# ---- skew_monitor_ctrl ----
[src/rtl/skew_mon_pkg.sv]
// Shared definitions for the skew-check controller: FSM encoding and default widths.
package skew_mon_pkg;

   typedef enum logic [1:0] {
      S_IDLE    = 2'd0,
      S_ARMED_A = 2'd1,
      S_ARMED_B = 2'd2
   } skew_state_e;

   localparam int unsigned DEF_CNT_W  = 8;
   localparam int unsigned DEF_VCNT_W = 8;

endpackage

[src/rtl/edge_detect_prime.sv]
// Rising-edge detector for a strobe already synchronous to clk. The first cycle after
// reset is masked so a strobe that is already high does not look like a fresh edge.
module edge_detect_prime (
   input  logic clk,
   input  logic reset_n,
   input  logic sig,
   output logic rise
);

   logic sig_q;
   logic primed_q;

   always_ff @(posedge clk or negedge reset_n) begin
      if (!reset_n) begin
         sig_q    <= 1'b0;
         primed_q <= 1'b0;
      end else begin
         sig_q    <= sig;
         primed_q <= 1'b1;
      end
   end

   assign rise = primed_q & sig & ~sig_q;

endmodule

[src/rtl/skew_monitor_ctrl.sv]
// Measures cycle distance between rising edges of sig_a and sig_b, compares it to a
// programmable limit and keeps a saturating violation count.
module skew_monitor_ctrl
   import skew_mon_pkg::*;
#(
   parameter int unsigned CNT_W  = DEF_CNT_W,
   parameter int unsigned VCNT_W = DEF_VCNT_W
) (
   input  logic              clk,
   input  logic              reset_n,
   input  logic              enable,
   input  logic              sig_a,
   input  logic              sig_b,
   input  logic [CNT_W-1:0]  limit,
   input  logic              clear_cnt,
   output logic              skew_valid,
   output logic [CNT_W-1:0]  skew_value,
   output logic              skew_viol,
   output logic              lead_b,
   output logic              miss_pulse,
   output logic [VCNT_W-1:0] viol_count
);

   localparam logic [CNT_W-1:0]  CNT_MAX  = {CNT_W{1'b1}};
   localparam logic [CNT_W-1:0]  CNT_ONE  = CNT_W'(1);
   localparam logic [VCNT_W-1:0] VCNT_MAX = {VCNT_W{1'b1}};
   localparam logic [VCNT_W-1:0] VCNT_ONE = VCNT_W'(1);

   skew_state_e       state_q, state_d;
   logic [CNT_W-1:0]  cnt_q, cnt_d;
   logic              edge_a, edge_b;

   logic              res_fire;
   logic              res_timeout;
   logic              res_lead_b;
   logic              res_viol;
   logic [CNT_W-1:0]  res_value;
   logic              miss_fire;

   logic              skew_valid_q;
   logic [CNT_W-1:0]  skew_value_q;
   logic              skew_viol_q;
   logic              lead_b_q;
   logic              miss_pulse_q;
   logic [VCNT_W-1:0] viol_count_q;

   edge_detect_prime u_edge_a (
      .clk     (clk),
      .reset_n (reset_n),
      .sig     (sig_a),
      .rise    (edge_a)
   );

   edge_detect_prime u_edge_b (
      .clk     (clk),
      .reset_n (reset_n),
      .sig     (sig_b),
      .rise    (edge_b)
   );

   // State register
   always_ff @(posedge clk or negedge reset_n) begin
      if (!reset_n) begin
         state_q <= S_IDLE;
         cnt_q   <= '0;
      end else begin
         state_q <= state_d;
         cnt_q   <= cnt_d;
      end
   end

   // Next-state and skew counter
   always_comb begin
      state_d = state_q;
      cnt_d   = cnt_q;
      if (!enable) begin
         state_d = S_IDLE;
         cnt_d   = '0;
      end else begin
         case (state_q)
            S_IDLE: begin
               cnt_d = '0;
               if (edge_a && !edge_b) begin
                  state_d = S_ARMED_A;
                  cnt_d   = CNT_ONE;
               end else if (edge_b && !edge_a) begin
                  state_d = S_ARMED_B;
                  cnt_d   = CNT_ONE;
               end
            end
            S_ARMED_A: begin
               if (edge_b) begin
                  state_d = S_IDLE;
                  cnt_d   = '0;
               end else if (edge_a) begin
                  cnt_d = CNT_ONE;
               end else if (cnt_q == CNT_MAX) begin
                  state_d = S_IDLE;
                  cnt_d   = '0;
               end else begin
                  cnt_d = cnt_q + CNT_ONE;
               end
            end
            S_ARMED_B: begin
               if (edge_a) begin
                  state_d = S_IDLE;
                  cnt_d   = '0;
               end else if (edge_b) begin
                  cnt_d = CNT_ONE;
               end else if (cnt_q == CNT_MAX) begin
                  state_d = S_IDLE;
                  cnt_d   = '0;
               end else begin
                  cnt_d = cnt_q + CNT_ONE;
               end
            end
            default: begin
               state_d = S_IDLE;
               cnt_d   = '0;
            end
         endcase
      end
   end

   // Result decode; the closing edge wins over a re-fire of the leading strobe
   always_comb begin
      res_fire    = 1'b0;
      res_timeout = 1'b0;
      res_lead_b  = 1'b0;
      res_value   = cnt_q;
      miss_fire   = 1'b0;
      if (enable) begin
         case (state_q)
            S_IDLE: begin
               if (edge_a && edge_b) begin
                  res_fire  = 1'b1;
                  res_value = '0;
               end
            end
            S_ARMED_A: begin
               if (edge_b) begin
                  res_fire = 1'b1;
               end else if (edge_a) begin
                  miss_fire = 1'b1;
               end else if (cnt_q == CNT_MAX) begin
                  res_fire    = 1'b1;
                  res_timeout = 1'b1;
               end
            end
            S_ARMED_B: begin
               res_lead_b = 1'b1;
               if (edge_a) begin
                  res_fire = 1'b1;
               end else if (edge_b) begin
                  miss_fire = 1'b1;
               end else if (cnt_q == CNT_MAX) begin
                  res_fire    = 1'b1;
                  res_timeout = 1'b1;
               end
            end
            default: begin
               res_fire = 1'b0;
            end
         endcase
      end
      res_viol = res_timeout | (res_value > limit);
   end

   // Registered result, miss pulse and violation counter
   always_ff @(posedge clk or negedge reset_n) begin
      if (!reset_n) begin
         skew_valid_q <= 1'b0;
         skew_value_q <= '0;
         skew_viol_q  <= 1'b0;
         lead_b_q     <= 1'b0;
         miss_pulse_q <= 1'b0;
         viol_count_q <= '0;
      end else begin
         skew_valid_q <= res_fire;
         miss_pulse_q <= miss_fire;
         if (res_fire) begin
            skew_value_q <= res_value;
            skew_viol_q  <= res_viol;
            lead_b_q     <= res_lead_b;
         end
         if (clear_cnt) begin
            viol_count_q <= '0;
         end else if (res_fire && res_viol && (viol_count_q != VCNT_MAX)) begin
            viol_count_q <= viol_count_q + VCNT_ONE;
         end
      end
   end

   assign skew_valid = skew_valid_q;
   assign skew_value = skew_value_q;
   assign skew_viol  = skew_viol_q;
   assign lead_b     = lead_b_q;
   assign miss_pulse = miss_pulse_q;
   assign viol_count = viol_count_q;

endmodule

[config.mk]
export PLATFORM = sky130hd
export DESIGN_NAME = skew_monitor_ctrl
export DESIGN_NICKNAME = d
export VERILOG_FILES = /design/src/rtl/skew_mon_pkg.sv /design/src/rtl/edge_detect_prime.sv /design/src/rtl/skew_monitor_ctrl.sv
export SDC_FILE = /design/constraint.sdc
export NUM_CORES = 1
export LEC_CHECK = 0
export ABC_AREA = 1
export CELL_PAD_IN_SITES_DETAIL_PLACEMENT = 0
export CELL_PAD_IN_SITES_GLOBAL_PLACEMENT = 2
export CORE_ASPECT_RATIO = 0.75
export CORE_MARGIN = 5
export CORE_UTILIZATION = 31
export CTS_CLUSTER_DIAMETER = 30
export DETAILED_ROUTE_END_ITERATION = 8
export GPL_TIMING_DRIVEN = 0
export PLACE_DENSITY = 0.87
export SLEW_MARGIN = 0
export SYNTH_ARGS = -nofsm -noshare
export SYNTH_HDL_FRONTEND = slang
export SYNTH_HIERARCHICAL = 1
export SYNTH_SLANG_ARGS = --single-unit
[constraint.sdc]
create_clock -name clk -period 3.26 [get_ports clk]
set_input_delay 0.489 -clock clk [delete_from_list [all_inputs] [get_ports clk]]
set_output_delay 0.489 -clock clk [all_outputs]
set_load 0.01 [all_outputs]
# ---- nrzi_frame_rx ----
## src/rtl/nrzi_frame_rx.sv

```systemverilog
// Receive side of the toggle-encoded serial link.
// A line transition decodes as '1' and a held line decodes as '0'. The block
// hunts for the sync byte, removes stuffed '1's, assembles bytes LSB first,
// and ends the frame when it sees a run of zeros longer than the stuffing
// rule allows.
//
// state | meaning
// ------+-------------------------------------------------------------
// HUNT  | slide decoded bits through the shift register until sync
// DATA  | in frame: destuff, assemble bytes, watch for end-of-frame
module nrzi_frame_rx #(
  parameter logic [7:0] SYNC_PATTERN = 8'h7E,
  parameter int         MAX_ZEROS    = 6,
  parameter int         MAX_LEN      = 255
) (
  input  logic       Clock,
  input  logic       Reset,
  input  logic       LineIn,
  input  logic       BitEn,
  output logic [7:0] DataOut,
  output logic       DataValid,
  output logic       FrameStart,
  output logic       FrameDone,
  output logic       FrameErr,
  output logic       Busy,
  output logic [7:0] FrameLen
);

  typedef enum logic {
    HUNT = 1'b0,
    DATA = 1'b1
  } state_t;

  localparam logic [2:0] ZMAX    = 3'(MAX_ZEROS);
  localparam logic [3:0] BC_ZMAX = {1'b0, ZMAX};
  localparam logic [7:0] LMAX    = 8'(MAX_LEN);

  state_t      state;
  logic        prev_line;
  logic [7:0]  shreg;
  logic [3:0]  bit_cnt;
  logic [2:0]  zero_run;

  logic        d;
  logic [7:0]  sh_next;
  logic [3:0]  bc_next;

  // Decoded bit and the candidate next values of the assembly registers.
  assign d       = LineIn ^ prev_line;
  assign sh_next = {d, shreg[7:1]};
  assign bc_next = bit_cnt + 4'd1;

  // Busy follows the state register directly, so it is still a registered output.
  assign Busy = (state == DATA);

  // Decoder, sync hunt, destuffing, byte assembly and frame termination.
  always_ff @(posedge Clock) begin
    DataValid  <= 1'b0;
    FrameStart <= 1'b0;
    FrameDone  <= 1'b0;
    FrameErr   <= 1'b0;
    if (!Reset) begin
      state     <= HUNT;
      prev_line <= 1'b1;
      shreg     <= 8'h00;
      bit_cnt   <= 4'd0;
      zero_run  <= 3'd0;
      DataOut   <= 8'h00;
      FrameLen  <= 8'h00;
    end else if (BitEn) begin
      prev_line <= LineIn;
      case (state)
        HUNT: begin
          shreg <= sh_next;
          if (sh_next == SYNC_PATTERN) begin
            FrameStart <= 1'b1;
            state      <= DATA;
            bit_cnt    <= 4'd0;
            zero_run   <= 3'd0;
            FrameLen   <= 8'h00;
          end
        end
        DATA: begin
          if (zero_run == ZMAX) begin
            if (d) begin
              // Stuffed '1': dropped, does not count as a data bit.
              zero_run <= 3'd0;
            end else begin
              // End-of-frame marker. A clean end leaves only marker zeros
              // in the partial byte; anything more means a truncated byte.
              state    <= HUNT;
              shreg    <= 8'h00;
              bit_cnt  <= 4'd0;
              zero_run <= 3'd0;
              if (bit_cnt <= BC_ZMAX) FrameDone <= 1'b1;
              else                    FrameErr  <= 1'b1;
            end
          end else begin
            shreg    <= sh_next;
            zero_run <= d ? 3'd0 : zero_run + 3'd1;
            if (bc_next == 4'd8) begin
              bit_cnt <= 4'd0;
              if (FrameLen < LMAX) begin
                DataOut   <= sh_next;
                DataValid <= 1'b1;
                FrameLen  <= FrameLen + 8'd1;
              end else begin
                // Overlong frame: abandon it, keeping the last good byte visible.
                FrameErr <= 1'b1;
                state    <= HUNT;
                shreg    <= 8'h00;
                zero_run <= 3'd0;
              end
            end else begin
              bit_cnt <= bc_next;
            end
          end
        end
        default: state <= HUNT;
      endcase
    end
  end

endmodule

```

## config.mk

```make
export PLATFORM = sky130hd
export DESIGN_NAME = nrzi_frame_rx
export DESIGN_NICKNAME = d
export VERILOG_FILES = /design/src/rtl/nrzi_frame_rx.sv
export SDC_FILE = /design/constraint.sdc
export NUM_CORES = 1
export LEC_CHECK = 0
export CORE_AREA = 2 2 57 69
export CTS_BUF_LIST = sky130_fd_sc_hd__clkbuf_16
export DETAILED_ROUTE_END_ITERATION = 10
export DIE_AREA = 0 0 59 71
export GPL_TIMING_DRIVEN = 0
export PLACE_DENSITY = 0.77
export REMOVE_ABC_BUFFERS = 1
export SYNTH_ARGS = -nofsm -noshare
export SYNTH_HDL_FRONTEND = slang
export SYNTH_SLANG_ARGS = --single-unit
```

## constraint.sdc

```tcl
create_clock -name Clock -period 2.35 [get_ports Clock]
set_input_delay 0.3525 -clock Clock [delete_from_list [all_inputs] [get_ports Clock]]
set_output_delay 0.3525 -clock Clock [all_outputs]
set_load 0.1 [all_outputs]
```

# ---- operand_fetch_stage ----
`src/rtl/operand_fetch_stage.sv`:
```
// Operand-fetch / issue stage feeding arith_logic_unit.
// It holds the register file and a busy scoreboard, reads two operands with
// write-back bypass, and presents them through a one-entry output register.

// One architectural register together with its scoreboard bit.
// A write-back hit clears busy, and an accept targeting this register sets it.
// When both happen on the same edge the set wins, so the value updates but the
// register stays reserved for the newer producer.
module operand_fetch_reg_cell #(
  parameter int WORD_SIZE = 19
) (
  input  logic                 clk,
  input  logic                 rst,
  input  logic                 wb_hit,
  input  logic [WORD_SIZE-1:0] wb_data,
  input  logic                 set_busy,
  output logic [WORD_SIZE-1:0] value,
  output logic                 hazard
);

  logic [WORD_SIZE-1:0] val_q, val_d;
  logic                 busy_q, busy_d;

  // next value / scoreboard state
  always_comb begin
    val_d  = val_q;
    busy_d = busy_q;
    if (wb_hit) begin
      val_d  = wb_data;
      busy_d = 1'b0;
    end
    if (set_busy) busy_d = 1'b1;
  end

  // register and busy flop, cleared immediately by reset
  always_ff @(posedge clk or posedge rst) begin
    if (rst) begin
      val_q  <= '0;
      busy_q <= 1'b0;
    end else begin
      val_q  <= val_d;
      busy_q <= busy_d;
    end
  end

  // a write-back arriving this cycle resolves the hazard; the value is bypassed
  assign value  = val_q;
  assign hazard = busy_q & ~wb_hit;

endmodule

module operand_fetch_stage #(
  parameter int WORD_SIZE   = 19,
  parameter int OPCODE_SIZE = 5,
  parameter int NUM_REGS    = 16,
  parameter int REG_ADDR_W  = 4
) (
  input  logic                   clk,
  input  logic                   rst,
  input  logic                   issue_valid,
  output logic                   issue_ready,
  input  logic [OPCODE_SIZE-1:0] issue_opcode,
  input  logic [REG_ADDR_W-1:0]  issue_rs1,
  input  logic [REG_ADDR_W-1:0]  issue_rs2,
  input  logic [REG_ADDR_W-1:0]  issue_rd,
  input  logic                   wb_en,
  input  logic [REG_ADDR_W-1:0]  wb_addr,
  input  logic [WORD_SIZE-1:0]   wb_data,
  output logic [WORD_SIZE-1:0]   reg_data_1,
  output logic [WORD_SIZE-1:0]   reg_data_2,
  output logic [OPCODE_SIZE-1:0] ALU_control,
  output logic [REG_ADDR_W-1:0]  alu_rd,
  output logic                   alu_valid,
  input  logic                   alu_ready
);

  typedef struct packed {
    logic [WORD_SIZE-1:0]   d1;
    logic [WORD_SIZE-1:0]   d2;
    logic [OPCODE_SIZE-1:0] op;
    logic [REG_ADDR_W-1:0]  rd;
  } alu_req_t;

  logic [NUM_REGS-1:0][WORD_SIZE-1:0] reg_val;
  logic [NUM_REGS-1:0]                reg_haz;
  logic [NUM_REGS-1:0]                wb_hit;
  logic [NUM_REGS-1:0]                set_busy;

  logic     accept;
  logic     haz;
  alu_req_t out_q, out_d;
  logic     alu_valid_q, alu_valid_d;
  logic [WORD_SIZE-1:0] op1, op2;

  // R0 is hardwired: always zero, never busy, never written
  assign reg_val[0]  = '0;
  assign reg_haz[0]  = 1'b0;
  assign wb_hit[0]   = 1'b0;
  assign set_busy[0] = 1'b0;

  genvar r;
  generate
    for (r = 1; r < NUM_REGS; r++) begin : g_reg
      assign wb_hit[r]   = wb_en  & (wb_addr  == REG_ADDR_W'(r));
      assign set_busy[r] = accept & (issue_rd == REG_ADDR_W'(r));
      operand_fetch_reg_cell #(.WORD_SIZE(WORD_SIZE)) u_cell (
        .clk      (clk),
        .rst      (rst),
        .wb_hit   (wb_hit[r]),
        .wb_data  (wb_data),
        .set_busy (set_busy[r]),
        .value    (reg_val[r]),
        .hazard   (reg_haz[r])
      );
    end
  endgenerate

  // RAW on either source, WAW on the destination
  assign haz         = reg_haz[issue_rs1] | reg_haz[issue_rs2] | reg_haz[issue_rd];
  assign issue_ready = ~rst & ~haz & (~alu_valid_q | alu_ready);
  assign accept      = issue_valid & issue_ready;

  // operand read with write-back bypass; R0 wins over a bypass to R0
  always_comb begin
    op1 = reg_val[issue_rs1];
    op2 = reg_val[issue_rs2];
    if (wb_hit[issue_rs1]) op1 = wb_data;
    if (wb_hit[issue_rs2]) op2 = wb_data;
    if (issue_rs1 == '0)   op1 = '0;
    if (issue_rs2 == '0)   op2 = '0;
  end

  // output stage: load on accept, drop valid when consumed, otherwise hold
  always_comb begin
    out_d       = out_q;
    alu_valid_d = alu_valid_q;
    if (accept) begin
      out_d.d1    = op1;
      out_d.d2    = op2;
      out_d.op    = issue_opcode;
      out_d.rd    = issue_rd;
      alu_valid_d = 1'b1;
    end else if (alu_ready) begin
      alu_valid_d = 1'b0;
    end
  end

  // output register; reset discards any held operation at once
  always_ff @(posedge clk or posedge rst) begin
    if (rst) begin
      out_q       <= '0;
      alu_valid_q <= 1'b0;
    end else begin
      out_q       <= out_d;
      alu_valid_q <= alu_valid_d;
    end
  end

  assign reg_data_1  = out_q.d1;
  assign reg_data_2  = out_q.d2;
  assign ALU_control = out_q.op;
  assign alu_rd      = out_q.rd;
  assign alu_valid   = alu_valid_q;

endmodule

```
`config.mk`:
```
export PLATFORM = sky130hd
export DESIGN_NAME = operand_fetch_stage
export DESIGN_NICKNAME = d
export VERILOG_FILES = /design/src/rtl/operand_fetch_stage.sv
export SDC_FILE = /design/constraint.sdc
export NUM_CORES = 1
export LEC_CHECK = 0
export ABC_AREA = 1
export ABC_CLOCK_PERIOD_IN_PS = 28700
export CAP_MARGIN = 20
export CORE_AREA = 2 2 276 210
export CTS_BUF_LIST = sky130_fd_sc_hd__clkbuf_8
export CTS_CLUSTER_DIAMETER = 40
export DETAILED_ROUTE_END_ITERATION = 12
export DIE_AREA = 0 0 278 212
export SLEW_MARGIN = 0
export SYNTH_ARGS = -nofsm -noshare
export SYNTH_HDL_FRONTEND = slang
export SYNTH_SLANG_ARGS = --single-unit
```
`constraint.sdc`:
```
create_clock -name clk -period 28.7 [get_ports clk]
set_clock_uncertainty 0.1 [all_clocks]
set_input_delay 2.87 -clock clk [delete_from_list [all_inputs] [get_ports clk]]
set_output_delay 2.87 -clock clk [all_outputs]
set_load 0.02 [all_outputs]
```
# ---- apb_master_requester ----
<file path="src/rtl/apb_master_pkg.sv">
// ============================================================================
// Module      : apb_master_pkg
// Description : Shared types and I2C core register map for the APB requester.
// Revision    : 1.0 - initial release
// ============================================================================
`default_nettype none

package apb_master_pkg;

  typedef enum logic [1:0] {
    IDLE   = 2'd0,
    SETUP  = 2'd1,
    ACCESS = 2'd2,
    RESP   = 2'd3
  } state_t;

  localparam int unsigned ADDR_TX_FIFO = 0;
  localparam int unsigned ADDR_RX_FIFO = 4;
  localparam int unsigned ADDR_CONFIG  = 8;
  localparam int unsigned ADDR_TIMEOUT = 12;
  localparam int unsigned ADDR_CUR_TX  = 16;

endpackage

`default_nettype wire

</file>
<file path="src/rtl/apb_master_wdog.sv">
// ============================================================================
// Module      : apb_master_wdog
// Description : pready watchdog; expired fires on the TIMEOUT-th stalled cycle.
// Revision    : 1.0 - initial release
// ============================================================================
`default_nettype none

module apb_master_wdog #(
  parameter int unsigned TIMEOUT = 255
) (
  input  logic pclk,
  input  logic presetn,
  input  logic clear,
  input  logic enable,
  output logic expired
);

  generate
    if (TIMEOUT != 0) begin : g_wdog_on
      localparam int unsigned c_cnt_w = $clog2(TIMEOUT + 1);
      localparam logic [c_cnt_w-1:0] c_limit = c_cnt_w'(TIMEOUT - 1);

      logic [c_cnt_w-1:0] r_cnt;

      // The transfer ends when the count reaches TIMEOUT, so it cannot wrap.
      always_ff @(posedge pclk) begin
        if (!presetn || clear) begin
          r_cnt <= '0;
        end else if (enable) begin
          r_cnt <= r_cnt + 1'b1;
        end
      end

      assign expired = enable && (r_cnt == c_limit);
    end else begin : g_wdog_off
      logic w_unused;
      assign w_unused = &{1'b0, pclk, presetn, clear, enable};
      assign expired  = 1'b0;
    end
  endgenerate

endmodule

`default_nettype wire

</file>
<file path="src/rtl/apb_master_requester.sv">
// ============================================================================
// Module      : apb_master_requester
// Description : APB3 requester turning valid/ready commands into APB transfers.
// Revision    : 1.0 - initial release
// ============================================================================
`default_nettype none

module apb_master_requester
  import apb_master_pkg::*;
#(
  parameter int unsigned ADDR_W  = 32,
  parameter int unsigned DATA_W  = 32,
  parameter int unsigned TIMEOUT = 255
) (
  input  logic              pclk,
  input  logic              presetn,
  input  logic              cmd_valid,
  output logic              cmd_ready,
  input  logic              cmd_write,
  input  logic [ADDR_W-1:0] cmd_addr,
  input  logic [DATA_W-1:0] cmd_wdata,
  output logic              rsp_valid,
  input  logic              rsp_ready,
  output logic [DATA_W-1:0] rsp_rdata,
  output logic              rsp_slverr,
  output logic              rsp_timeout,
  output logic              pselx,
  output logic              penable,
  output logic              pwrite,
  output logic [ADDR_W-1:0] paddr,
  output logic [DATA_W-1:0] pwdata,
  input  logic [DATA_W-1:0] prdata,
  input  logic              pready,
  input  logic              pslverr,
  output logic              busy
);

  state_t r_state;
  state_t w_state_nxt;
  logic   w_accept;
  logic   w_done;
  logic   w_expired;
  logic   w_wdog_en;
  logic   w_wdog_clr;

  // Kept outside the FSM block so the watchdog output does not loop back into it.
  assign w_wdog_en  = (r_state == ACCESS) && !pready;
  assign w_wdog_clr = (r_state == RESP) && rsp_ready;
  assign busy       = (r_state != IDLE);

  apb_master_wdog #(
    .TIMEOUT (TIMEOUT)
  ) u_wdog (
    .pclk    (pclk),
    .presetn (presetn),
    .clear   (w_wdog_clr),
    .enable  (w_wdog_en),
    .expired (w_expired)
  );

  always_comb begin
    w_state_nxt = r_state;
    cmd_ready   = 1'b0;
    pselx       = 1'b0;
    penable     = 1'b0;
    rsp_valid   = 1'b0;
    w_accept    = 1'b0;
    w_done      = 1'b0;
    case (r_state)
      IDLE: begin
        cmd_ready = presetn;
        w_accept  = cmd_valid && presetn;
        if (w_accept) begin
          w_state_nxt = SETUP;
        end
      end
      SETUP: begin
        pselx       = 1'b1;
        w_state_nxt = ACCESS;
      end
      ACCESS: begin
        pselx   = 1'b1;
        penable = 1'b1;
        if (pready || w_expired) begin
          w_done      = 1'b1;
          w_state_nxt = RESP;
        end
      end
      RESP: begin
        rsp_valid = 1'b1;
        if (rsp_ready) begin
          w_state_nxt = IDLE;
        end
      end
      default: w_state_nxt = IDLE;
    endcase
  end

  always_ff @(posedge pclk) begin
    if (!presetn) begin
      r_state     <= IDLE;
      pwrite      <= 1'b0;
      paddr       <= '0;
      pwdata      <= '0;
      rsp_rdata   <= '0;
      rsp_slverr  <= 1'b0;
      rsp_timeout <= 1'b0;
    end else begin
      r_state <= w_state_nxt;
      if (w_accept) begin
        pwrite <= cmd_write;
        paddr  <= cmd_addr;
        pwdata <= cmd_wdata;
      end
      // pready wins over the watchdog when both land in the same cycle.
      if (w_done) begin
        if (pready) begin
          rsp_rdata   <= pwrite ? '0 : prdata;
          rsp_slverr  <= pslverr;
          rsp_timeout <= 1'b0;
        end else begin
          rsp_rdata   <= '0;
          rsp_slverr  <= 1'b1;
          rsp_timeout <= 1'b1;
        end
      end
    end
  end

endmodule

`default_nettype wire

</file>
<file path="config.mk">
export PLATFORM = sky130hd
export DESIGN_NAME = apb_master_requester
export DESIGN_NICKNAME = d
export VERILOG_FILES = /design/src/rtl/apb_master_pkg.sv /design/src/rtl/apb_master_wdog.sv /design/src/rtl/apb_master_requester.sv
export SDC_FILE = /design/constraint.sdc
export NUM_CORES = 1
export LEC_CHECK = 0
export CORE_UTILIZATION = 43
export DETAILED_ROUTE_END_ITERATION = 6
export GPL_ROUTABILITY_DRIVEN = 1
export PLACE_DENSITY_LB_ADDON = 0.3
export SETUP_SLACK_MARGIN = 0.4
export SYNTH_ARGS = -nofsm -noshare
export SYNTH_HDL_FRONTEND = slang
export SYNTH_SLANG_ARGS = --single-unit
</file>
<file path="constraint.sdc">
create_clock -name pclk -period 3.1 [get_ports pclk]
set_input_delay 0.465 -clock pclk [delete_from_list [all_inputs] [get_ports pclk]]
set_output_delay 0.465 -clock pclk [all_outputs]
set_load 0.005 [all_outputs]
</file>
nrzi_frame_rx, signal wires by layer:
Two of the layers only.
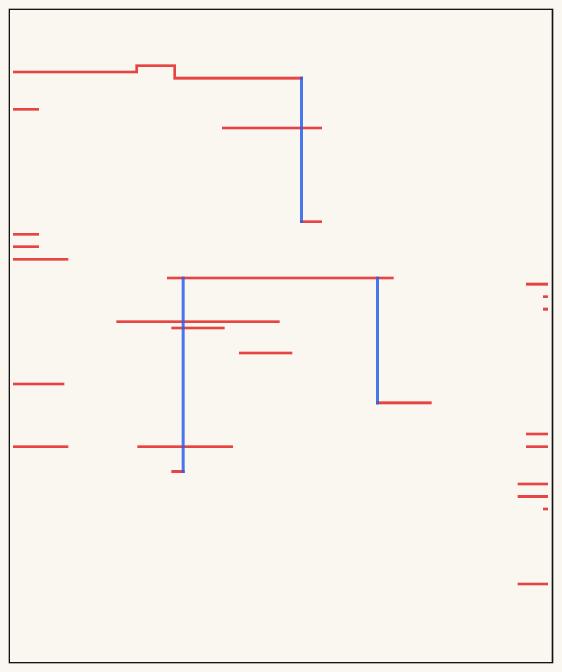
[met3] red | wire length: 156 um
[met4] blue | wire length: 50.3 um
GRT Total Usage: 0.201
Post-Route WL: 3720 um
vias: 1626

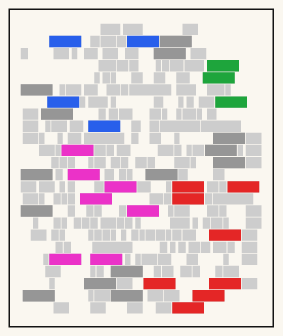
nrzi_frame_rx: sequential cells grouped by signal name
Other sequential cells in the stronger gray, the rest of the logic in the fainter gray.
[bit_cnt] blue | flops: 4
[zero_run] green | flops: 3
[FrameLen] red | flops: 8 | where: lower right
[shreg] magenta | flops: 7
not colored: 14
fin util: 0.619
area taken by flip-flops and latches: 721 um2

==> impl_metrics.ini, nrzi_frame_rx <==
; synthesis and place-and-route metrics
[logic_synthesis]
synth-edff-count = 0
simple_gate_share = 0.253
top_area_cell = dfxtp_1
synthXorXnorAreaFrac = 0.00952
synth-main-ff-cell = dfxtp_1
synthAoiAreaFrac = 0.192
yosys-top-cells-count = 36 x dfxtp_1, 25 x nand2_1, 24 x nand3_1

[drt]
wl_met1_um = 1750
dr.max_layer_used = met4

[pwr]
p_seq_frac = 0.487
leakage_nw = 0.827
p_clk_frac = 0.471
intPower_mw = 1.02

[status]
status = complete, no violations

[job]
warnings = 27
max-cap-violations = 0

[critical_path]
path_buffers = 1
critical_path_class = reg2out
rrSetupSlack_ns = 0.20
endpoint_kind = output pin
critical-path-top-delay-family = buffers and inverters

[hold_path]
hold_path_end = DataOut[0]
hp-class = reg2reg

[final_layout]
area_delta_synth_final_pct = 19.2
final_nets = 241
final_cell_area_um2 = 2190

[placement]
post-place-ws_ns = -0.592
gp_congestion = 0.775

[clock_network]
cts_tree = done
cts_root_buffer = clkbuf_16
clock_latency_ns = 0.27
clk_path_buf_depth = 2

[die]
die_x_um = 59
## nrzi_frame_rx: area by class of cell
class                   instances  area (um2)
clock buffers                   5         125
fillers                       318        1350
flip-flops and latches         36         721
repair buffers                 24         238
well taps                      39        48.8
inverters                       8        30.0
clock inverters                 2        7.51
multi-input cells             157        1020
## nrzi_frame_rx: stage by stage
step	TNS [ns]	power (mW)
global route	0	1.33
CTS	0	1.30
finish	0	1.29
global placement	-6.04	0.695
detailed placement	-5.82	0.695
floorplan	-1.41	0.669
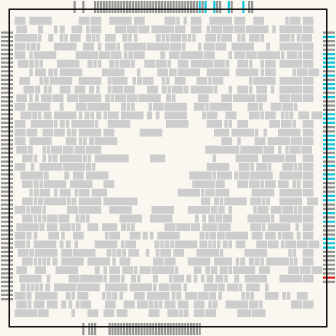
apb_master_requester: ports around the boundary
Pins as bars across the die edge, other pins in gray.
[pselx] red | pins: 1 | direction: output | edge: right
[rsp_rdata] cyan | pins: 32 | direction: output | edge: 27 right, 5 top
all pins by edge: 63 left, 59 right, 49 top, 36 bottom

==> impl_metrics.ini, apb_master_requester <==
; synthesis and place-and-route metrics
[logic_synthesis]
yosys_area_um2 = 4130
postSynthCellCount = 497
ys_cells = 497
yosysWarnings = 0
top_area_cell = dfxtp_1

[final_timing]
fin_skew_ns = 0.0113
fmax_mhz = 457
setup_violations = 0
worstMarginPinSlew_ns = 0.570

[die]
ios = 207

[final_layout]
comb_share = 0.271
seq_cells = 109

[hold_path]
hp-class = in2reg

[clock_network]
numCtsBuffers = 9
cts_resized = 0
htree_levels = 3
post_cts_buffers = 0
cts_root_buffer = clkbuf_8

[critical_path]
critical_path.cell_chain = inv_1, ha_1, clkdlybuf4s50_1

[drt]
drt_first_pass_iters = 4
drc = 0
first_iter_violations = 103

[status]
status = complete, no violations

[global_routing]
grt_usage = 0.216
-- apb_master_requester: state kept, by name, indices dropped and copies added, names as in the netlist --
| register | flops |
|---|---|
| rsp_rdata | 32 |
| pwrite | 1 |
| r_state | 2 |
| rsp_slverr | 1 |
| paddr | 32 |
| u_wdog.g_wdog_on.r_cnt | 8 |
| pwdata | 32 |
| rsp_timeout | 1 |
-- apb_master_requester: through the flow --
step                      setup slack (ns)  total power, mW  instances
after floorplan                       1.69             2.29        497
final                                0.912             3.98        821
after CTS                            0.901             4.02        821
after detailed placement              1.07             3.04        806
after global routing                 0.797             4.22        821
after global placement                1.14             2.99        806
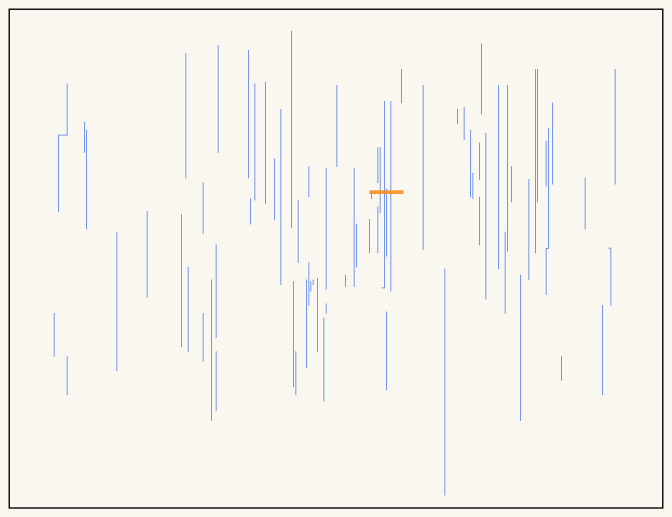
operand_fetch_stage: signal wires by layer
Two of the layers only.
[met4] blue | wire length: 2730 um
[met5] orange | wire length: 12.9 um
vias: 20005
GRT Total Usage: 0.284
wire length per cell: 23.7 um
Post-Route WL: 84200 um

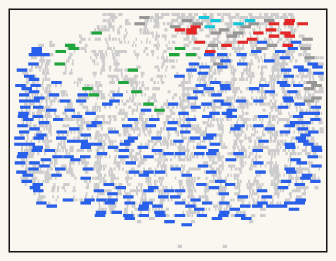
operand_fetch_stage: sequential cells grouped by signal name
Other sequential cells in the stronger gray, the rest of the logic in the fainter gray.
[ALU_control] cyan | flops: 5
[reg_data_2] red | flops: 19 | where: upper right
[g_reg.u_cell.busy_q] green | flops: 15
[g_reg.u_cell.value] blue | flops: 285
not colored: 24

==> impl_metrics.ini, operand_fetch_stage <==
; synthesis and place-and-route metrics
[logic_synthesis]
synth_seq_share = 0.446
postSynthCellCount = 2781
synthAoiAreaFrac = 0.180
netlist_area_um2 = 19500
avgSynthCellArea_um2 = 7.02
floorplan.nets = 2826
synth-main-ff-cell = dfrtp_1

[critical_path]
endpoint = issue_ready
worst-path-stages = 13
crit_slowest_cell = clkdlybuf4s50_1
worst_path_most_repeated_cell = nand2_1
r2r_start = g_reg[6].u_cell.busy_q

[hold_path]
hp-start = reg_data_2[7]
hp-class = reg2reg
hold_path_end = reg_data_2[7]
holdPathStages = 2

[pwr]
pwr-share-comb = 0.260
p_seq_frac = 0.408
p_clk_frac = 0.331
powerComb_mw = 0.431

[drt]
drt_first_pass_iters = 6

[job]
warnings = 29

[status]
status = complete, no violations

[clock_network]
numCtsBuffers = 60

[placement]
dpl_cell_area_um2 = 20900
io_buffers = 93

[final_timing]
min_period_over_period = 0.358
## operand_fetch_stage: flip-flops by register name, summed over array words and instances, names as in the netlist
register,cells
reg_data_1,19
g.u_cell.value,285
alu_rd,4
g.u_cell.busy_q,15
reg_data_2,19
ALU_control,5
alu_valid,1
## operand_fetch_stage: layer usage
| metal | vias up | GRT usage | share of wire |
|---|---|---|---|
| li1 | 9066 | - | - |
| met4 | 2 | 0.0919 | 0.032 |
| met2 | 1226 | 0.389 | 0.40 |
| met5 | - | 0 | 0.00014 |
| met1 | 9541 | 0.418 | 0.44 |
| met3 | 170 | 0.0931 | 0.13 |
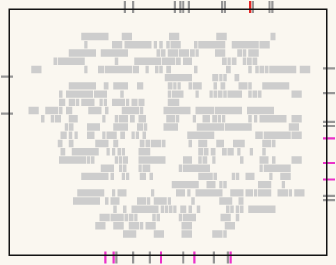
skew_monitor_ctrl: ports around the boundary
Pins as bars across the die edge, other pins in gray.
[skew_value] magenta | pins: 8 | direction: output | edge: 5 bottom, 3 right
[clear_cnt] red | pins: 1 | direction: input | edge: top

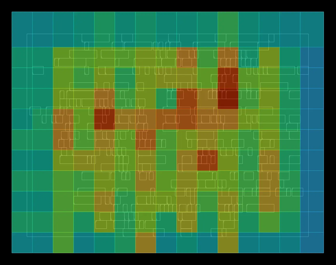
skew_monitor_ctrl: congestion heat map
GRT Total Usage: 0.118
GR Util met3: 0.0294
fin util: 0.403
met1 usage: 0.167
met2 usage: 0.174

==> impl_metrics.ini, skew_monitor_ctrl <==
; synthesis and place-and-route metrics
[status]
status = complete, no violations

[logic_synthesis]
ys_cells = 254
floorplan.nets = 285
avgSynthCellArea_um2 = 8.17
yosysWarnings = 6

[pwr]
p_clk_frac = 0.307
p_sw_frac = 0.303
intPower_mw = 0.679
maxPowerGroup = sequential cells
p_seq_frac = 0.481
peakVddDrop_mv = 0.143
pwr-share-comb = 0.212
powerComb_mw = 0.207

[global_routing]
grt_pass1_vias = 1718
grt_overflow = 0

[critical_path]
worst_path_most_repeated_cell = nand2_1
critical-path-top-delay-family = simple AND/OR/NAND/NOR gates
r2r_start = u_edge_a/sig_q
crit_slowest_cell = clkdlybuf4s50_1

[die]
fp.coreArea_um2 = 6410
die-area_um2 = 8450

[job]
warnings = 31

[placement]
hpwl_um = 3490
dpl_cell_area_um2 = 2500

[final_layout]
num-nonclk-buffers = 35
layout_top_cell = nand2_1
diodes = 0
comb_share = 0.414
bufAreaShareNonClock = 0.133

[drt]
via_count = 1683
first_iter_violations = 63
vias_per_cell = 4.49
wl_per_cell_um = 12.3

[final_timing]
setup_ws_ns = 0.312
maxSlewHeadroom = 0.485
fin_setup_tns_ns = 0

[clock_network]
cts_tree = done
clk_pin_slew_worst_paths_ns = 0.07
hold_buffers = 0
clkSinkCount = 34
cts_root_buffer = clkbuf_8
==> skew_monitor_ctrl: logic make-up (layout without fill, tap and decap cells) <==
logic type      Yosys count  in the layout  share of synthesized area
compound gates           33             33                      0.110
xor+xnor                  5              5                     0.0211
fa+ha+maj                17             17                      0.103
buf+inv                  39             79                     0.0760
flops                    34             34                      0.410
other cells               2              2                    0.00362
simple gates            124            124                      0.276
==> skew_monitor_ctrl: per-layer routing <==
layer | wire, um | vias up
met5 | 0 | -
met4 | 69 | 0
met3 | 178 | 7
met2 | 1950 | 22
met1 | 2410 | 763
li1 | - | 891

==> notes/layouts.md <==
Pictures saved along the way, in no particular order.

Signal wires on met3.
Plate I
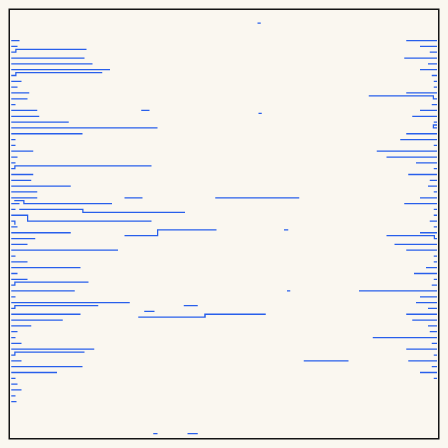
Plate II
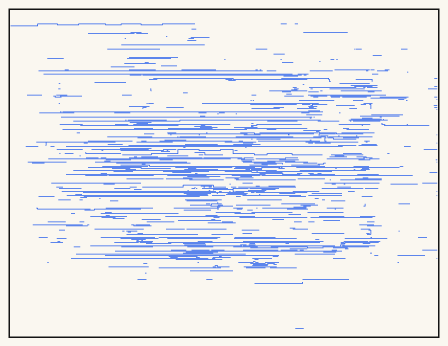
Plate III
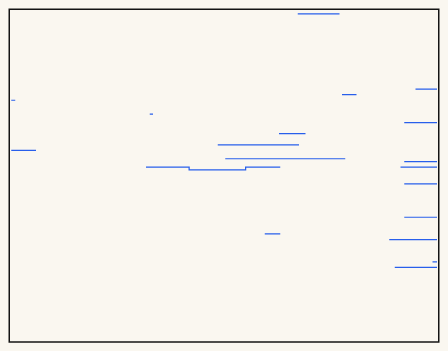
Plate IV
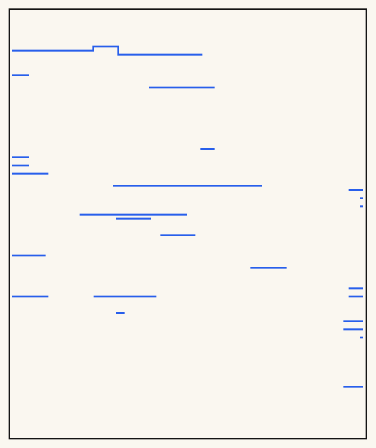
nrzi_frame_rx is Plate IV.
operand_fetch_stage is Plate II.
skew_monitor_ctrl is Plate III.
apb_master_requester is Plate I.


# ---- scan_scheduler ----
scan_scheduler, congestion heat map:
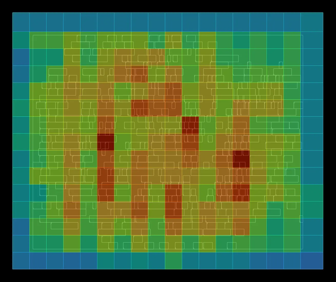

[src/rtl/scan_pkg.sv]
// rtl/scan_pkg.sv - shared FSM encodings and hex segment table for the digit scanner
package scan_pkg;

  typedef enum logic [0:0] {
    STATE_DEAD = 1'b0,
    STATE_ON   = 1'b1
  } state_e;

  localparam logic [7:0] ALL_OFF = 8'hFF;

  // Active-low segments {dp,g,f,e,d,c,b,a}; entry 15 listed first
  localparam logic [15:0][7:0] SEG_TABLE = {
    8'h8E, 8'h86, 8'hA1, 8'hC6, 8'h83, 8'h88, 8'h90, 8'h80,
    8'hF8, 8'h82, 8'h92, 8'h99, 8'hB0, 8'hA4, 8'hF9, 8'hC0
  };

endpackage

[src/rtl/hex_to_seg.sv]
// rtl/hex_to_seg.sv - combinational nibble to active-low 7-segment decoder
module hex_to_seg
  import scan_pkg::*;
(
  input  logic [3:0] nibble_i,
  output logic [7:0] seg_o
);

  assign seg_o = SEG_TABLE[nibble_i];

endmodule

[src/rtl/scan_scheduler.sv]
// rtl/scan_scheduler.sv - tick-paced 8-digit display scanner with dead-time and per-frame snapshot
module scan_scheduler
  import scan_pkg::*;
#(
  parameter int DIGITS = 8,
  parameter int DWELL  = 16,
  parameter int DEAD   = 2,
  parameter int CNT_W  = 8
) (
  input  logic        clk,
  input  logic        rst,
  input  logic        tick,
  input  logic [31:0] numb,
  input  logic [7:0]  digit_mask,
  output logic [7:0]  anodes,
  output logic [7:0]  cathodes,
  output logic [2:0]  digit_sel,
  output logic        frame_start
);

  localparam bit              HAS_DEAD   = (DEAD > 0);
  localparam logic [CNT_W-1:0] DEAD_LAST  = CNT_W'(HAS_DEAD ? DEAD - 1 : 0);
  localparam logic [CNT_W-1:0] DWELL_LAST = CNT_W'(DWELL - 1);
  localparam logic [2:0]       SEL_LAST   = 3'(DIGITS - 1);

  state_e           state_q;
  logic [CNT_W-1:0] phase_q;
  logic [2:0]       sel_q;
  logic [31:0]      snap_numb_q;
  logic [7:0]       snap_mask_q;
  logic [7:0]       anodes_q;
  logic [7:0]       cathodes_q;
  logic             frame_start_q;

  logic        dead_done;
  logic        dwell_done;
  logic        wrap;
  logic [2:0]  sel_next;
  logic [2:0]  show_sel;
  logic [31:0] show_numb;
  logic [7:0]  show_mask;
  logic [3:0]  show_nibble;
  logic [7:0]  show_seg;
  logic        show_on;
  logic [7:0]  show_anodes;
  logic [7:0]  show_cathodes;

  always_comb begin
    dead_done  = !HAS_DEAD || (phase_q == DEAD_LAST);
    dwell_done = (phase_q == DWELL_LAST);
    wrap       = (state_q == STATE_ON) && dwell_done && (sel_q == SEL_LAST);
    sel_next   = (sel_q == SEL_LAST) ? 3'd0 : sel_q + 3'd1;
    // The digit about to be lit: current slot leaving DEAD, next slot when ON runs back-to-back
    show_sel   = (state_q == STATE_DEAD) ? sel_q : sel_next;
    // On a wrap the snapshot reloads on this very edge, so decode from the live inputs
    show_numb  = wrap ? numb : snap_numb_q;
    show_mask  = wrap ? digit_mask : snap_mask_q;
    show_nibble = show_numb[{show_sel, 2'b00} +: 4];
    show_on    = show_mask[show_sel];
    show_anodes   = show_on ? ~(8'd1 << show_sel) : ALL_OFF;
    show_cathodes = show_on ? show_seg : ALL_OFF;
  end

  hex_to_seg u_hex_to_seg (
    .nibble_i (show_nibble),
    .seg_o    (show_seg)
  );

  always_ff @(posedge clk) begin
    if (rst) begin
      state_q       <= STATE_DEAD;
      phase_q       <= '0;
      sel_q         <= 3'd0;
      anodes_q      <= ALL_OFF;
      cathodes_q    <= ALL_OFF;
      frame_start_q <= 1'b0;
      snap_numb_q   <= numb;
      snap_mask_q   <= digit_mask;
    end else begin
      frame_start_q <= 1'b0;
      if (tick) begin
        case (state_q)
          STATE_DEAD: begin
            if (dead_done) begin
              state_q    <= STATE_ON;
              phase_q    <= '0;
              anodes_q   <= show_anodes;
              cathodes_q <= show_cathodes;
            end else begin
              phase_q <= phase_q + CNT_W'(1);
            end
          end
          STATE_ON: begin
            if (dwell_done) begin
              phase_q       <= '0;
              sel_q         <= sel_next;
              frame_start_q <= wrap;
              if (wrap) begin
                snap_numb_q <= numb;
                snap_mask_q <= digit_mask;
              end
              if (HAS_DEAD) begin
                state_q    <= STATE_DEAD;
                anodes_q   <= ALL_OFF;
                cathodes_q <= ALL_OFF;
              end else begin
                anodes_q   <= show_anodes;
                cathodes_q <= show_cathodes;
              end
            end else begin
              phase_q <= phase_q + CNT_W'(1);
            end
          end
          default: state_q <= STATE_DEAD;
        endcase
      end
    end
  end

  assign anodes      = anodes_q;
  assign cathodes    = cathodes_q;
  assign digit_sel   = sel_q;
  assign frame_start = frame_start_q;

endmodule
[config.mk]
export PLATFORM = sky130hd
export DESIGN_NAME = scan_scheduler
export DESIGN_NICKNAME = d
export VERILOG_FILES = /design/src/rtl/scan_pkg.sv /design/src/rtl/hex_to_seg.sv /design/src/rtl/scan_scheduler.sv
export SDC_FILE = /design/constraint.sdc
export NUM_CORES = 1
export LEC_CHECK = 0
export CAP_MARGIN = 20
export CORE_ASPECT_RATIO = 0.8
export CORE_MARGIN = 8
export CORE_UTILIZATION = 40
export DETAILED_ROUTE_END_ITERATION = 8
export GPL_ROUTABILITY_DRIVEN = 0
export SLEW_MARGIN = 20
export SYNTH_ARGS = -nofsm -noshare
export SYNTH_HDL_FRONTEND = slang
export SYNTH_SLANG_ARGS = --single-unit
[constraint.sdc]
create_clock -name clk -period 4.1 [get_ports clk]
set_input_delay 0.82 -clock clk [delete_from_list [all_inputs] [get_ports clk]]
set_output_delay 0.82 -clock clk [all_outputs]
set_load 0.005 [all_outputs]
# ---- text_sequencer_flat ----
## src/rtl/text_sequencer_pkg.sv

```systemverilog
// Shared types and constants for the text sequencer: FSM states, message lengths, timing defaults.
// Optional skip feature is enabled by defining TEXT_SKIP_EN.
package text_pkg;

  typedef enum logic [2:0] {
    IDLE,
    LOAD,
    TYPE,
    HOLD,
    DONE
  } state_t;

  localparam int SEL_W = 3;
  localparam int IDX_W = 5;
  localparam int CNT_W = 8;

  localparam int CHAR_DELAY_DEF = 4;
  localparam int HOLD_TICKS_DEF = 60;

  // Characters per message, indexed by message code.
  localparam logic [IDX_W-1:0] MSG_LEN [8] = '{
    5'd0, 5'd12, 5'd9, 5'd9, 5'd14, 5'd18, 5'd10, 5'd16
  };

endpackage

```

## src/rtl/text_sequencer_if.sv

```systemverilog
// Controller-side bus of the text sequencer; master drives message control, slave reveals text.
// The skip input exists only when TEXT_SKIP_EN is defined.
interface text_sequencer_if;
  import text_pkg::*;

  logic             rstText;
  logic [SEL_W-1:0] textSel;
  logic             tick;
  logic             pause;
`ifdef TEXT_SKIP_EN
  logic             skip;
`endif
  logic [7:0]       charAddr;
  logic [IDX_W-1:0] charIdx;
  logic             charWe;
  logic             textFin;

  modport master (
`ifdef TEXT_SKIP_EN
    output skip,
`endif
    output rstText, textSel, tick, pause,
    input  charAddr, charIdx, charWe, textFin
  );

  modport slave (
`ifdef TEXT_SKIP_EN
    input  skip,
`endif
    input  rstText, textSel, tick, pause,
    output charAddr, charIdx, charWe, textFin
  );

endinterface

```

## src/rtl/text_len_rom.sv

```systemverilog
// Combinational length lookup: 3-bit message code to number of characters in that message.
module text_len_rom
  import text_pkg::*;
(
  input  logic [SEL_W-1:0] code,
  output logic [IDX_W-1:0] len
);

  assign len = MSG_LEN[code];

endmodule

```

## src/rtl/text_sequencer.sv

```systemverilog
// Typewriter-style message reveal: latches a message code, reveals one character every CHAR_DELAY
// ticks, holds for HOLD_TICKS ticks, then flags completion. TEXT_SKIP_EN adds a skip-to-end input.
module text_sequencer
  import text_pkg::*;
#(
  parameter int CHAR_DELAY = CHAR_DELAY_DEF,
  parameter int HOLD_TICKS = HOLD_TICKS_DEF
) (
  input logic             clk,
  input logic             rst,
  text_sequencer_if.slave bus
);

  localparam logic [CNT_W-1:0] CHAR_LAST = CNT_W'(CHAR_DELAY - 1);
  localparam logic [CNT_W-1:0] HOLD_LAST = CNT_W'(HOLD_TICKS - 1);

  state_t           state_q, state_d;
  logic [SEL_W-1:0] sel_q,   sel_d;
  logic [IDX_W-1:0] len_q,   len_d;
  logic [IDX_W-1:0] idx_q,   idx_d;
  logic [CNT_W-1:0] tick_q,  tick_d;
  logic [CNT_W-1:0] hold_q,  hold_d;
  logic             we_q,    we_d;

  logic [IDX_W-1:0] rom_len;
  logic [IDX_W-1:0] idx_inc;
  logic             qual_tick;
  logic             skip_go;

  text_len_rom u_len_rom (
    .code (sel_q),
    .len  (rom_len)
  );

  assign idx_inc   = idx_q + 5'd1;
  assign qual_tick = bus.tick && !bus.pause;

`ifdef TEXT_SKIP_EN
  assign skip_go = bus.skip && !bus.pause;
`else
  assign skip_go = 1'b0;
`endif

  // NOTE: every next-state variable takes its hold value first, so no path leaves it unassigned and no latch is inferred.
  always_comb begin
    state_d = state_q;
    sel_d   = sel_q;
    len_d   = len_q;
    idx_d   = idx_q;
    tick_d  = tick_q;
    hold_d  = hold_q;
    we_d    = 1'b0;

    if (bus.rstText) begin
      state_d = IDLE;
      idx_d   = '0;
      tick_d  = '0;
      hold_d  = '0;
    end else begin
      unique case (state_q)
        IDLE: begin
          state_d = LOAD;
          sel_d   = bus.textSel;
        end

        LOAD: begin
          len_d   = rom_len;
          idx_d   = '0;
          tick_d  = '0;
          hold_d  = '0;
          state_d = (rom_len == '0) ? HOLD : TYPE;
        end

        TYPE: begin
          if (skip_go) begin
            idx_d   = len_q;
            we_d    = 1'b1;
            tick_d  = '0;
            state_d = HOLD;
          end else if (qual_tick) begin
            if (tick_q == CHAR_LAST) begin
              tick_d = '0;
              idx_d  = idx_inc;
              we_d   = 1'b1;
              if (idx_inc == len_q) state_d = HOLD;
            end else begin
              tick_d = tick_q + 8'd1;
            end
          end
        end

        HOLD: begin
          if (skip_go) begin
            state_d = DONE;
          end else if (HOLD_TICKS == 0) begin
            // A zero hold still spends one (unpaused) cycle here before finishing.
            if (!bus.pause) state_d = DONE;
          end else if (qual_tick) begin
            hold_d = hold_q + 8'd1;
            if (hold_q == HOLD_LAST) state_d = DONE;
          end
        end

        DONE: ;

        default: state_d = IDLE;
      endcase
    end
  end

  // NOTE: sequential state uses non-blocking assignments so every register samples pre-edge values.
  always_ff @(posedge clk) begin
    if (rst) begin
      state_q <= IDLE;
      sel_q   <= '0;
      len_q   <= '0;
      idx_q   <= '0;
      tick_q  <= '0;
      hold_q  <= '0;
      we_q    <= 1'b0;
    end else begin
      state_q <= state_d;
      sel_q   <= sel_d;
      len_q   <= len_d;
      idx_q   <= idx_d;
      tick_q  <= tick_d;
      hold_q  <= hold_d;
      we_q    <= we_d;
    end
  end

  assign bus.charAddr = {sel_q, idx_q};
  assign bus.charIdx  = idx_q;
  assign bus.charWe   = we_q;
  assign bus.textFin  = (state_q == DONE);

endmodule

```

## src/flat_wrapper.sv

```systemverilog
// flat-port wrapper written by rule: the top's interface ports become plain ports
module text_sequencer_flat import text_pkg::*;
#(
  parameter int CHAR_DELAY = CHAR_DELAY_DEF,
  parameter int HOLD_TICKS = HOLD_TICKS_DEF
)
  (clk, rst, bus_rstText, bus_textSel, bus_tick, bus_pause, bus_charAddr, bus_charIdx, bus_charWe, bus_textFin);
  text_sequencer_if bus_i ();
  input logic clk;
  input logic rst;
  input wire logic [$bits(bus_i.rstText)-1:0] bus_rstText;
  input wire logic [$bits(bus_i.textSel)-1:0] bus_textSel;
  input wire logic [$bits(bus_i.tick)-1:0] bus_tick;
  input wire logic [$bits(bus_i.pause)-1:0] bus_pause;
  output wire logic [$bits(bus_i.charAddr)-1:0] bus_charAddr;
  output wire logic [$bits(bus_i.charIdx)-1:0] bus_charIdx;
  output wire logic [$bits(bus_i.charWe)-1:0] bus_charWe;
  output wire logic [$bits(bus_i.textFin)-1:0] bus_textFin;
  assign bus_i.rstText = bus_rstText;
  assign bus_i.textSel = bus_textSel;
  assign bus_i.tick = bus_tick;
  assign bus_i.pause = bus_pause;
  assign bus_charAddr = bus_i.charAddr;
  assign bus_charIdx = bus_i.charIdx;
  assign bus_charWe = bus_i.charWe;
  assign bus_textFin = bus_i.textFin;
  text_sequencer #(.CHAR_DELAY(CHAR_DELAY), .HOLD_TICKS(HOLD_TICKS)) u_core (.clk(clk), .rst(rst), .bus(bus_i));
endmodule
```

## config.mk

```make
export PLATFORM = sky130hd
export DESIGN_NAME = text_sequencer_flat
export DESIGN_NICKNAME = d
export VERILOG_FILES = /design/src/rtl/text_sequencer_pkg.sv /design/src/rtl/text_sequencer_if.sv /design/src/rtl/text_len_rom.sv /design/src/rtl/text_sequencer.sv /design/src/flat_wrapper.sv
export SDC_FILE = /design/constraint.sdc
export NUM_CORES = 1
export LEC_CHECK = 0
export ABC_AREA = 1
export CAP_MARGIN = 20
export CORE_MARGIN = 4
export CORE_UTILIZATION = 38
export DETAILED_ROUTE_END_ITERATION = 7
export SKIP_CTS_REPAIR_TIMING = 1
export SLEW_MARGIN = 40
export SYNTH_ARGS = -nofsm -noshare
export SYNTH_HDL_FRONTEND = slang
export SYNTH_SLANG_ARGS = --single-unit
```

## constraint.sdc

```tcl
create_clock -name clk -period 2.1 [get_ports clk]
set_clock_uncertainty 0.15 [all_clocks]
set_input_delay 0.315 -clock clk [delete_from_list [all_inputs] [get_ports clk]]
set_output_delay 0.315 -clock clk [all_outputs]
set_load 0.02 [all_outputs]
```

# ---- pc_sequencer ----
--- src/rtl/pc_seq_pkg.sv ---
// ---------------------------------------------------------------------------
// pc_seq_pkg
// Shared definitions for the fetch-stage next-PC sequencer:
//   PC_W        - fetch address width (64)
//   MAX_ILEN    - longest instruction in bytes (10)
//   seq_state_t - sequencer FSM encoding (RUN=0, RET_WAIT=1, HALT=2)
//   seq_next_pc - sequential successor of a PC, wrapping modulo 2^PC_W
// ---------------------------------------------------------------------------
package pc_seq_pkg;

   localparam int PC_W     = 64;
   localparam int MAX_ILEN = 10;

   typedef enum logic [1:0] {
      ST_RUN      = 2'd0,
      ST_RET_WAIT = 2'd1,
      ST_HALT     = 2'd2
   } seq_state_t;

   // The 4-bit length is zero-extended, so the sum simply wraps past the top
   // of the address space.
   function automatic logic [PC_W-1:0] seq_next_pc(input logic [PC_W-1:0] pc,
                                                   input logic [3:0]      ilen);
      return pc + {{(PC_W-4){1'b0}}, ilen};
   endfunction

endpackage

--- src/rtl/ret_addr_stack.sv ---
// ---------------------------------------------------------------------------
// ret_addr_stack
// Circular return-address stack used to predict return targets.
// Ports:
//   clk, reset  - clock, synchronous active-high reset (empties the stack)
//   clear       - empty the stack (execute-stage redirect)
//   push        - write push_data as the new top; when full, the oldest
//                 entry is overwritten and the count stays at DEPTH
//   pop         - discard the top entry (ignored when empty)
//   push_data   - return address to push
//   top         - most recently pushed entry still on the stack
//   empty, full - occupancy flags
// Parameter DEPTH must be a power of two, at least 2.
// ---------------------------------------------------------------------------
module ret_addr_stack
   import pc_seq_pkg::*;
#(
   parameter int DEPTH = 4
) (
   input  logic            clk,
   input  logic            reset,
   input  logic            clear,
   input  logic            push,
   input  logic            pop,
   input  logic [PC_W-1:0] push_data,
   output logic [PC_W-1:0] top,
   output logic            empty,
   output logic            full
);

   localparam int PTR_W = $clog2(DEPTH);
   localparam int CNT_W = $clog2(DEPTH + 1);

   logic [PC_W-1:0]  mem [DEPTH];
   logic [PTR_W-1:0] wr_ptr;
   logic [PTR_W-1:0] top_idx;
   logic [CNT_W-1:0] count;

   // wr_ptr always points at the slot the next push will write, so the top
   // lives one slot below it. Because DEPTH is a power of two the pointer
   // wraps on its own, and a push onto a full stack lands on the oldest entry.
   assign top_idx = wr_ptr - PTR_W'(1);
   assign top     = mem[top_idx];
   assign empty   = (count == '0);
   assign full    = (count == CNT_W'(DEPTH));

   // Pointer and occupancy bookkeeping; clear wins over any push or pop
   // issued in the same cycle.
   always_ff @(posedge clk) begin
      if (reset || clear) begin
         wr_ptr <= '0;
         count  <= '0;
      end else if (push) begin
         wr_ptr <= wr_ptr + PTR_W'(1);
         if (!full) begin
            count <= count + CNT_W'(1);
         end
      end else if (pop && !empty) begin
         wr_ptr <= top_idx;
         count  <= count - CNT_W'(1);
      end
   end

   // Entry storage carries no reset; entries are only read while counted.
   always_ff @(posedge clk) begin
      if (push && !reset && !clear) begin
         mem[wr_ptr] <= push_data;
      end
   end

endmodule

--- src/rtl/pc_sequencer.sv ---
// ---------------------------------------------------------------------------
// pc_sequencer
// Fetch-stage next-PC controller. Owns the fetch PC and each cycle picks
// between sequential advance, predicted jump/call/return, stall hold,
// execute-stage redirect, waiting for a return target, and halt.
// Ports:
//   clk, reset        - clock, synchronous active-high reset
//   stall             - hold PC, state and return stack this cycle
//   ins_valid         - decode fields describe the instruction at pc_out
//   ilen              - instruction length in bytes (1..10)
//   is_jump/is_call/is_ret/is_halt - decoded control-flow class
//   dest              - jump/call target
//   redirect_valid    - execute-stage correction, beats everything but reset
//   redirect_pc       - corrected PC
//   pc_out            - current fetch PC
//   pc_valid          - pc_out is a real fetch address (RUN only)
//   halted            - sequencer is in HALT
//   state             - FSM state (RUN=0, RET_WAIT=1, HALT=2)
// Configuration macro: PC_SEQ_RAS_EN instantiates a RAS_DEPTH-entry return
// stack that predicts returns; without it every return waits in RET_WAIT
// for a redirect.
// ---------------------------------------------------------------------------
module pc_sequencer
   import pc_seq_pkg::*;
#(
   parameter logic [63:0] RESET_PC  = 64'h0,
   parameter int          RAS_DEPTH = 4
) (
   input  logic            clk,
   input  logic            reset,
   input  logic            stall,
   input  logic            ins_valid,
   input  logic [3:0]      ilen,
   input  logic            is_jump,
   input  logic            is_call,
   input  logic            is_ret,
   input  logic            is_halt,
   input  logic [PC_W-1:0] dest,
   input  logic            redirect_valid,
   input  logic [PC_W-1:0] redirect_pc,
   output logic [PC_W-1:0] pc_out,
   output logic            pc_valid,
   output logic            halted,
   output logic [1:0]      state
);

   seq_state_t      cur_state;
   logic            advance;
   logic            ras_empty;
   logic [PC_W-1:0] ras_top;

   // An instruction is acted on only in RUN, with valid decode, and when
   // nothing of higher priority (reset, redirect, stall) claims the cycle.
   assign advance = !reset && !redirect_valid && !stall &&
                    (cur_state == ST_RUN) && ins_valid;

   assign state = cur_state;

`ifdef PC_SEQ_RAS_EN
   logic ras_push;
   logic ras_pop;

   // Halt and ret outrank call, so a call only pushes when it is the
   // winning flag. A pop is only issued when there is something to pop.
   assign ras_push = advance && !is_halt && !is_ret && is_call;
   assign ras_pop  = advance && !is_halt && is_ret && !ras_empty;

   ret_addr_stack #(
      .DEPTH(RAS_DEPTH)
   ) u_ras (
      .clk      (clk),
      .reset    (reset),
      .clear    (redirect_valid),
      .push     (ras_push),
      .pop      (ras_pop),
      .push_data(seq_next_pc(pc_out, ilen)),
      .top      (ras_top),
      .empty    (ras_empty),
      .full     ()
   );
`else
   assign ras_empty = 1'b1;
   assign ras_top   = '0;
`endif

   // Sequencer FSM. pc_valid and halted are registered alongside the state
   // so they always describe the state being entered.
   always_ff @(posedge clk) begin
      if (reset) begin
         pc_out    <= RESET_PC;
         cur_state <= ST_RUN;
         pc_valid  <= 1'b1;
         halted    <= 1'b0;
      end else if (redirect_valid) begin
         pc_out    <= redirect_pc;
         cur_state <= ST_RUN;
         pc_valid  <= 1'b1;
         halted    <= 1'b0;
      end else if (advance) begin
         if (is_halt) begin
            cur_state <= ST_HALT;
            pc_valid  <= 1'b0;
            halted    <= 1'b1;
         end else if (is_ret) begin
            if (!ras_empty) begin
               pc_out <= ras_top;
            end else begin
               cur_state <= ST_RET_WAIT;
               pc_valid  <= 1'b0;
            end
         end else if (is_call || is_jump) begin
            pc_out <= dest;
         end else begin
            pc_out <= seq_next_pc(pc_out, ilen);
         end
      end
   end

endmodule

--- config.mk ---
export PLATFORM = sky130hd
export DESIGN_NAME = pc_sequencer
export DESIGN_NICKNAME = d
export VERILOG_FILES = /design/src/rtl/pc_seq_pkg.sv /design/src/rtl/ret_addr_stack.sv /design/src/rtl/pc_sequencer.sv
export SDC_FILE = /design/constraint.sdc
export NUM_CORES = 1
export LEC_CHECK = 0
export ABC_CLOCK_PERIOD_IN_PS = 2780
export CAP_MARGIN = 20
export CORE_ASPECT_RATIO = 1.2
export CORE_MARGIN = 4
export CORE_UTILIZATION = 41
export CTS_BUF_LIST = sky130_fd_sc_hd__clkbuf_2
export DETAILED_ROUTE_END_ITERATION = 6
export HOLD_SLACK_MARGIN = 0.05
export PLACE_DENSITY = 0.8
export SETUP_SLACK_MARGIN = 0.4
export SYNTH_ARGS = -nofsm -noshare
export SYNTH_HDL_FRONTEND = slang
export SYNTH_SLANG_ARGS = --single-unit
--- constraint.sdc ---
create_clock -name clk -period 2.78 [get_ports clk]
set_input_delay 0.278 -clock clk [delete_from_list [all_inputs] [get_ports clk]]
set_output_delay 0.278 -clock clk [all_outputs]
set_load 0.01 [all_outputs]

## Gallery

Sequential cells grouped by signal name.
Other sequential cells in the stronger gray, the rest of the logic in the fainter gray.
image #1
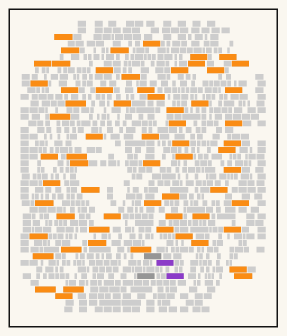
image #2
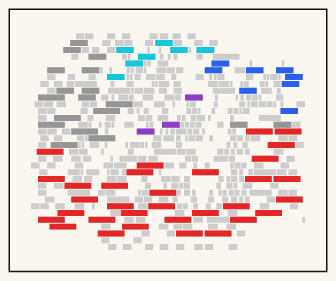
image #3
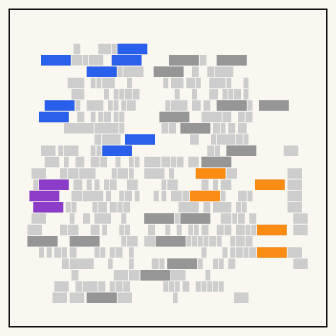
text_sequencer_flat is image #3.
scan_scheduler is image #2.
pc_sequencer is image #1.
The one with the fewest cells is image #3.
The one with the most cells is image #1.

Key to image #3:
[u_core.state_q] purple | flops: 3
[u_core.bus.charIdx] orange | flops: 5 | where: middle right
[u_core.hold_q] blue | flops: 8

scan_scheduler, ports around the boundary:
Pins as bars across the die edge, other pins in gray.
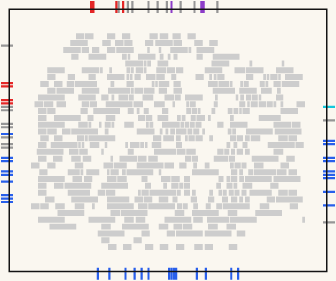
[tick] cyan | pins: 1 | direction: input | edge: right
[digit_sel] purple | pins: 3 | direction: output | edge: top
[anodes] red | pins: 8 | direction: output | edge: 4 left, 4 top
[numb] blue | pins: 32 | direction: input | edge: 14 bottom, 9 right, 9 left
all pins by edge: 21 left, 16 top, 14 bottom, 12 right

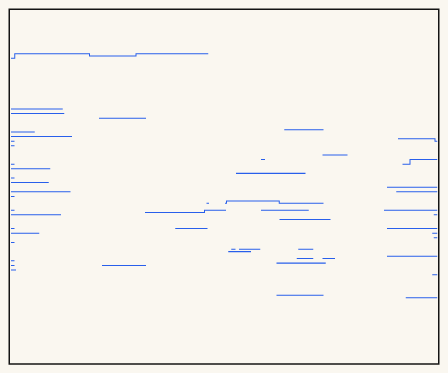
scan_scheduler: signal wires on met3
nets with wire on the layer: 45
wire length on this layer: 504 um
share of all routed wire: 5.0%
main direction: horizontal
GR Util met3: 0.0502
vias: 3074

Notes on 'congestion heat map' of scan_scheduler above:
GRT Total Usage: 0.157
fin util: 0.519
met2 usage: 0.237

==> impl_metrics.ini, scan_scheduler <==
; synthesis and place-and-route metrics
[critical_path]
path_buffers = 3
endpoint_kind = flip-flop
worst-path-stages = 12
critical_path.cell_chain = ha_1, ha_1, inv_2, nor3_4, mux2_2, a2111oi_0, mux2i_1, inv_1, ha_1, inv_1, a221o_1, a21oi_2
cp-startpoint = digit_sel[0]
r2r_start = digit_sel[0]
timing.rr.end = cathodes[0]

[logic_synthesis]
netlist_area_um2 = 3900
topCellsByArea = edfxtp_1 31%, mux2_2 15%, dfxtp_1 14%, mux2i_1 3.8%, a21oi_1 3.3%
top_cell = mux2_2
avgSynthCellArea_um2 = 10.7
synthArstFlopShare = 0
synth_seq_share = 0.451
ys_ff = 68
top_area_cell = edfxtp_1
ys_cells = 364

[final_timing]
fmax_mhz = 269
fin_skew_ns = 0.00535

[hold_path]
hp-start = cathodes[4]
hold_path_end = cathodes[4]

[pwr]
leakage_nw = 1.75
intPower_mw = 1.41
powerComb_mw = 0.230
powerSeq_mw = 0.788
p_clk_frac = 0.444
power.density_nw_per_um2 = 368

[drt]
wl_met3_um = 503

[die]
num_rows = 32
ios = 63
die_x_um = 126

[final_layout]
nMultiInputCombCells = 260
bufAreaShareNonClock = 0.143
clkbuf_count = 12
clk_share = 0.0627
area_delta_synth_final_pct = 27.3
instances_no_fill = 546
drive_gt1_frac = 0.199

[global_routing]
grt_overflow = 0
grt_pass1_wl_um = 16600

[clock_network]
post_cts_buffers = 0
clock_latency_ns = 0.34

[placement]
dp_cells = 530

[status]
status = complete, no violations
scan_scheduler: logic make-up (layout without fill, tap and decap cells):
family,after synthesis,count (layout),share of synthesized area
compound gates,77,77,0.142
xor+xnor,6,6,0.0135
fa+ha+maj,10,10,0.0320
buf+inv,36,99,0.0413
flops,68,68,0.451
mux,66,66,0.186
other cells,1,1,0.000960
simple gates,100,100,0.133
scan_scheduler: registers in the layout, summed over array words and instances (netlist names):
signal and count:
phase_q 8, snap_numb_q 32, frame_start 1, digit_sel 3, cathodes 7, anodes 8, snap_mask_q 8, state_q 1
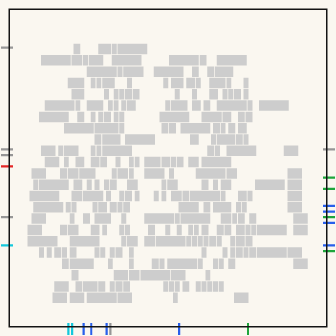
text_sequencer_flat: ports around the boundary
Pins as bars across the die edge, other pins in gray.
[bus_charIdx] green | pins: 5 | direction: output | edge: 4 right, 1 bottom
[bus_charAddr] blue | pins: 8 | direction: output | edge: 4 bottom, 4 right
[bus_textFin] red | pins: 1 | direction: output | edge: left
[bus_textSel] cyan | pins: 3 | direction: input | edge: 2 bottom, 1 left
all pins by edge: 9 right, 8 bottom, 6 left
count of input and output buffers: 22
Die X: 76.0 um

==> impl_metrics.ini, text_sequencer_flat <==
; synthesis and place-and-route metrics
[logic_synthesis]
floorplan.nets = 255

[critical_path]
path_buffers = 1
cp.arrival_ns = 1.51
crit_slowest_cell = clkdlybuf4s50_1
critPathMaxStageDelay_ns = 0.65

[final_layout]
diodes = 0
clk_share = 0.0344

[global_routing]
grt_overflow = 0
grt_use_met3 = 0.0366
grt.busiest_layer = met2
met2_usage = 0.192

[drt]
drt_first_pass_iters = 4

[job]
max-cap-violations = 0

[hold_path]
hold_path_end = u_core.len_q[3]

[final_timing]
fin_crit_ns = 1.98

[status]
status = complete, no violations

[pwr]
maxPowerGroup = sequential cells
text_sequencer_flat: cell families after synthesis:
family	share of synthesized area
AOI/OAI and AO/OA	0.117
xor gates and xnor gates	0.0199
adders and majority gates	0.0213
buffers and inverters	0.106
DFF	0.376
and+or+nand+nor	0.361
text_sequencer_flat: sequential cells by signal, indices dropped and copies added, names as in the netlist:
register            cells
u_core.state_q          3
u_core.tick_q           8
u_core.hold_q           8
u_core.bus.charIdx      5
u_core.len_q            5
u_core.bus.charWe       1
u_core.sel_q            3
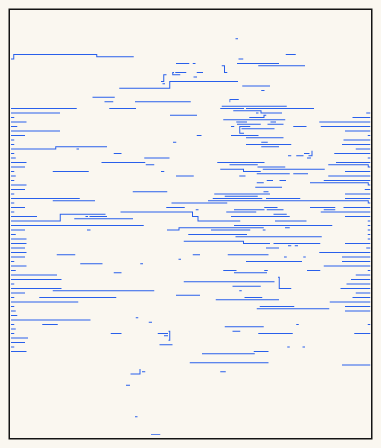
pc_sequencer: signal wires on met3
share of all routed wire: 8.6%
wire length on this layer: 1920 um

==> impl_metrics.ini, pc_sequencer <==
; synthesis and place-and-route metrics
[status]
status = complete, no violations

[pwr]
intPower_mw = 1.60
p_seq_frac = 0.463

[clock_network]
cts_resized = 18
hold_buffers = 0

[final_layout]
final_cell_area_um2 = 8020
combGateArea_um2 = 3680
seq_area_frac = 0.176
num-nonclk-buffers = 278

[critical_path]
critical-path-top-delay-family = simple AND/OR/NAND/NOR gates
cp.arrival_ns = 2.98
crit_slowest_cell = or4_4

[final_timing]
fin_skew_ns = 0.0391

[logic_synthesis]
floorplan.nets = 846
synth-main-ff-cell = dfxtp_1

[global_routing]
grt.busiest_layer = met2

[die]
num_rows = 44
initCoreUtil = 0.418
==> pc_sequencer: worst paths after layout <==
kind	start	endpoint	slack [ns]	cells past startpoint
setup reg to reg	pc_out[12]	pc_out[49]	0.32	6
hold / removal	redirect_valid	pc_out[31]	0.25	4
setup / recovery	pc_out[12]	pc_out[49]	0.32	6
hold reg to reg	pc_valid	pc_valid	0.49	1
==> pc_sequencer: routing by layer <==
| layer | vias up | wire [um] |
|---|---|---|
| met2 | 376 | 10900 |
| met3 | 70 | 1920 |
| met5 | - | 0 |
| li1 | 3159 | - |
| met4 | 0 | 714 |
| met1 | 3179 | 8600 |

# ---- ahb_master ----
ahb_master, signal wires by layer:
Two of the layers only.
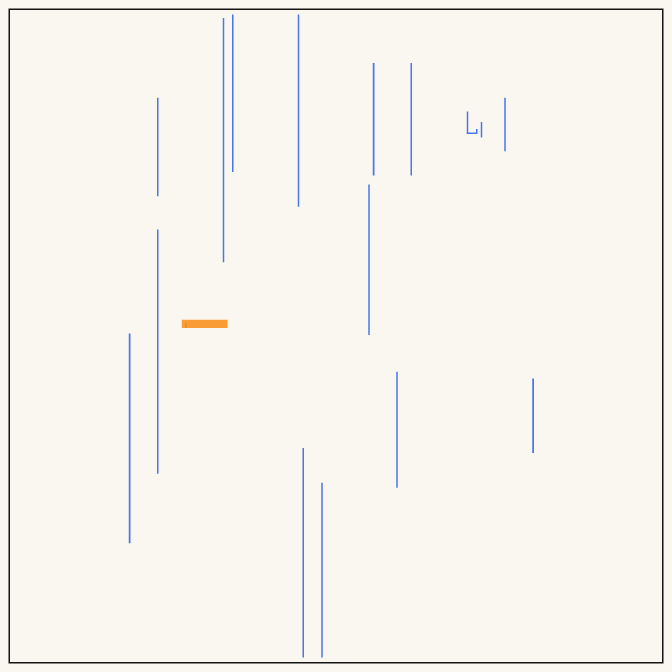

===== src/rtl/ahb_master.sv =====
// rtl/ahb_master.sv - AHB-Lite initiator turning single commands into SINGLE/INCR transfers
// Address phase of beat n overlaps data phase of beat n-1; HREADY low freezes everything.
module ahb_master #(
   parameter int MAX_LEN = 16
) (
   input  logic        HCLK,
   input  logic        HRESET,
   input  logic        cmd_valid,
   output logic        cmd_ready,
   input  logic        cmd_write,
   input  logic [31:0] cmd_addr,
   input  logic [2:0]  cmd_size,
   input  logic [4:0]  cmd_len,
   input  logic [31:0] wr_data,
   output logic        wr_ready,
   output logic [31:0] rd_data,
   output logic        rd_valid,
   output logic        done,
   input  logic        HREADY,
   input  logic [31:0] HRDATA,
   output logic [31:0] HADDR,
   output logic [1:0]  HTRANS,
   output logic        HWRITE,
   output logic [2:0]  HSIZE,
   output logic [2:0]  HBURST,
   output logic [31:0] HWDATA
);
   localparam logic [1:0] S_IDLE  = 2'd0;
   localparam logic [1:0] S_ADDR  = 2'd1;
   localparam logic [1:0] S_BURST = 2'd2;
   localparam logic [1:0] S_LAST  = 2'd3;

   localparam logic [1:0] TR_IDLE   = 2'b00;
   localparam logic [1:0] TR_NONSEQ = 2'b10;
   localparam logic [1:0] TR_SEQ    = 2'b11;

   localparam logic [4:0] MAX_LEN_L = 5'(MAX_LEN);

   logic [1:0]  state_q, state_d;
   logic [31:0] haddr_q, haddr_d;
   logic [1:0]  htrans_q, htrans_d;
   logic        hwrite_q, hwrite_d;
   logic [2:0]  hsize_q, hsize_d;
   logic [2:0]  hburst_q, hburst_d;
   logic [31:0] hwdata_q, hwdata_d;
   logic [4:0]  rem_q, rem_d;
   logic [31:0] rd_data_q, rd_data_d;
   logic        rd_valid_q, rd_valid_d;
   logic        done_q, done_d;
   logic        cmd_ready_q, cmd_ready_d;

   logic        accept;
   logic        addr_go;
   logic        data_go;
   logic [2:0]  size_eff;
   logic [4:0]  len_eff;
   logic [31:0] incr;

   assign accept   = cmd_valid & cmd_ready_q;
   assign addr_go  = (htrans_q != TR_IDLE) & HREADY;
   assign data_go  = ((state_q == S_BURST) | (state_q == S_LAST)) & HREADY;
   assign size_eff = (cmd_size > 3'd2) ? 3'd2 : cmd_size;
   assign len_eff  = (cmd_len == 5'd0) ? 5'd1 :
                     ((cmd_len > MAX_LEN_L) ? MAX_LEN_L : cmd_len);
   assign incr     = 32'd1 << hsize_q;

   always_comb begin
      state_d     = state_q;
      haddr_d     = haddr_q;
      htrans_d    = htrans_q;
      hwrite_d    = hwrite_q;
      hsize_d     = hsize_q;
      hburst_d    = hburst_q;
      hwdata_d    = hwdata_q;
      rem_d       = rem_q;
      rd_data_d   = rd_data_q;
      rd_valid_d  = 1'b0;
      done_d      = 1'b0;

      case (state_q)
         S_IDLE: begin
            if (accept) begin
               state_d  = S_ADDR;
               htrans_d = TR_NONSEQ;
               haddr_d  = cmd_addr;
               hwrite_d = cmd_write;
               hsize_d  = size_eff;
               hburst_d = (len_eff == 5'd1) ? 3'b000 : 3'b001;
               rem_d    = len_eff - 5'd1;
            end
         end
         S_ADDR, S_BURST: begin
            // rem_q counts address phases still to issue after the current one
            if (HREADY) begin
               if (rem_q == 5'd0) begin
                  state_d  = S_LAST;
                  htrans_d = TR_IDLE;
               end else begin
                  state_d  = S_BURST;
                  htrans_d = TR_SEQ;
                  haddr_d  = haddr_q + incr;
                  rem_d    = rem_q - 5'd1;
               end
            end
         end
         S_LAST: begin
            if (HREADY) begin
               state_d = S_IDLE;
               done_d  = 1'b1;
            end
         end
         default: state_d = S_IDLE;
      endcase

      if (addr_go && hwrite_q) begin
         hwdata_d = wr_data;
      end
      if (data_go && !hwrite_q) begin
         rd_data_d  = HRDATA;
         rd_valid_d = 1'b1;
      end

      cmd_ready_d = (state_d == S_IDLE);
   end

   always_ff @(posedge HCLK) begin
      if (HRESET) begin
         state_q     <= S_IDLE;
         haddr_q     <= 32'd0;
         htrans_q    <= TR_IDLE;
         hwrite_q    <= 1'b0;
         hsize_q     <= 3'd0;
         hburst_q    <= 3'd0;
         hwdata_q    <= 32'd0;
         rem_q       <= 5'd0;
         rd_data_q   <= 32'd0;
         rd_valid_q  <= 1'b0;
         done_q      <= 1'b0;
         cmd_ready_q <= 1'b0;
      end else begin
         state_q     <= state_d;
         haddr_q     <= haddr_d;
         htrans_q    <= htrans_d;
         hwrite_q    <= hwrite_d;
         hsize_q     <= hsize_d;
         hburst_q    <= hburst_d;
         hwdata_q    <= hwdata_d;
         rem_q       <= rem_d;
         rd_data_q   <= rd_data_d;
         rd_valid_q  <= rd_valid_d;
         done_q      <= done_d;
         cmd_ready_q <= cmd_ready_d;
      end
   end

   assign cmd_ready = cmd_ready_q;
   assign wr_ready  = addr_go & hwrite_q;
   assign rd_data   = rd_data_q;
   assign rd_valid  = rd_valid_q;
   assign done      = done_q;
   assign HADDR     = haddr_q;
   assign HTRANS    = htrans_q;
   assign HWRITE    = hwrite_q;
   assign HSIZE     = hsize_q;
   assign HBURST    = hburst_q;
   assign HWDATA    = hwdata_q;

endmodule


===== config.mk =====
export PLATFORM = sky130hd
export DESIGN_NAME = ahb_master
export DESIGN_NICKNAME = d
export VERILOG_FILES = /design/src/rtl/ahb_master.sv
export SDC_FILE = /design/constraint.sdc
export NUM_CORES = 1
export LEC_CHECK = 0
export CAP_MARGIN = 25
export CORE_MARGIN = 5
export CORE_UTILIZATION = 39
export CTS_CLUSTER_SIZE = 30
export DETAILED_ROUTE_END_ITERATION = 8
export PLACE_DENSITY = 0.76
export SLEW_MARGIN = 25
export SYNTH_ARGS = -nofsm -noshare
export SYNTH_HDL_FRONTEND = slang
export SYNTH_SLANG_ARGS = --single-unit
export TNS_END_PERCENT = 1

===== constraint.sdc =====
create_clock -name HCLK -period 2.65 [get_ports HCLK]
set_input_delay 0.265 -clock HCLK [delete_from_list [all_inputs] [get_ports HCLK]]
set_output_delay 0.265 -clock HCLK [all_outputs]
set_load 0.01 [all_outputs]

# ---- sram_ctrl_flat ----
==> src/rtl/sram_ctrl_pkg.sv <==
// Shared types and sizing helpers for sram_ctrl.
// SRAM_CTRL_WR_RSP_EN adds an is_wr tag so write acks can travel through the response FIFO.
package sram_ctrl_pkg;

    localparam int unsigned RspDataWidth = 64;

    typedef struct packed {
`ifdef SRAM_CTRL_WR_RSP_EN
        logic                    is_wr;
`endif
        logic [RspDataWidth-1:0] data;
    } sram_rsp_t;

    function automatic int unsigned addr_width(input int unsigned depth);
        return (depth > 1) ? $clog2(depth) : 1;
    endfunction

    // One extra bit so a completely full FIFO is representable.
    function automatic int unsigned cnt_width(input int unsigned depth);
        return $clog2(depth) + 1;
    endfunction

endpackage

==> src/rtl/sram_if.sv <==
// Port bundle between the controller and the single-port SRAM macro wrapper.
// Signal names follow the macro's point of view.
interface sram_if #(
    parameter int unsigned BIT_WIDTH  = 64,
    parameter int unsigned WORD_DEPTH = 512
);
    import sram_ctrl_pkg::*;

    localparam int unsigned AW = addr_width(WORD_DEPTH);

    logic                   clk_i;
    logic                   en_i;
    logic                   wen_i;
    logic [BIT_WIDTH/8-1:0] bm_i;
    logic [AW-1:0]          addr_i;
    logic [BIT_WIDTH-1:0]   dat_i;
    logic [BIT_WIDTH-1:0]   dat_o;

    modport slave (output clk_i, en_i, wen_i, bm_i, addr_i, dat_i, input dat_o);
    modport macro (input clk_i, en_i, wen_i, bm_i, addr_i, dat_i, output dat_o);

endinterface

==> src/rtl/sram_rsp_fifo.sv <==
// Synchronous FIFO holding read responses; pointers wrap naturally, count is one bit wider.
module sram_rsp_fifo #(
    parameter int unsigned Depth = 4,
    parameter int unsigned Width = 64,
    localparam int unsigned PW = $clog2(Depth),
    localparam int unsigned CW = PW + 1
) (
    input  logic             clk_i,
    input  logic             rst_n_i,
    input  logic             push_i,
    input  logic             pop_i,
    input  logic [Width-1:0] wdata_i,
    output logic [Width-1:0] rdata_o,
    output logic [CW-1:0]    count_o,
    output logic             full_o,
    output logic             empty_o
);
    localparam logic [CW-1:0] DepthC = CW'(Depth);

    logic [Width-1:0] mem_q [Depth];
    logic [PW-1:0]    wptr_q, rptr_q;
    logic [CW-1:0]    cnt_q, cnt_d;

    always_comb begin
        cnt_d = cnt_q;
        unique case ({push_i, pop_i})
            2'b10:   cnt_d = cnt_q + 1'b1;
            2'b01:   cnt_d = cnt_q - 1'b1;
            default: cnt_d = cnt_q;
        endcase
    end

    always_ff @(posedge clk_i or negedge rst_n_i) begin
        if (!rst_n_i) begin
            wptr_q <= '0;
            rptr_q <= '0;
            cnt_q  <= '0;
        end else begin
            if (push_i) wptr_q <= wptr_q + 1'b1;
            if (pop_i)  rptr_q <= rptr_q + 1'b1;
            cnt_q <= cnt_d;
        end
    end

    always_ff @(posedge clk_i) begin
        if (push_i) mem_q[wptr_q] <= wdata_i;
    end

    assign rdata_o = mem_q[rptr_q];
    assign count_o = cnt_q;
    assign full_o  = (cnt_q == DepthC);
    assign empty_o = (cnt_q == '0);

endmodule

==> src/rtl/sram_ctrl.sv <==
// Valid/ready front-end for a single-port SRAM; a read is accepted only when its response slot
// is already reserved. Define SRAM_CTRL_WR_RSP_EN to make every write return an ack (data 0).
module sram_ctrl
    import sram_ctrl_pkg::*;
#(
    parameter int unsigned BIT_WIDTH  = RspDataWidth,
    parameter int unsigned WORD_DEPTH = 512,
    parameter int unsigned RSP_DEPTH  = 4,
    localparam int unsigned AW = addr_width(WORD_DEPTH)
) (
    input  logic                   clk_i,
    input  logic                   rst_n_i,
    input  logic                   req_valid_i,
    output logic                   req_ready_o,
    input  logic                   req_we_i,
    input  logic [BIT_WIDTH/8-1:0] req_bm_i,
    input  logic [AW-1:0]          req_addr_i,
    input  logic [BIT_WIDTH-1:0]   req_dat_i,
    output logic                   rsp_valid_o,
    input  logic                   rsp_ready_i,
    output logic [BIT_WIDTH-1:0]   rsp_dat_o,
    sram_if.slave                  sram
);
    localparam int unsigned CW = cnt_width(RSP_DEPTH);
    localparam logic [CW:0] CreditMax = (CW + 1)'(RSP_DEPTH);

    // The response entry type is sized by the package.
    if (BIT_WIDTH != RspDataWidth) begin : g_width_check
        $error("sram_ctrl: BIT_WIDTH must equal sram_ctrl_pkg::RspDataWidth");
    end

    logic          accept, rsp_req, inflight_q;
    logic          push, pop, fifo_full, fifo_empty;
    logic [CW-1:0] fifo_cnt;
    logic [CW:0]   credit_sum;
    sram_rsp_t     push_ent, head_ent;

    // Credits count both stored responses and the one still coming out of the macro.
    assign credit_sum  = {1'b0, fifo_cnt} + {{CW{1'b0}}, inflight_q};
    assign req_ready_o = (credit_sum < CreditMax);
    assign accept      = req_valid_i && req_ready_o;

`ifdef SRAM_CTRL_WR_RSP_EN
    logic wr_q;

    assign rsp_req = accept;

    always_ff @(posedge clk_i or negedge rst_n_i) begin
        if (!rst_n_i) wr_q <= 1'b0;
        else          wr_q <= accept && req_we_i;
    end

    always_comb begin
        push_ent       = '0;
        push_ent.is_wr = wr_q;
        push_ent.data  = wr_q ? '0 : sram.dat_o;
    end

    assign rsp_dat_o = (rsp_valid_o && !head_ent.is_wr) ? head_ent.data : '0;
`else
    assign rsp_req = accept && !req_we_i;

    always_comb begin
        push_ent      = '0;
        push_ent.data = sram.dat_o;
    end

    assign rsp_dat_o = rsp_valid_o ? head_ent.data : '0;
`endif

    always_ff @(posedge clk_i or negedge rst_n_i) begin
        if (!rst_n_i) inflight_q <= 1'b0;
        else          inflight_q <= rsp_req;
    end

    assign push        = inflight_q;
    assign rsp_valid_o = !fifo_empty;
    assign pop         = rsp_valid_o && rsp_ready_i;

    sram_rsp_fifo #(
        .Depth (RSP_DEPTH),
        .Width ($bits(sram_rsp_t))
    ) u_rsp_fifo (
        .clk_i   (clk_i),
        .rst_n_i (rst_n_i),
        .push_i  (push),
        .pop_i   (pop),
        .wdata_i (push_ent),
        .rdata_o (head_ent),
        .count_o (fifo_cnt),
        .full_o  (fifo_full),
        .empty_o (fifo_empty)
    );

    assert property (@(posedge clk_i) disable iff (!rst_n_i) !(push && fifo_full && !pop));

    assign sram.clk_i = clk_i;

    always_comb begin
        sram.en_i   = 1'b0;
        sram.wen_i  = 1'b0;
        sram.bm_i   = '0;
        sram.addr_i = '0;
        sram.dat_i  = '0;
        if (accept) begin
            sram.en_i   = 1'b1;
            sram.wen_i  = req_we_i;
            sram.bm_i   = req_we_i ? req_bm_i : '1;
            sram.addr_i = req_addr_i;
            sram.dat_i  = req_dat_i;
        end
    end

endmodule
==> src/flat_wrapper.sv <==
// flat-port wrapper written by rule: the top's interface ports become plain ports
module sram_ctrl_flat import sram_ctrl_pkg::*;
#(
    parameter int unsigned BIT_WIDTH  = RspDataWidth,
    parameter int unsigned WORD_DEPTH = 512,
    parameter int unsigned RSP_DEPTH  = 4,
    localparam int unsigned AW = addr_width(WORD_DEPTH)
)
  (clk_i, rst_n_i, req_valid_i, req_ready_o, req_we_i, req_bm_i, req_addr_i, req_dat_i, rsp_valid_o, rsp_ready_i, rsp_dat_o, sram_clk_i, sram_en_i, sram_wen_i, sram_bm_i, sram_addr_i, sram_dat_i, sram_dat_o);
  sram_if #(.BIT_WIDTH(BIT_WIDTH), .WORD_DEPTH(WORD_DEPTH)) sram_i ();
  input  logic clk_i;
  input  logic rst_n_i;
  input  logic req_valid_i;
  output logic req_ready_o;
  input  logic req_we_i;
  input  logic [BIT_WIDTH/8-1:0] req_bm_i;
  input  logic [AW-1:0] req_addr_i;
  input  logic [BIT_WIDTH-1:0] req_dat_i;
  output logic rsp_valid_o;
  input  logic rsp_ready_i;
  output logic [BIT_WIDTH-1:0] rsp_dat_o;
  output wire logic [$bits(sram_i.clk_i)-1:0] sram_clk_i;
  output wire logic [$bits(sram_i.en_i)-1:0] sram_en_i;
  output wire logic [$bits(sram_i.wen_i)-1:0] sram_wen_i;
  output wire logic [$bits(sram_i.bm_i)-1:0] sram_bm_i;
  output wire logic [$bits(sram_i.addr_i)-1:0] sram_addr_i;
  output wire logic [$bits(sram_i.dat_i)-1:0] sram_dat_i;
  input wire logic [$bits(sram_i.dat_o)-1:0] sram_dat_o;
  assign sram_clk_i = sram_i.clk_i;
  assign sram_en_i = sram_i.en_i;
  assign sram_wen_i = sram_i.wen_i;
  assign sram_bm_i = sram_i.bm_i;
  assign sram_addr_i = sram_i.addr_i;
  assign sram_dat_i = sram_i.dat_i;
  assign sram_i.dat_o = sram_dat_o;
  sram_ctrl #(.BIT_WIDTH(BIT_WIDTH), .WORD_DEPTH(WORD_DEPTH), .RSP_DEPTH(RSP_DEPTH)) u_core (.clk_i(clk_i), .rst_n_i(rst_n_i), .req_valid_i(req_valid_i), .req_ready_o(req_ready_o), .req_we_i(req_we_i), .req_bm_i(req_bm_i), .req_addr_i(req_addr_i), .req_dat_i(req_dat_i), .rsp_valid_o(rsp_valid_o), .rsp_ready_i(rsp_ready_i), .rsp_dat_o(rsp_dat_o), .sram(sram_i));
endmodule
==> config.mk <==
export PLATFORM = sky130hd
export DESIGN_NAME = sram_ctrl_flat
export DESIGN_NICKNAME = d
export VERILOG_FILES = /design/src/rtl/sram_ctrl_pkg.sv /design/src/rtl/sram_if.sv /design/src/rtl/sram_rsp_fifo.sv /design/src/rtl/sram_ctrl.sv /design/src/flat_wrapper.sv
export SDC_FILE = /design/constraint.sdc
export NUM_CORES = 1
export LEC_CHECK = 0
export CORE_AREA = 2 2 211 213
export CTS_CLUSTER_SIZE = 8
export DETAILED_ROUTE_END_ITERATION = 8
export DIE_AREA = 0 0 213 215
export PLACE_DENSITY = 0.58
export SLEW_MARGIN = 20
export SYNTH_ARGS = -nofsm -noshare
export SYNTH_HDL_FRONTEND = slang
export SYNTH_SLANG_ARGS = --single-unit
==> constraint.sdc <==
create_clock -name clk_i -period 2.6 [get_ports clk_i]
set_clock_uncertainty 0.1 [all_clocks]
set_input_delay 0.65 -clock clk_i [delete_from_list [all_inputs] [get_ports clk_i]]
set_output_delay 0.65 -clock clk_i [all_outputs]
set_load 0.05 [all_outputs]
# ---- cordic_arbiter_flat ----
File: config.mk
export PLATFORM = sky130hd
export DESIGN_NAME = cordic_arbiter_flat
export DESIGN_NICKNAME = d
export VERILOG_FILES = /design/src/rtl/cordic_arbiter_if.sv /design/src/rtl/cordic_arbiter.sv /design/src/flat_wrapper.sv
export SDC_FILE = /design/constraint.sdc
export NUM_CORES = 1
export LEC_CHECK = 0
export ABC_AREA = 1
export CORE_MARGIN = 3
export CORE_UTILIZATION = 35
export CTS_CLUSTER_SIZE = 20
export DETAILED_ROUTE_END_ITERATION = 10
export GPL_TIMING_DRIVEN = 0
export HOLD_SLACK_MARGIN = 0.05
export PLACE_DENSITY = 0.75
export SLEW_MARGIN = 20
export SYNTH_ARGS = -nofsm -noshare
export SYNTH_HDL_FRONTEND = slang
export SYNTH_SLANG_ARGS = --single-unit
export TNS_END_PERCENT = 20
File: constraint.sdc
create_clock -name clk -period 2.8 [get_ports clk]
set_input_delay 0.56 -clock clk [delete_from_list [all_inputs] [get_ports clk]]
set_output_delay 0.56 -clock clk [all_outputs]
set_load 0.01 [all_outputs]
File: src/rtl/cordic_arbiter_if.sv
// Requester-side bundle of the cordic arbiter: per-requester valid/ready
// request lanes plus the shared one-hot response strobe and result words.
interface cordic_arbiter_if #(
    parameter int WL    = 16,
    parameter int N_REQ = 4
);
    logic [N_REQ-1:0]    req_valid;
    logic [N_REQ*WL-1:0] req_angle;
    logic [N_REQ-1:0]    req_ready;
    logic [N_REQ-1:0]    rsp_valid;
    logic [WL-1:0]       rsp_cos;
    logic [WL-1:0]       rsp_sin;
    logic                rsp_error;

    modport master (
        output req_valid, req_angle,
        input  req_ready, rsp_valid, rsp_cos, rsp_sin, rsp_error
    );

    modport slave (
        input  req_valid, req_angle,
        output req_ready, rsp_valid, rsp_cos, rsp_sin, rsp_error
    );
endinterface

File: src/rtl/cordic_arbiter.sv
// Round-robin front end sharing one cordic core among N_REQ requesters,
// with signed range check, start pulse and done watchdog.
module cordic_arbiter #(
    parameter int WL        = 16,
    parameter int N_REQ     = 4,
    parameter int ANGLE_MAX = 25736,
    parameter int TIMEOUT   = 64
) (
    input  logic          clk,
    input  logic          rst_n,
    cordic_arbiter_if.slave bus,
    output logic          busy,
    output logic          cordic_start,
    output logic [WL-1:0] cordic_angle,
    input  logic [WL-1:0] cordic_cos,
    input  logic [WL-1:0] cordic_sin,
    input  logic          cordic_done
);
    localparam int IW = $clog2(N_REQ);
    localparam int CW = $clog2(TIMEOUT);
    localparam logic signed [WL:0] AMAX = (WL+1)'(ANGLE_MAX);
    localparam logic signed [WL:0] AMIN = -AMAX;
    localparam logic [N_REQ-1:0] ONE = N_REQ'(1);

    typedef enum logic [1:0] {IDLE, ISSUE, WAIT, RESP} state_t;

    state_t            state, state_d;
    logic [IW-1:0]     last, last_d;
    logic [IW-1:0]     gnt, gnt_d;
    logic [CW-1:0]     cnt, cnt_d;
    logic              busy_d, start_d;
    logic [WL-1:0]     angle_d;
    logic [N_REQ-1:0]  rv, rv_d;
    logic [WL-1:0]     cos_q, cos_d, sin_q, sin_d;
    logic              err_q, err_d;

    logic [IW-1:0]     pick;
    logic              found;
    logic [WL-1:0]     angle_sel;
    logic signed [WL:0] ext;
    logic              in_range;

    // First valid requester after the last one served, with wrap-around.
    always_comb begin
        pick  = '0;
        found = 1'b0;
        for (int k = 1; k <= N_REQ; k++) begin
            if (!found && bus.req_valid[(int'(last) + k) % N_REQ]) begin
                found = 1'b1;
                pick  = IW'((int'(last) + k) % N_REQ);
            end
        end
    end

    assign angle_sel = bus.req_angle[int'(pick)*WL +: WL];
    // One extra bit so the most negative code cannot overflow the check.
    assign ext       = {angle_sel[WL-1], angle_sel};
    assign in_range  = (ext <= AMAX) && (ext >= AMIN);

    assign bus.req_ready = (rst_n && state == IDLE && found)
                         ? (ONE << pick) : '0;

    always_comb begin
        state_d = state;
        last_d  = last;
        gnt_d   = gnt;
        cnt_d   = cnt;
        start_d = 1'b0;
        angle_d = cordic_angle;
        rv_d    = '0;
        cos_d   = cos_q;
        sin_d   = sin_q;
        err_d   = err_q;
        unique case (state)
            IDLE: begin
                if (found) begin
                    gnt_d = pick;
                    if (in_range) begin
                        state_d = ISSUE;
                        start_d = 1'b1;
                        angle_d = angle_sel;
                    end else begin
                        state_d = RESP;
                        err_d   = 1'b1;
                        cos_d   = '0;
                        sin_d   = '0;
                        rv_d    = ONE << pick;
                    end
                end
            end
            ISSUE: begin
                cnt_d   = '0;
                state_d = WAIT;
            end
            WAIT: begin
                cnt_d = cnt + 1'b1;
                // A done still high from the previous job is ignored at cnt 0.
                if (cnt != '0 && cordic_done) begin
                    state_d = RESP;
                    err_d   = 1'b0;
                    cos_d   = cordic_cos;
                    sin_d   = cordic_sin;
                    rv_d    = ONE << gnt;
                end else if (cnt == CW'(TIMEOUT - 2)) begin
                    state_d = RESP;
                    err_d   = 1'b1;
                    cos_d   = '0;
                    sin_d   = '0;
                    rv_d    = ONE << gnt;
                end
            end
            RESP: begin
                last_d  = gnt;
                state_d = IDLE;
            end
            default: state_d = IDLE;
        endcase
        busy_d = (state_d != IDLE);
    end

    always_ff @(posedge clk) begin
        if (!rst_n) begin
            state        <= IDLE;
            last         <= IW'(N_REQ - 1);
            gnt          <= '0;
            cnt          <= '0;
            busy         <= 1'b0;
            cordic_start <= 1'b0;
            cordic_angle <= '0;
            rv           <= '0;
            cos_q        <= '0;
            sin_q        <= '0;
            err_q        <= 1'b0;
        end else begin
            state        <= state_d;
            last         <= last_d;
            gnt          <= gnt_d;
            cnt          <= cnt_d;
            busy         <= busy_d;
            cordic_start <= start_d;
            cordic_angle <= angle_d;
            rv           <= rv_d;
            cos_q        <= cos_d;
            sin_q        <= sin_d;
            err_q        <= err_d;
        end
    end

    assign bus.rsp_valid = rv;
    assign bus.rsp_cos   = cos_q;
    assign bus.rsp_sin   = sin_q;
    assign bus.rsp_error = err_q;
endmodule

File: src/flat_wrapper.sv
// flat-port wrapper written by rule: the top's interface ports become plain ports
module cordic_arbiter_flat 
#(
    parameter int WL        = 16,
    parameter int N_REQ     = 4,
    parameter int ANGLE_MAX = 25736,
    parameter int TIMEOUT   = 64
)
  (clk, rst_n, busy, cordic_start, cordic_angle, cordic_cos, cordic_sin, cordic_done, bus_req_valid, bus_req_angle, bus_req_ready, bus_rsp_valid, bus_rsp_cos, bus_rsp_sin, bus_rsp_error);
  cordic_arbiter_if #(.WL(WL), .N_REQ(N_REQ)) bus_i ();
  input  logic clk;
  input  logic rst_n;
  output logic busy;
  output logic cordic_start;
  output logic [WL-1:0] cordic_angle;
  input  logic [WL-1:0] cordic_cos;
  input  logic [WL-1:0] cordic_sin;
  input  logic cordic_done;
  input wire logic [$bits(bus_i.req_valid)-1:0] bus_req_valid;
  input wire logic [$bits(bus_i.req_angle)-1:0] bus_req_angle;
  output wire logic [$bits(bus_i.req_ready)-1:0] bus_req_ready;
  output wire logic [$bits(bus_i.rsp_valid)-1:0] bus_rsp_valid;
  output wire logic [$bits(bus_i.rsp_cos)-1:0] bus_rsp_cos;
  output wire logic [$bits(bus_i.rsp_sin)-1:0] bus_rsp_sin;
  output wire logic [$bits(bus_i.rsp_error)-1:0] bus_rsp_error;
  assign bus_i.req_valid = bus_req_valid;
  assign bus_i.req_angle = bus_req_angle;
  assign bus_req_ready = bus_i.req_ready;
  assign bus_rsp_valid = bus_i.rsp_valid;
  assign bus_rsp_cos = bus_i.rsp_cos;
  assign bus_rsp_sin = bus_i.rsp_sin;
  assign bus_rsp_error = bus_i.rsp_error;
  cordic_arbiter #(.WL(WL), .N_REQ(N_REQ), .ANGLE_MAX(ANGLE_MAX), .TIMEOUT(TIMEOUT)) u_core (.clk(clk), .rst_n(rst_n), .bus(bus_i), .busy(busy), .cordic_start(cordic_start), .cordic_angle(cordic_angle), .cordic_cos(cordic_cos), .cordic_sin(cordic_sin), .cordic_done(cordic_done));
endmodule
# ---- sata_link_scrambler_mw ----
===== src/rtl/sata_link_scrambler_mw.sv =====
`default_nettype none
// ============================================================================
// Module      : sata_link_scrambler_mw
// Description : SATA link-layer scrambler/descrambler, NDW dwords per beat.
//               Data dwords are XORed with the keystream of
//               G(X)=X^16+X^15+X^13+X^4+1. Primitives pass through and do not
//               consume keystream. The same block scrambles (TX) and
//               descrambles (RX).
// Ports       : clk, rst           clock, synchronous active-high reset
//               scr_en             1 = scramble data dwords, 0 = pass-through
//               lfsr_init          pulse, re-seeds the LFSR at the next edge
//               in_*  (valid/ready) input beat: data, per-lane prim, sof, eof
//               out_* (valid/ready) registered output beat, same fields
// Revision    : 1.0 - initial release
// ============================================================================
module sata_link_scrambler_mw #(
    parameter int          NDW  = 1,
    parameter logic [15:0] SEED = 16'hF0F6,
    parameter logic [15:0] POLY = 16'hA011
) (
    input  logic              clk,
    input  logic              rst,
    input  logic              scr_en,
    input  logic              lfsr_init,
    input  logic              in_valid,
    output logic              in_ready,
    input  logic [32*NDW-1:0] in_data,
    input  logic [NDW-1:0]    in_prim,
    input  logic              in_sof,
    input  logic              in_eof,
    output logic              out_valid,
    input  logic              out_ready,
    output logic [32*NDW-1:0] out_data,
    output logic [NDW-1:0]    out_prim,
    output logic              out_sof,
    output logic              out_eof
);

    // Width of a count of data lanes, 0..NDW inclusive.
    localparam int CW = $clog2(NDW + 1);

    // The LFSR is a 16-bit shift register holding the last 16 stream bits,
    // bit 15 newest. Each shift produces feedback ^(state & POLY), which is
    // both the new bit 15 and the next keystream bit. Keystream bit i of a
    // dword is the i-th bit generated, which gives the SATA dword/byte order
    // directly (SEED 0xF0F6 -> first dword 0xC2D2768D).
    //
    // Response of one dword step to a single set state bit b:
    // {next_state[15:0], keystream[31:0]}.
    function automatic logic [47:0] lfsr_column(input int b);
        logic [15:0] st;
        logic [31:0] ks;
        logic        fb;
        st = 16'd1 << b;
        ks = '0;
        for (int i = 0; i < 32; i++) begin
            fb    = ^(st & POLY);
            ks[i] = fb;
            st    = {fb, st[15:1]};
        end
        return {st, ks};
    endfunction

    // The step is linear over GF(2), so the 16 columns form the whole
    // 16 -> 48 bit matrix. Built once at elaboration.
    function automatic logic [16*48-1:0] build_matrix();
        logic [16*48-1:0] m;
        m = '0;
        for (int b = 0; b < 16; b++) begin
            m[48*b +: 48] = lfsr_column(b);
        end
        return m;
    endfunction

    localparam logic [16*48-1:0] c_key_mat = build_matrix();

    // One matrix stage: XOR of the columns selected by the state bits.
    function automatic logic [47:0] key_stage(input logic [15:0] st);
        logic [47:0] acc;
        acc = '0;
        for (int b = 0; b < 16; b++) begin
            if (st[b]) begin
                acc = acc ^ c_key_mat[48*b +: 48];
            end
        end
        return acc;
    endfunction

    logic [15:0]       r_lfsr;
    logic              r_out_valid;
    logic [32*NDW-1:0] r_out_data;
    logic [NDW-1:0]    r_out_prim;
    logic              r_out_sof;
    logic              r_out_eof;

    logic              w_accept;
    logic [15:0]       w_state [NDW+1];
    logic [31:0]       w_key   [NDW];
    logic [CW-1:0]     w_cnt   [NDW];
    logic [CW-1:0]     w_cnt_total;
    logic [15:0]       w_adv_state;
    logic [15:0]       w_lfsr_next;
    logic [32*NDW-1:0] w_out_data;

    assign in_ready = ~r_out_valid | out_ready;
    assign w_accept = in_valid & in_ready;

    // SOF seeds the chain before lane 0, independent of scr_en.
    assign w_state[0] = in_sof ? SEED : r_lfsr;

    // Chain of NDW dword stages: w_key[m] is the keystream for the m-th data
    // dword of the beat, w_state[m+1] the state after it.
    for (genvar m = 0; m < NDW; m++) begin : g_stage
        logic [47:0] w_step;
        assign w_step       = key_stage(w_state[m]);
        assign w_key[m]     = w_step[31:0];
        assign w_state[m+1] = w_step[47:32];
    end

    // w_cnt[j] = number of data (non-primitive) lanes below lane j.
    always_comb begin : p_count
        logic [CW-1:0] v_acc;
        v_acc = '0;
        for (int i = 0; i < NDW; i++) begin
            w_cnt[i] = v_acc;
            v_acc    = v_acc + (in_prim[i] ? CW'(0) : CW'(1));
        end
        w_cnt_total = v_acc;
    end

    for (genvar j = 0; j < NDW; j++) begin : g_lane
        logic [31:0] w_lane_key;

        always_comb begin
            w_lane_key = '0;
            for (int m = 0; m < NDW; m++) begin
                if (w_cnt[j] == CW'(m)) begin
                    w_lane_key = w_key[m];
                end
            end
        end

        assign w_out_data[32*j +: 32] = (scr_en && !in_prim[j]) ?
                                        (in_data[32*j +: 32] ^ w_lane_key) :
                                        in_data[32*j +: 32];
    end

    // State after the beat: advanced by the number of data dwords consumed.
    always_comb begin
        w_adv_state = w_state[0];
        for (int m = 1; m <= NDW; m++) begin
            if (w_cnt_total == CW'(m)) begin
                w_adv_state = w_state[m];
            end
        end
    end

    // With scrambling off nothing is consumed, but an SOF still re-seeds.
    assign w_lfsr_next = scr_en ? w_adv_state : w_state[0];

    // lfsr_init wins over the beat's advance; the beat itself was already
    // processed from the pre-init state.
    always_ff @(posedge clk) begin
        if (rst) begin
            r_lfsr <= SEED;
        end else if (lfsr_init) begin
            r_lfsr <= SEED;
        end else if (w_accept) begin
            r_lfsr <= w_lfsr_next;
        end
    end

    always_ff @(posedge clk) begin
        if (rst) begin
            r_out_valid <= 1'b0;
            r_out_data  <= '0;
            r_out_prim  <= '0;
            r_out_sof   <= 1'b0;
            r_out_eof   <= 1'b0;
        end else if (in_ready) begin
            r_out_valid <= in_valid;
            if (in_valid) begin
                r_out_data <= w_out_data;
                r_out_prim <= in_prim;
                r_out_sof  <= in_sof;
                r_out_eof  <= in_eof;
            end
        end
    end

    assign out_valid = r_out_valid;
    assign out_data  = r_out_data;
    assign out_prim  = r_out_prim;
    assign out_sof   = r_out_sof;
    assign out_eof   = r_out_eof;

endmodule
`default_nettype wire


===== config.mk =====
export PLATFORM = sky130hd
export DESIGN_NAME = sata_link_scrambler_mw
export DESIGN_NICKNAME = d
export VERILOG_FILES = /design/src/rtl/sata_link_scrambler_mw.sv
export SDC_FILE = /design/constraint.sdc
export NUM_CORES = 1
export LEC_CHECK = 0
export CAP_MARGIN = 10
export CORE_ASPECT_RATIO = 0.9
export CORE_MARGIN = 2
export CORE_UTILIZATION = 51
export CTS_CLUSTER_DIAMETER = 40
export CTS_CLUSTER_SIZE = 16
export DETAILED_ROUTE_END_ITERATION = 10
export GPL_ROUTABILITY_DRIVEN = 0
export PLACE_DENSITY = 0.87
export SLEW_MARGIN = 20
export SYNTH_ARGS = -nofsm -noshare
export SYNTH_HDL_FRONTEND = slang
export SYNTH_SLANG_ARGS = --single-unit

===== constraint.sdc =====
create_clock -name clk -period 2.4 [get_ports clk]
set_clock_uncertainty 0.05 [all_clocks]
set_input_delay 0.48 -clock clk [delete_from_list [all_inputs] [get_ports clk]]
set_output_delay 0.48 -clock clk [all_outputs]
set_load 0.05 [all_outputs]

sata_link_scrambler_mw, ports around the boundary:
Pins as bars across the die edge, other pins in gray.
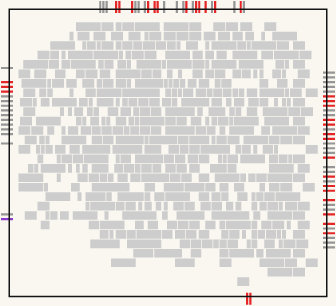
[in_data] red | pins: 32 | direction: input | edge: 15 right, 12 top, 3 left, 2 bottom
[lfsr_init] purple | pins: 1 | direction: input | edge: left
count of input and output buffers: 77
height of the die: 82.3 um
Die X: 91.0 um

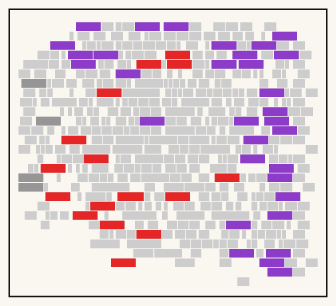
sata_link_scrambler_mw: sequential cells grouped by signal name
Other sequential cells in the stronger gray, the rest of the logic in the fainter gray.
[out_data] purple | flops: 32 | where: widely spread
[r_lfsr] red | flops: 16
sequential power: 0.946 mW
sequential cell area share: 0.230
fin util: 0.689
area taken by flip-flops and latches: 1040 um2

==> impl_metrics.ini, sata_link_scrambler_mw <==
; synthesis and place-and-route metrics
[global_routing]
use_met1 = 0.313
met2_usage = 0.453
grt_max_degree = 60
grt_use_met3 = 0.0662

[final_layout]
combGateArea_um2 = 2240
comb_share = 0.493
seq_cells = 52
clkbuf_count = 5

[drt]
vias_per_cell = 5.70
first_iter_violations = 298
met2_length_um = 4750
wl_met3_um = 928
wl_um = 9790

[logic_synthesis]
synth_seq_share = 0.299
yosysWarnings = 0
synth-main-ff-cell = dfxtp_1
synthArstFlopShare = 0
ys_sh_adder = 0
synth-edff-count = 0
ys_ff = 52

[pwr]
total_power_mw = 2.43
pwr-share-comb = 0.270
maxPowerGroup = sequential cells
switching_power_mw = 0.727

[placement]
hpwl_um = 7220
dp_cells = 537

[job]
max-cap-violations = 0

[final_timing]
maxSlewHeadroom = 0.642
fmax_mhz = 432
min_period_over_period = 0.965

[clock_network]
clk_path_buf_depth = 2
clk_pin_slew_worst_paths_ns = 0.10

[status]
status = complete, no violations

[die]
ios = 78
die-area_um2 = 7490
num_rows = 28
==> sata_link_scrambler_mw: timing repair <==
action	in CTS	in global routing
hold endpoints to repair	0	0
setup endpoints to repair	0	1
gates resized	0	1
==> sata_link_scrambler_mw: final timing paths <==
kind / from / end / slack (ns) / cells after the start
worst min register to register: out_sof / out_sof / 0.42 / 2
worst max-delay path: r_lfsr[6] / out_data[30] / 0.08 / 6
worst min-delay path: out_sof / out_sof / 0.42 / 2
worst max register to register: r_lfsr[6] / out_data[30] / 0.08 / 6
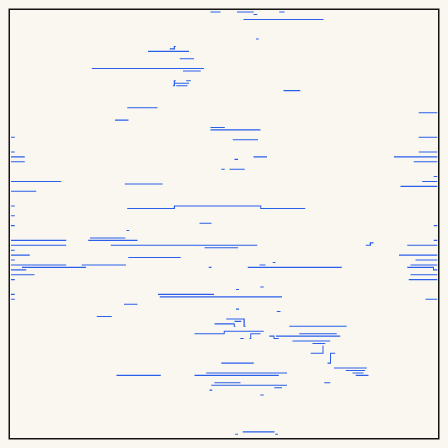
cordic_arbiter_flat: signal wires on met3
nets with wire on the layer: 95
longest straight run: 40.3 um
wire length on this layer: 843 um
main direction: horizontal
share of all routed wire: 5.2%

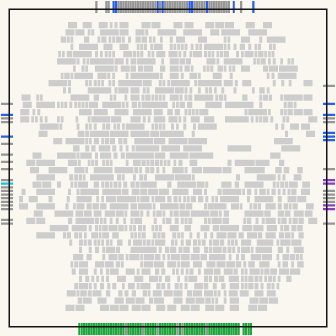
cordic_arbiter_flat: ports around the boundary
Pins as bars across the die edge, other pins in gray.
[bus_rsp_cos] blue | pins: 16 | direction: output | edge: 9 top, 5 right, 2 left
[bus_req_angle] green | pins: 64 | direction: input | edge: bottom
[bus_req_valid] purple | pins: 4 | direction: input | edge: right
[cordic_start] cyan | pins: 1 | direction: output | edge: left
all pins by edge: 70 bottom, 54 top, 20 left, 18 right
Die X: 119 um
height of the die: 119 um

==> impl_metrics.ini, cordic_arbiter_flat <==
; synthesis and place-and-route metrics
[pwr]
power.density_nw_per_um2 = 1260
p_seq_frac = 0.150
powerSeq_mw = 1.42

[critical_path]
r2r_start = u_core.last[0]
ff2ff_path_depth = 27
path_max_fanout = 6
critical-path-top-delay-family = simple AND/OR/NAND/NOR gates

[final_layout]
inverters = 108
largest_class = multi-input combinational cells
nMultiInputCombCells = 549
fillers = 1136
clkbuf_count = 10
instances_no_fill = 1142
layout_top_cells = 245 x nand2_1, 153 x clkdlybuf4s50_1, 85 x inv_1

[global_routing]
grt_usage = 0.216

[final_timing]
worstMarginPinSlew_ns = 0.733
setup_ws_ns = -0.281
min_period_over_period = 1.10
setup_violations = 53
fin_setup_tns_ns = -9.79

[status]
status = finished, violations left
violations = negative setup slack

[drt]
dr.max_layer_used = met4
antenna_left = 0
vias_per_cell = 4.77
via_count = 5447
met2_length_um = 8020

[clock_network]
hold_buffers = 0
clkSinkCount = 67
post_cts_buffers = 27
cts_tree = done
clk_pin_slew_worst_paths_ns = 0.06
clock_latency_ns = 0.32

[logic_synthesis]
top_cell = nand2_1
top_area_cell = dfxtp_1
yosys-top-cells-count = 288 x nand2_1, 88 x nor2_1, 87 x inv_1
ys_types = 30

[placement]
gp_congestion = 0.900

[die]
die-area_um2 = 14100
## cordic_arbiter_flat: cells by family (layout without fill, tap and decap cells)
| family | after synthesis | in the layout | synth area share |
|---|---|---|---|
| adders and majority gates | 6 | 6 | 0.0169 |
| AOI/OAI and AO/OA | 43 | 43 | 0.0491 |
| DFF | 67 | 67 | 0.302 |
| buffers and inverters | 143 | 358 | 0.141 |
| and+or+nand+nor | 499 | 500 | 0.490 |
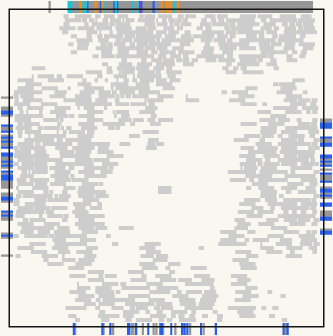
sram_ctrl_flat: ports around the boundary
Pins as bars across the die edge, other pins in gray.
[rsp_dat_o] blue | pins: 64 | direction: output | edge: 21 right, 20 left, 17 bottom, 6 top
[req_we_i] purple | pins: 1 | direction: input | edge: top
[req_addr_i] cyan | pins: 9 | direction: input | edge: top
[req_bm_i] orange | pins: 8 | direction: input | edge: top
all pins by edge: 182 top, 48 left, 38 right, 32 bottom
Die X: 213 um
count of input and output buffers: 299
height of the die: 215 um

==> impl_metrics.ini, sram_ctrl_flat <==
; synthesis and place-and-route metrics
[global_routing]
grt_max_degree = 65
grt_usage = 0.136

[status]
violations = negative setup slack
status = finished, violations left

[logic_synthesis]
floorplan.nets = 711
ys_sh_mux = 0.135
avgSynthCellArea_um2 = 19.3
yosysWarnings = 0
synth_seq_share = 0.736
ys_cells = 555
synthXorXnorAreaFrac = 0.00490

[clock_network]
cts_tree = done

[pwr]
power.density_nw_per_um2 = 1230
intPower_mw = 14.0
powerComb_mw = 12.4
p_seq_frac = 0.232
peakVddDrop_mv = 0.686

[final_timing]
setup_violations = 149
setup_ws_ns = -0.469

[job]
max-cap-violations = 0

[critical_path]
rrSetupSlack_ns = 0.25
worst-path-stages = 6

[final_layout]
largest_reg_flops = 256
seq_area_frac = 0.435
nMultiInputCombCells = 237
inverters = 15
final_nets = 1081
largest_class = registers
final_cell_area_um2 = 18200

[placement]
gp_congestion = 0.863
sram_ctrl_flat: cells in the final DEF (no fill, tap or decap), drive strengths merged, types with 2 or more instances in the layout:
master	instances
buf	215
xor2	4
and2	69
mux4	64
dfrtp	8
xnor2	2
inv	17
clkbuf	57
edfxtp	256
dlygate4sd2	2
ha	5
nand2	3
nor2	2
and3	74
clkdlybuf4s50	147
a21oi	8
sram_ctrl_flat: layer usage:
| layer | track usage | share of wire |
|---|---|---|
| met1 | 0.174 | 0.42 |
| met2 | 0.223 | 0.50 |
| met3 | 0.0396 | 0.059 |
| met4 | 0.0361 | 0.020 |
| met5 | 0 | 0 |
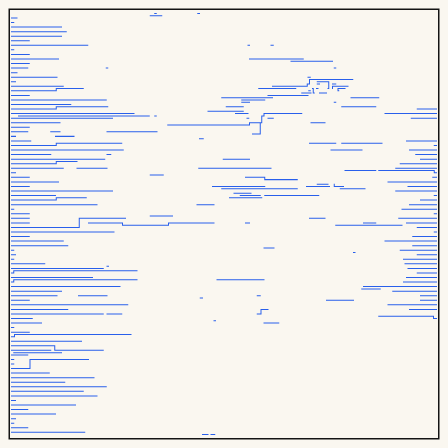
ahb_master: signal wires on met3
longest straight run: 39.1 um
main direction: horizontal
share of all routed wire: 13%
wire length on this layer: 2350 um
vias: 5862
GR Util met3: 0.110
Post-Route WL: 18300 um

About 'signal wires by layer' of ahb_master:
[met4] blue | wire length: 428 um
[met5] orange | wire length: 7.40 um

==> impl_metrics.ini, ahb_master <==
; synthesis and place-and-route metrics
[status]
status = complete, no violations

[logic_synthesis]
ys_cells = 683
ys_sh_mux = 0.0229
ys_sh_adder = 0.0360
yosys-top-cells-count = 158 x nand2_1, 113 x dfxtp_1, 92 x a21oi_1
synthArstFlopShare = 0
synthAoiAreaFrac = 0.225
simple_gate_share = 0.247
synthXorXnorAreaFrac = 0.00809

[critical_path]
critical_path.cell_chain = buf_4, and3b_1, ha_1, buf_4, nand4b_1, a21o_1, a21oi_1, a221oi_1, a311oi_1
required_ns = 2.96
crit_slowest_cell = a21oi_1
endpoint_kind = flip-flop
path_max_fanout = 7
ff2ff_path_depth = 9
critical_path_class = reg2reg

[placement]
dpl_cell_area_um2 = 7820
gp_congestion = 0.896

[pwr]
power.density_nw_per_um2 = 707

[final_timing]
setup_violations = 0
timing.final.hold_violations = 0
slew_violations = 0
fin_crit_ns = 2.63
min_period_over_period = 0.994

[clock_network]
hold_buffers = 0
cts_resized = 2

[die]
fp.dieH_um = 128

[hold_path]
hp-start = HRESET

[final_layout]
finalCoreUtilization = 0.615
seq_cells = 113
inverters = 9

[global_routing]
antenna_found_initial = 1
ahb_master: worst paths after layout:
path,endpoint,slack (ns)
max,HADDR[15],0.02
min,HADDR[21],0.30
max reg2reg,HADDR[15],0.02
min reg2reg,HWDATA[10],0.45
ahb_master: power by group:
part,internal (mW),total (mW),switching [mW]
Sequential,1.86,2.07,0.203
Combinational,0.812,1.63,0.814
Clock,1.47,2.30,0.829
ahb_master: metal layers:
layer  track usage  up-vias
met5             0        -
met1         0.251     2688
met3         0.110       40
met2         0.344      274
met4        0.0824        2
li1              -     2858


==> gallery <==
Signal wires by layer.
Two of the layers only.
(a)
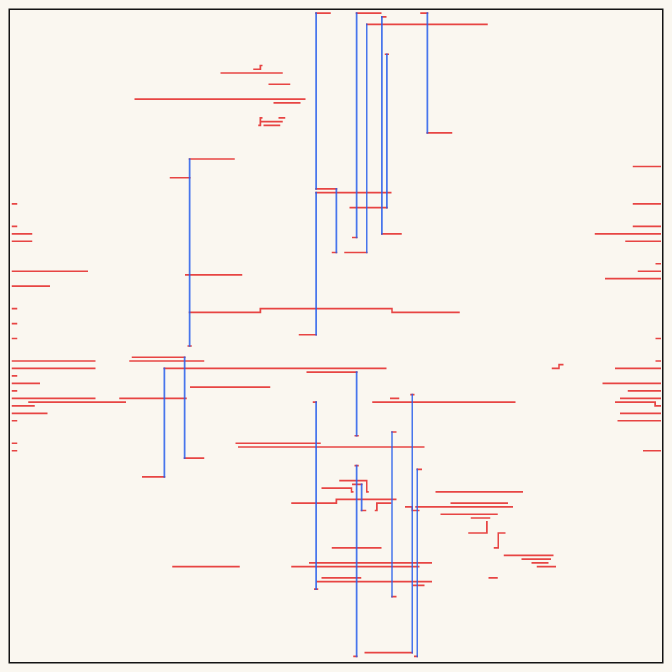
(b)
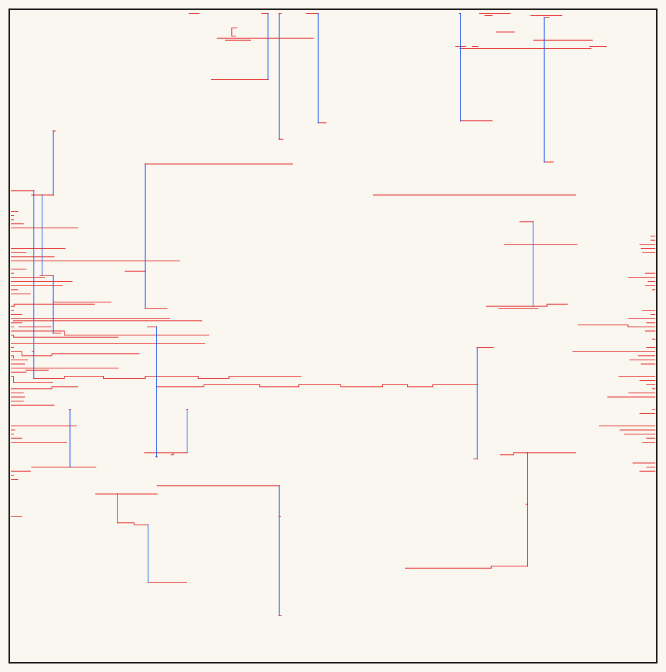
(c)
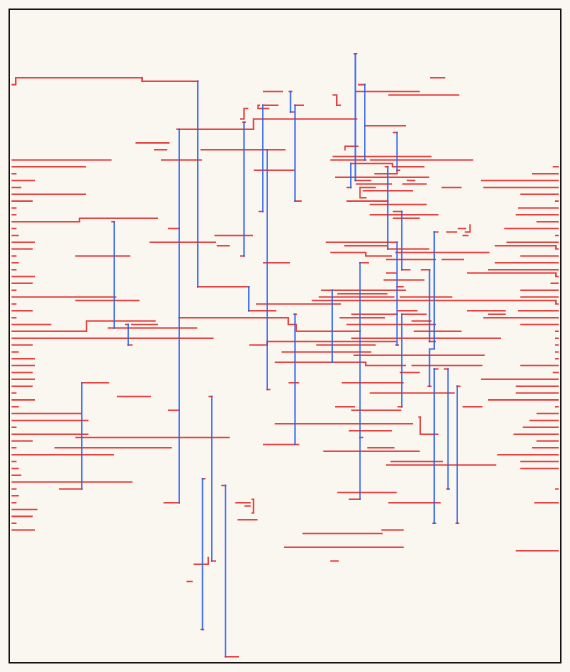
(d)
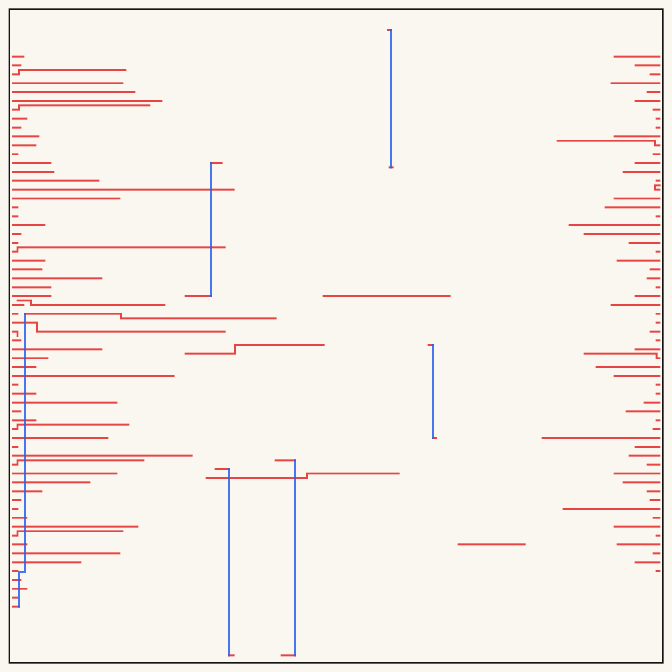
(e)
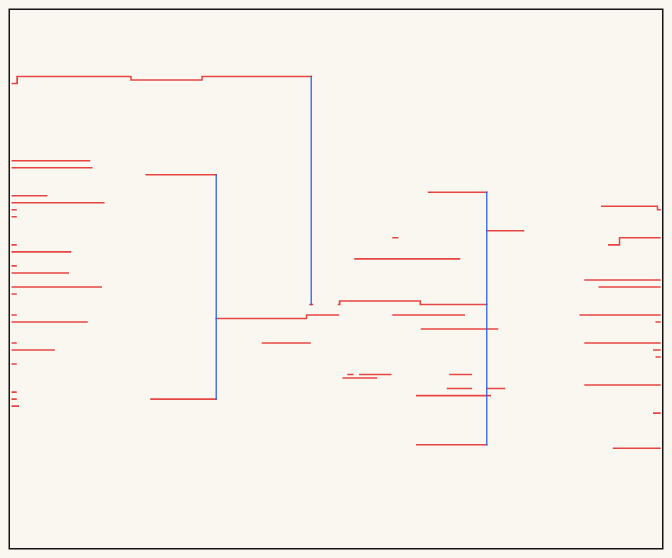
(f)
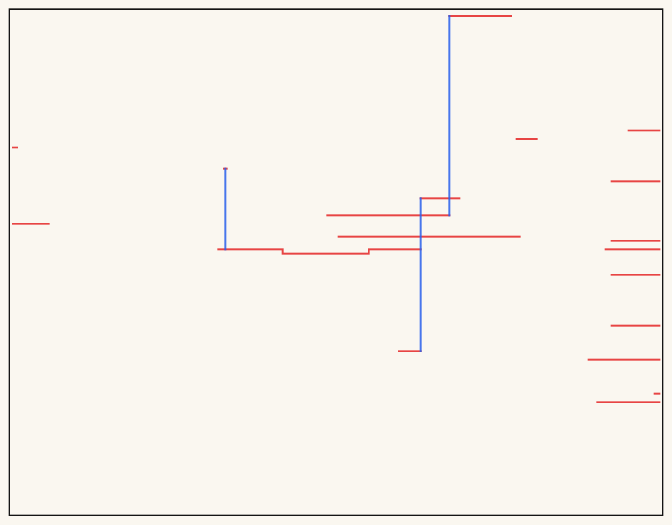
For cordic_arbiter_flat, see (a).
For scan_scheduler, see (e).
For pc_sequencer, see (c).
For skew_monitor_ctrl, see (f).
For apb_master_requester, see (d).
For sram_ctrl_flat, see (b).
Of these, least wire: (f)


## Gallery

Ports around the boundary.
Pins as bars across the die edge, other pins in gray.
panel A
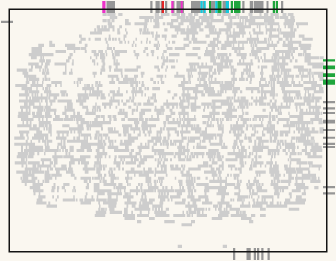
panel B
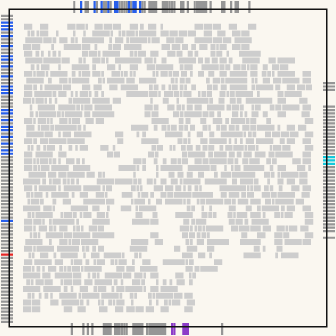
panel C
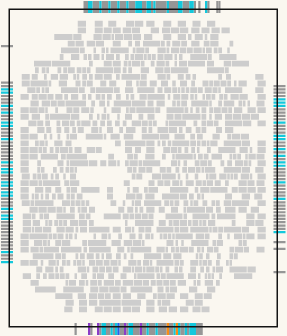
panel D
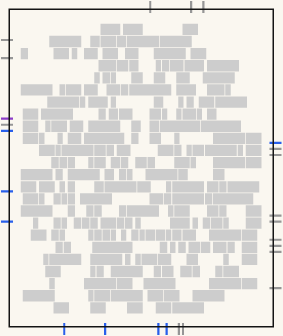
panel A -> operand_fetch_stage
panel C -> pc_sequencer
panel D -> nrzi_frame_rx
panel B -> ahb_master

Key to panel C:
[dest] cyan | pins: 64 | direction: input | edge: 19 left, 18 top, 14 bottom, 13 right
[is_call] blue | pins: 1 | direction: input | edge: bottom
[state] orange | pins: 2 | direction: output | edge: bottom
[ilen] purple | pins: 4 | direction: input | edge: bottom

Power figures rest on the tool's default switching activity, not on a simulated workload.
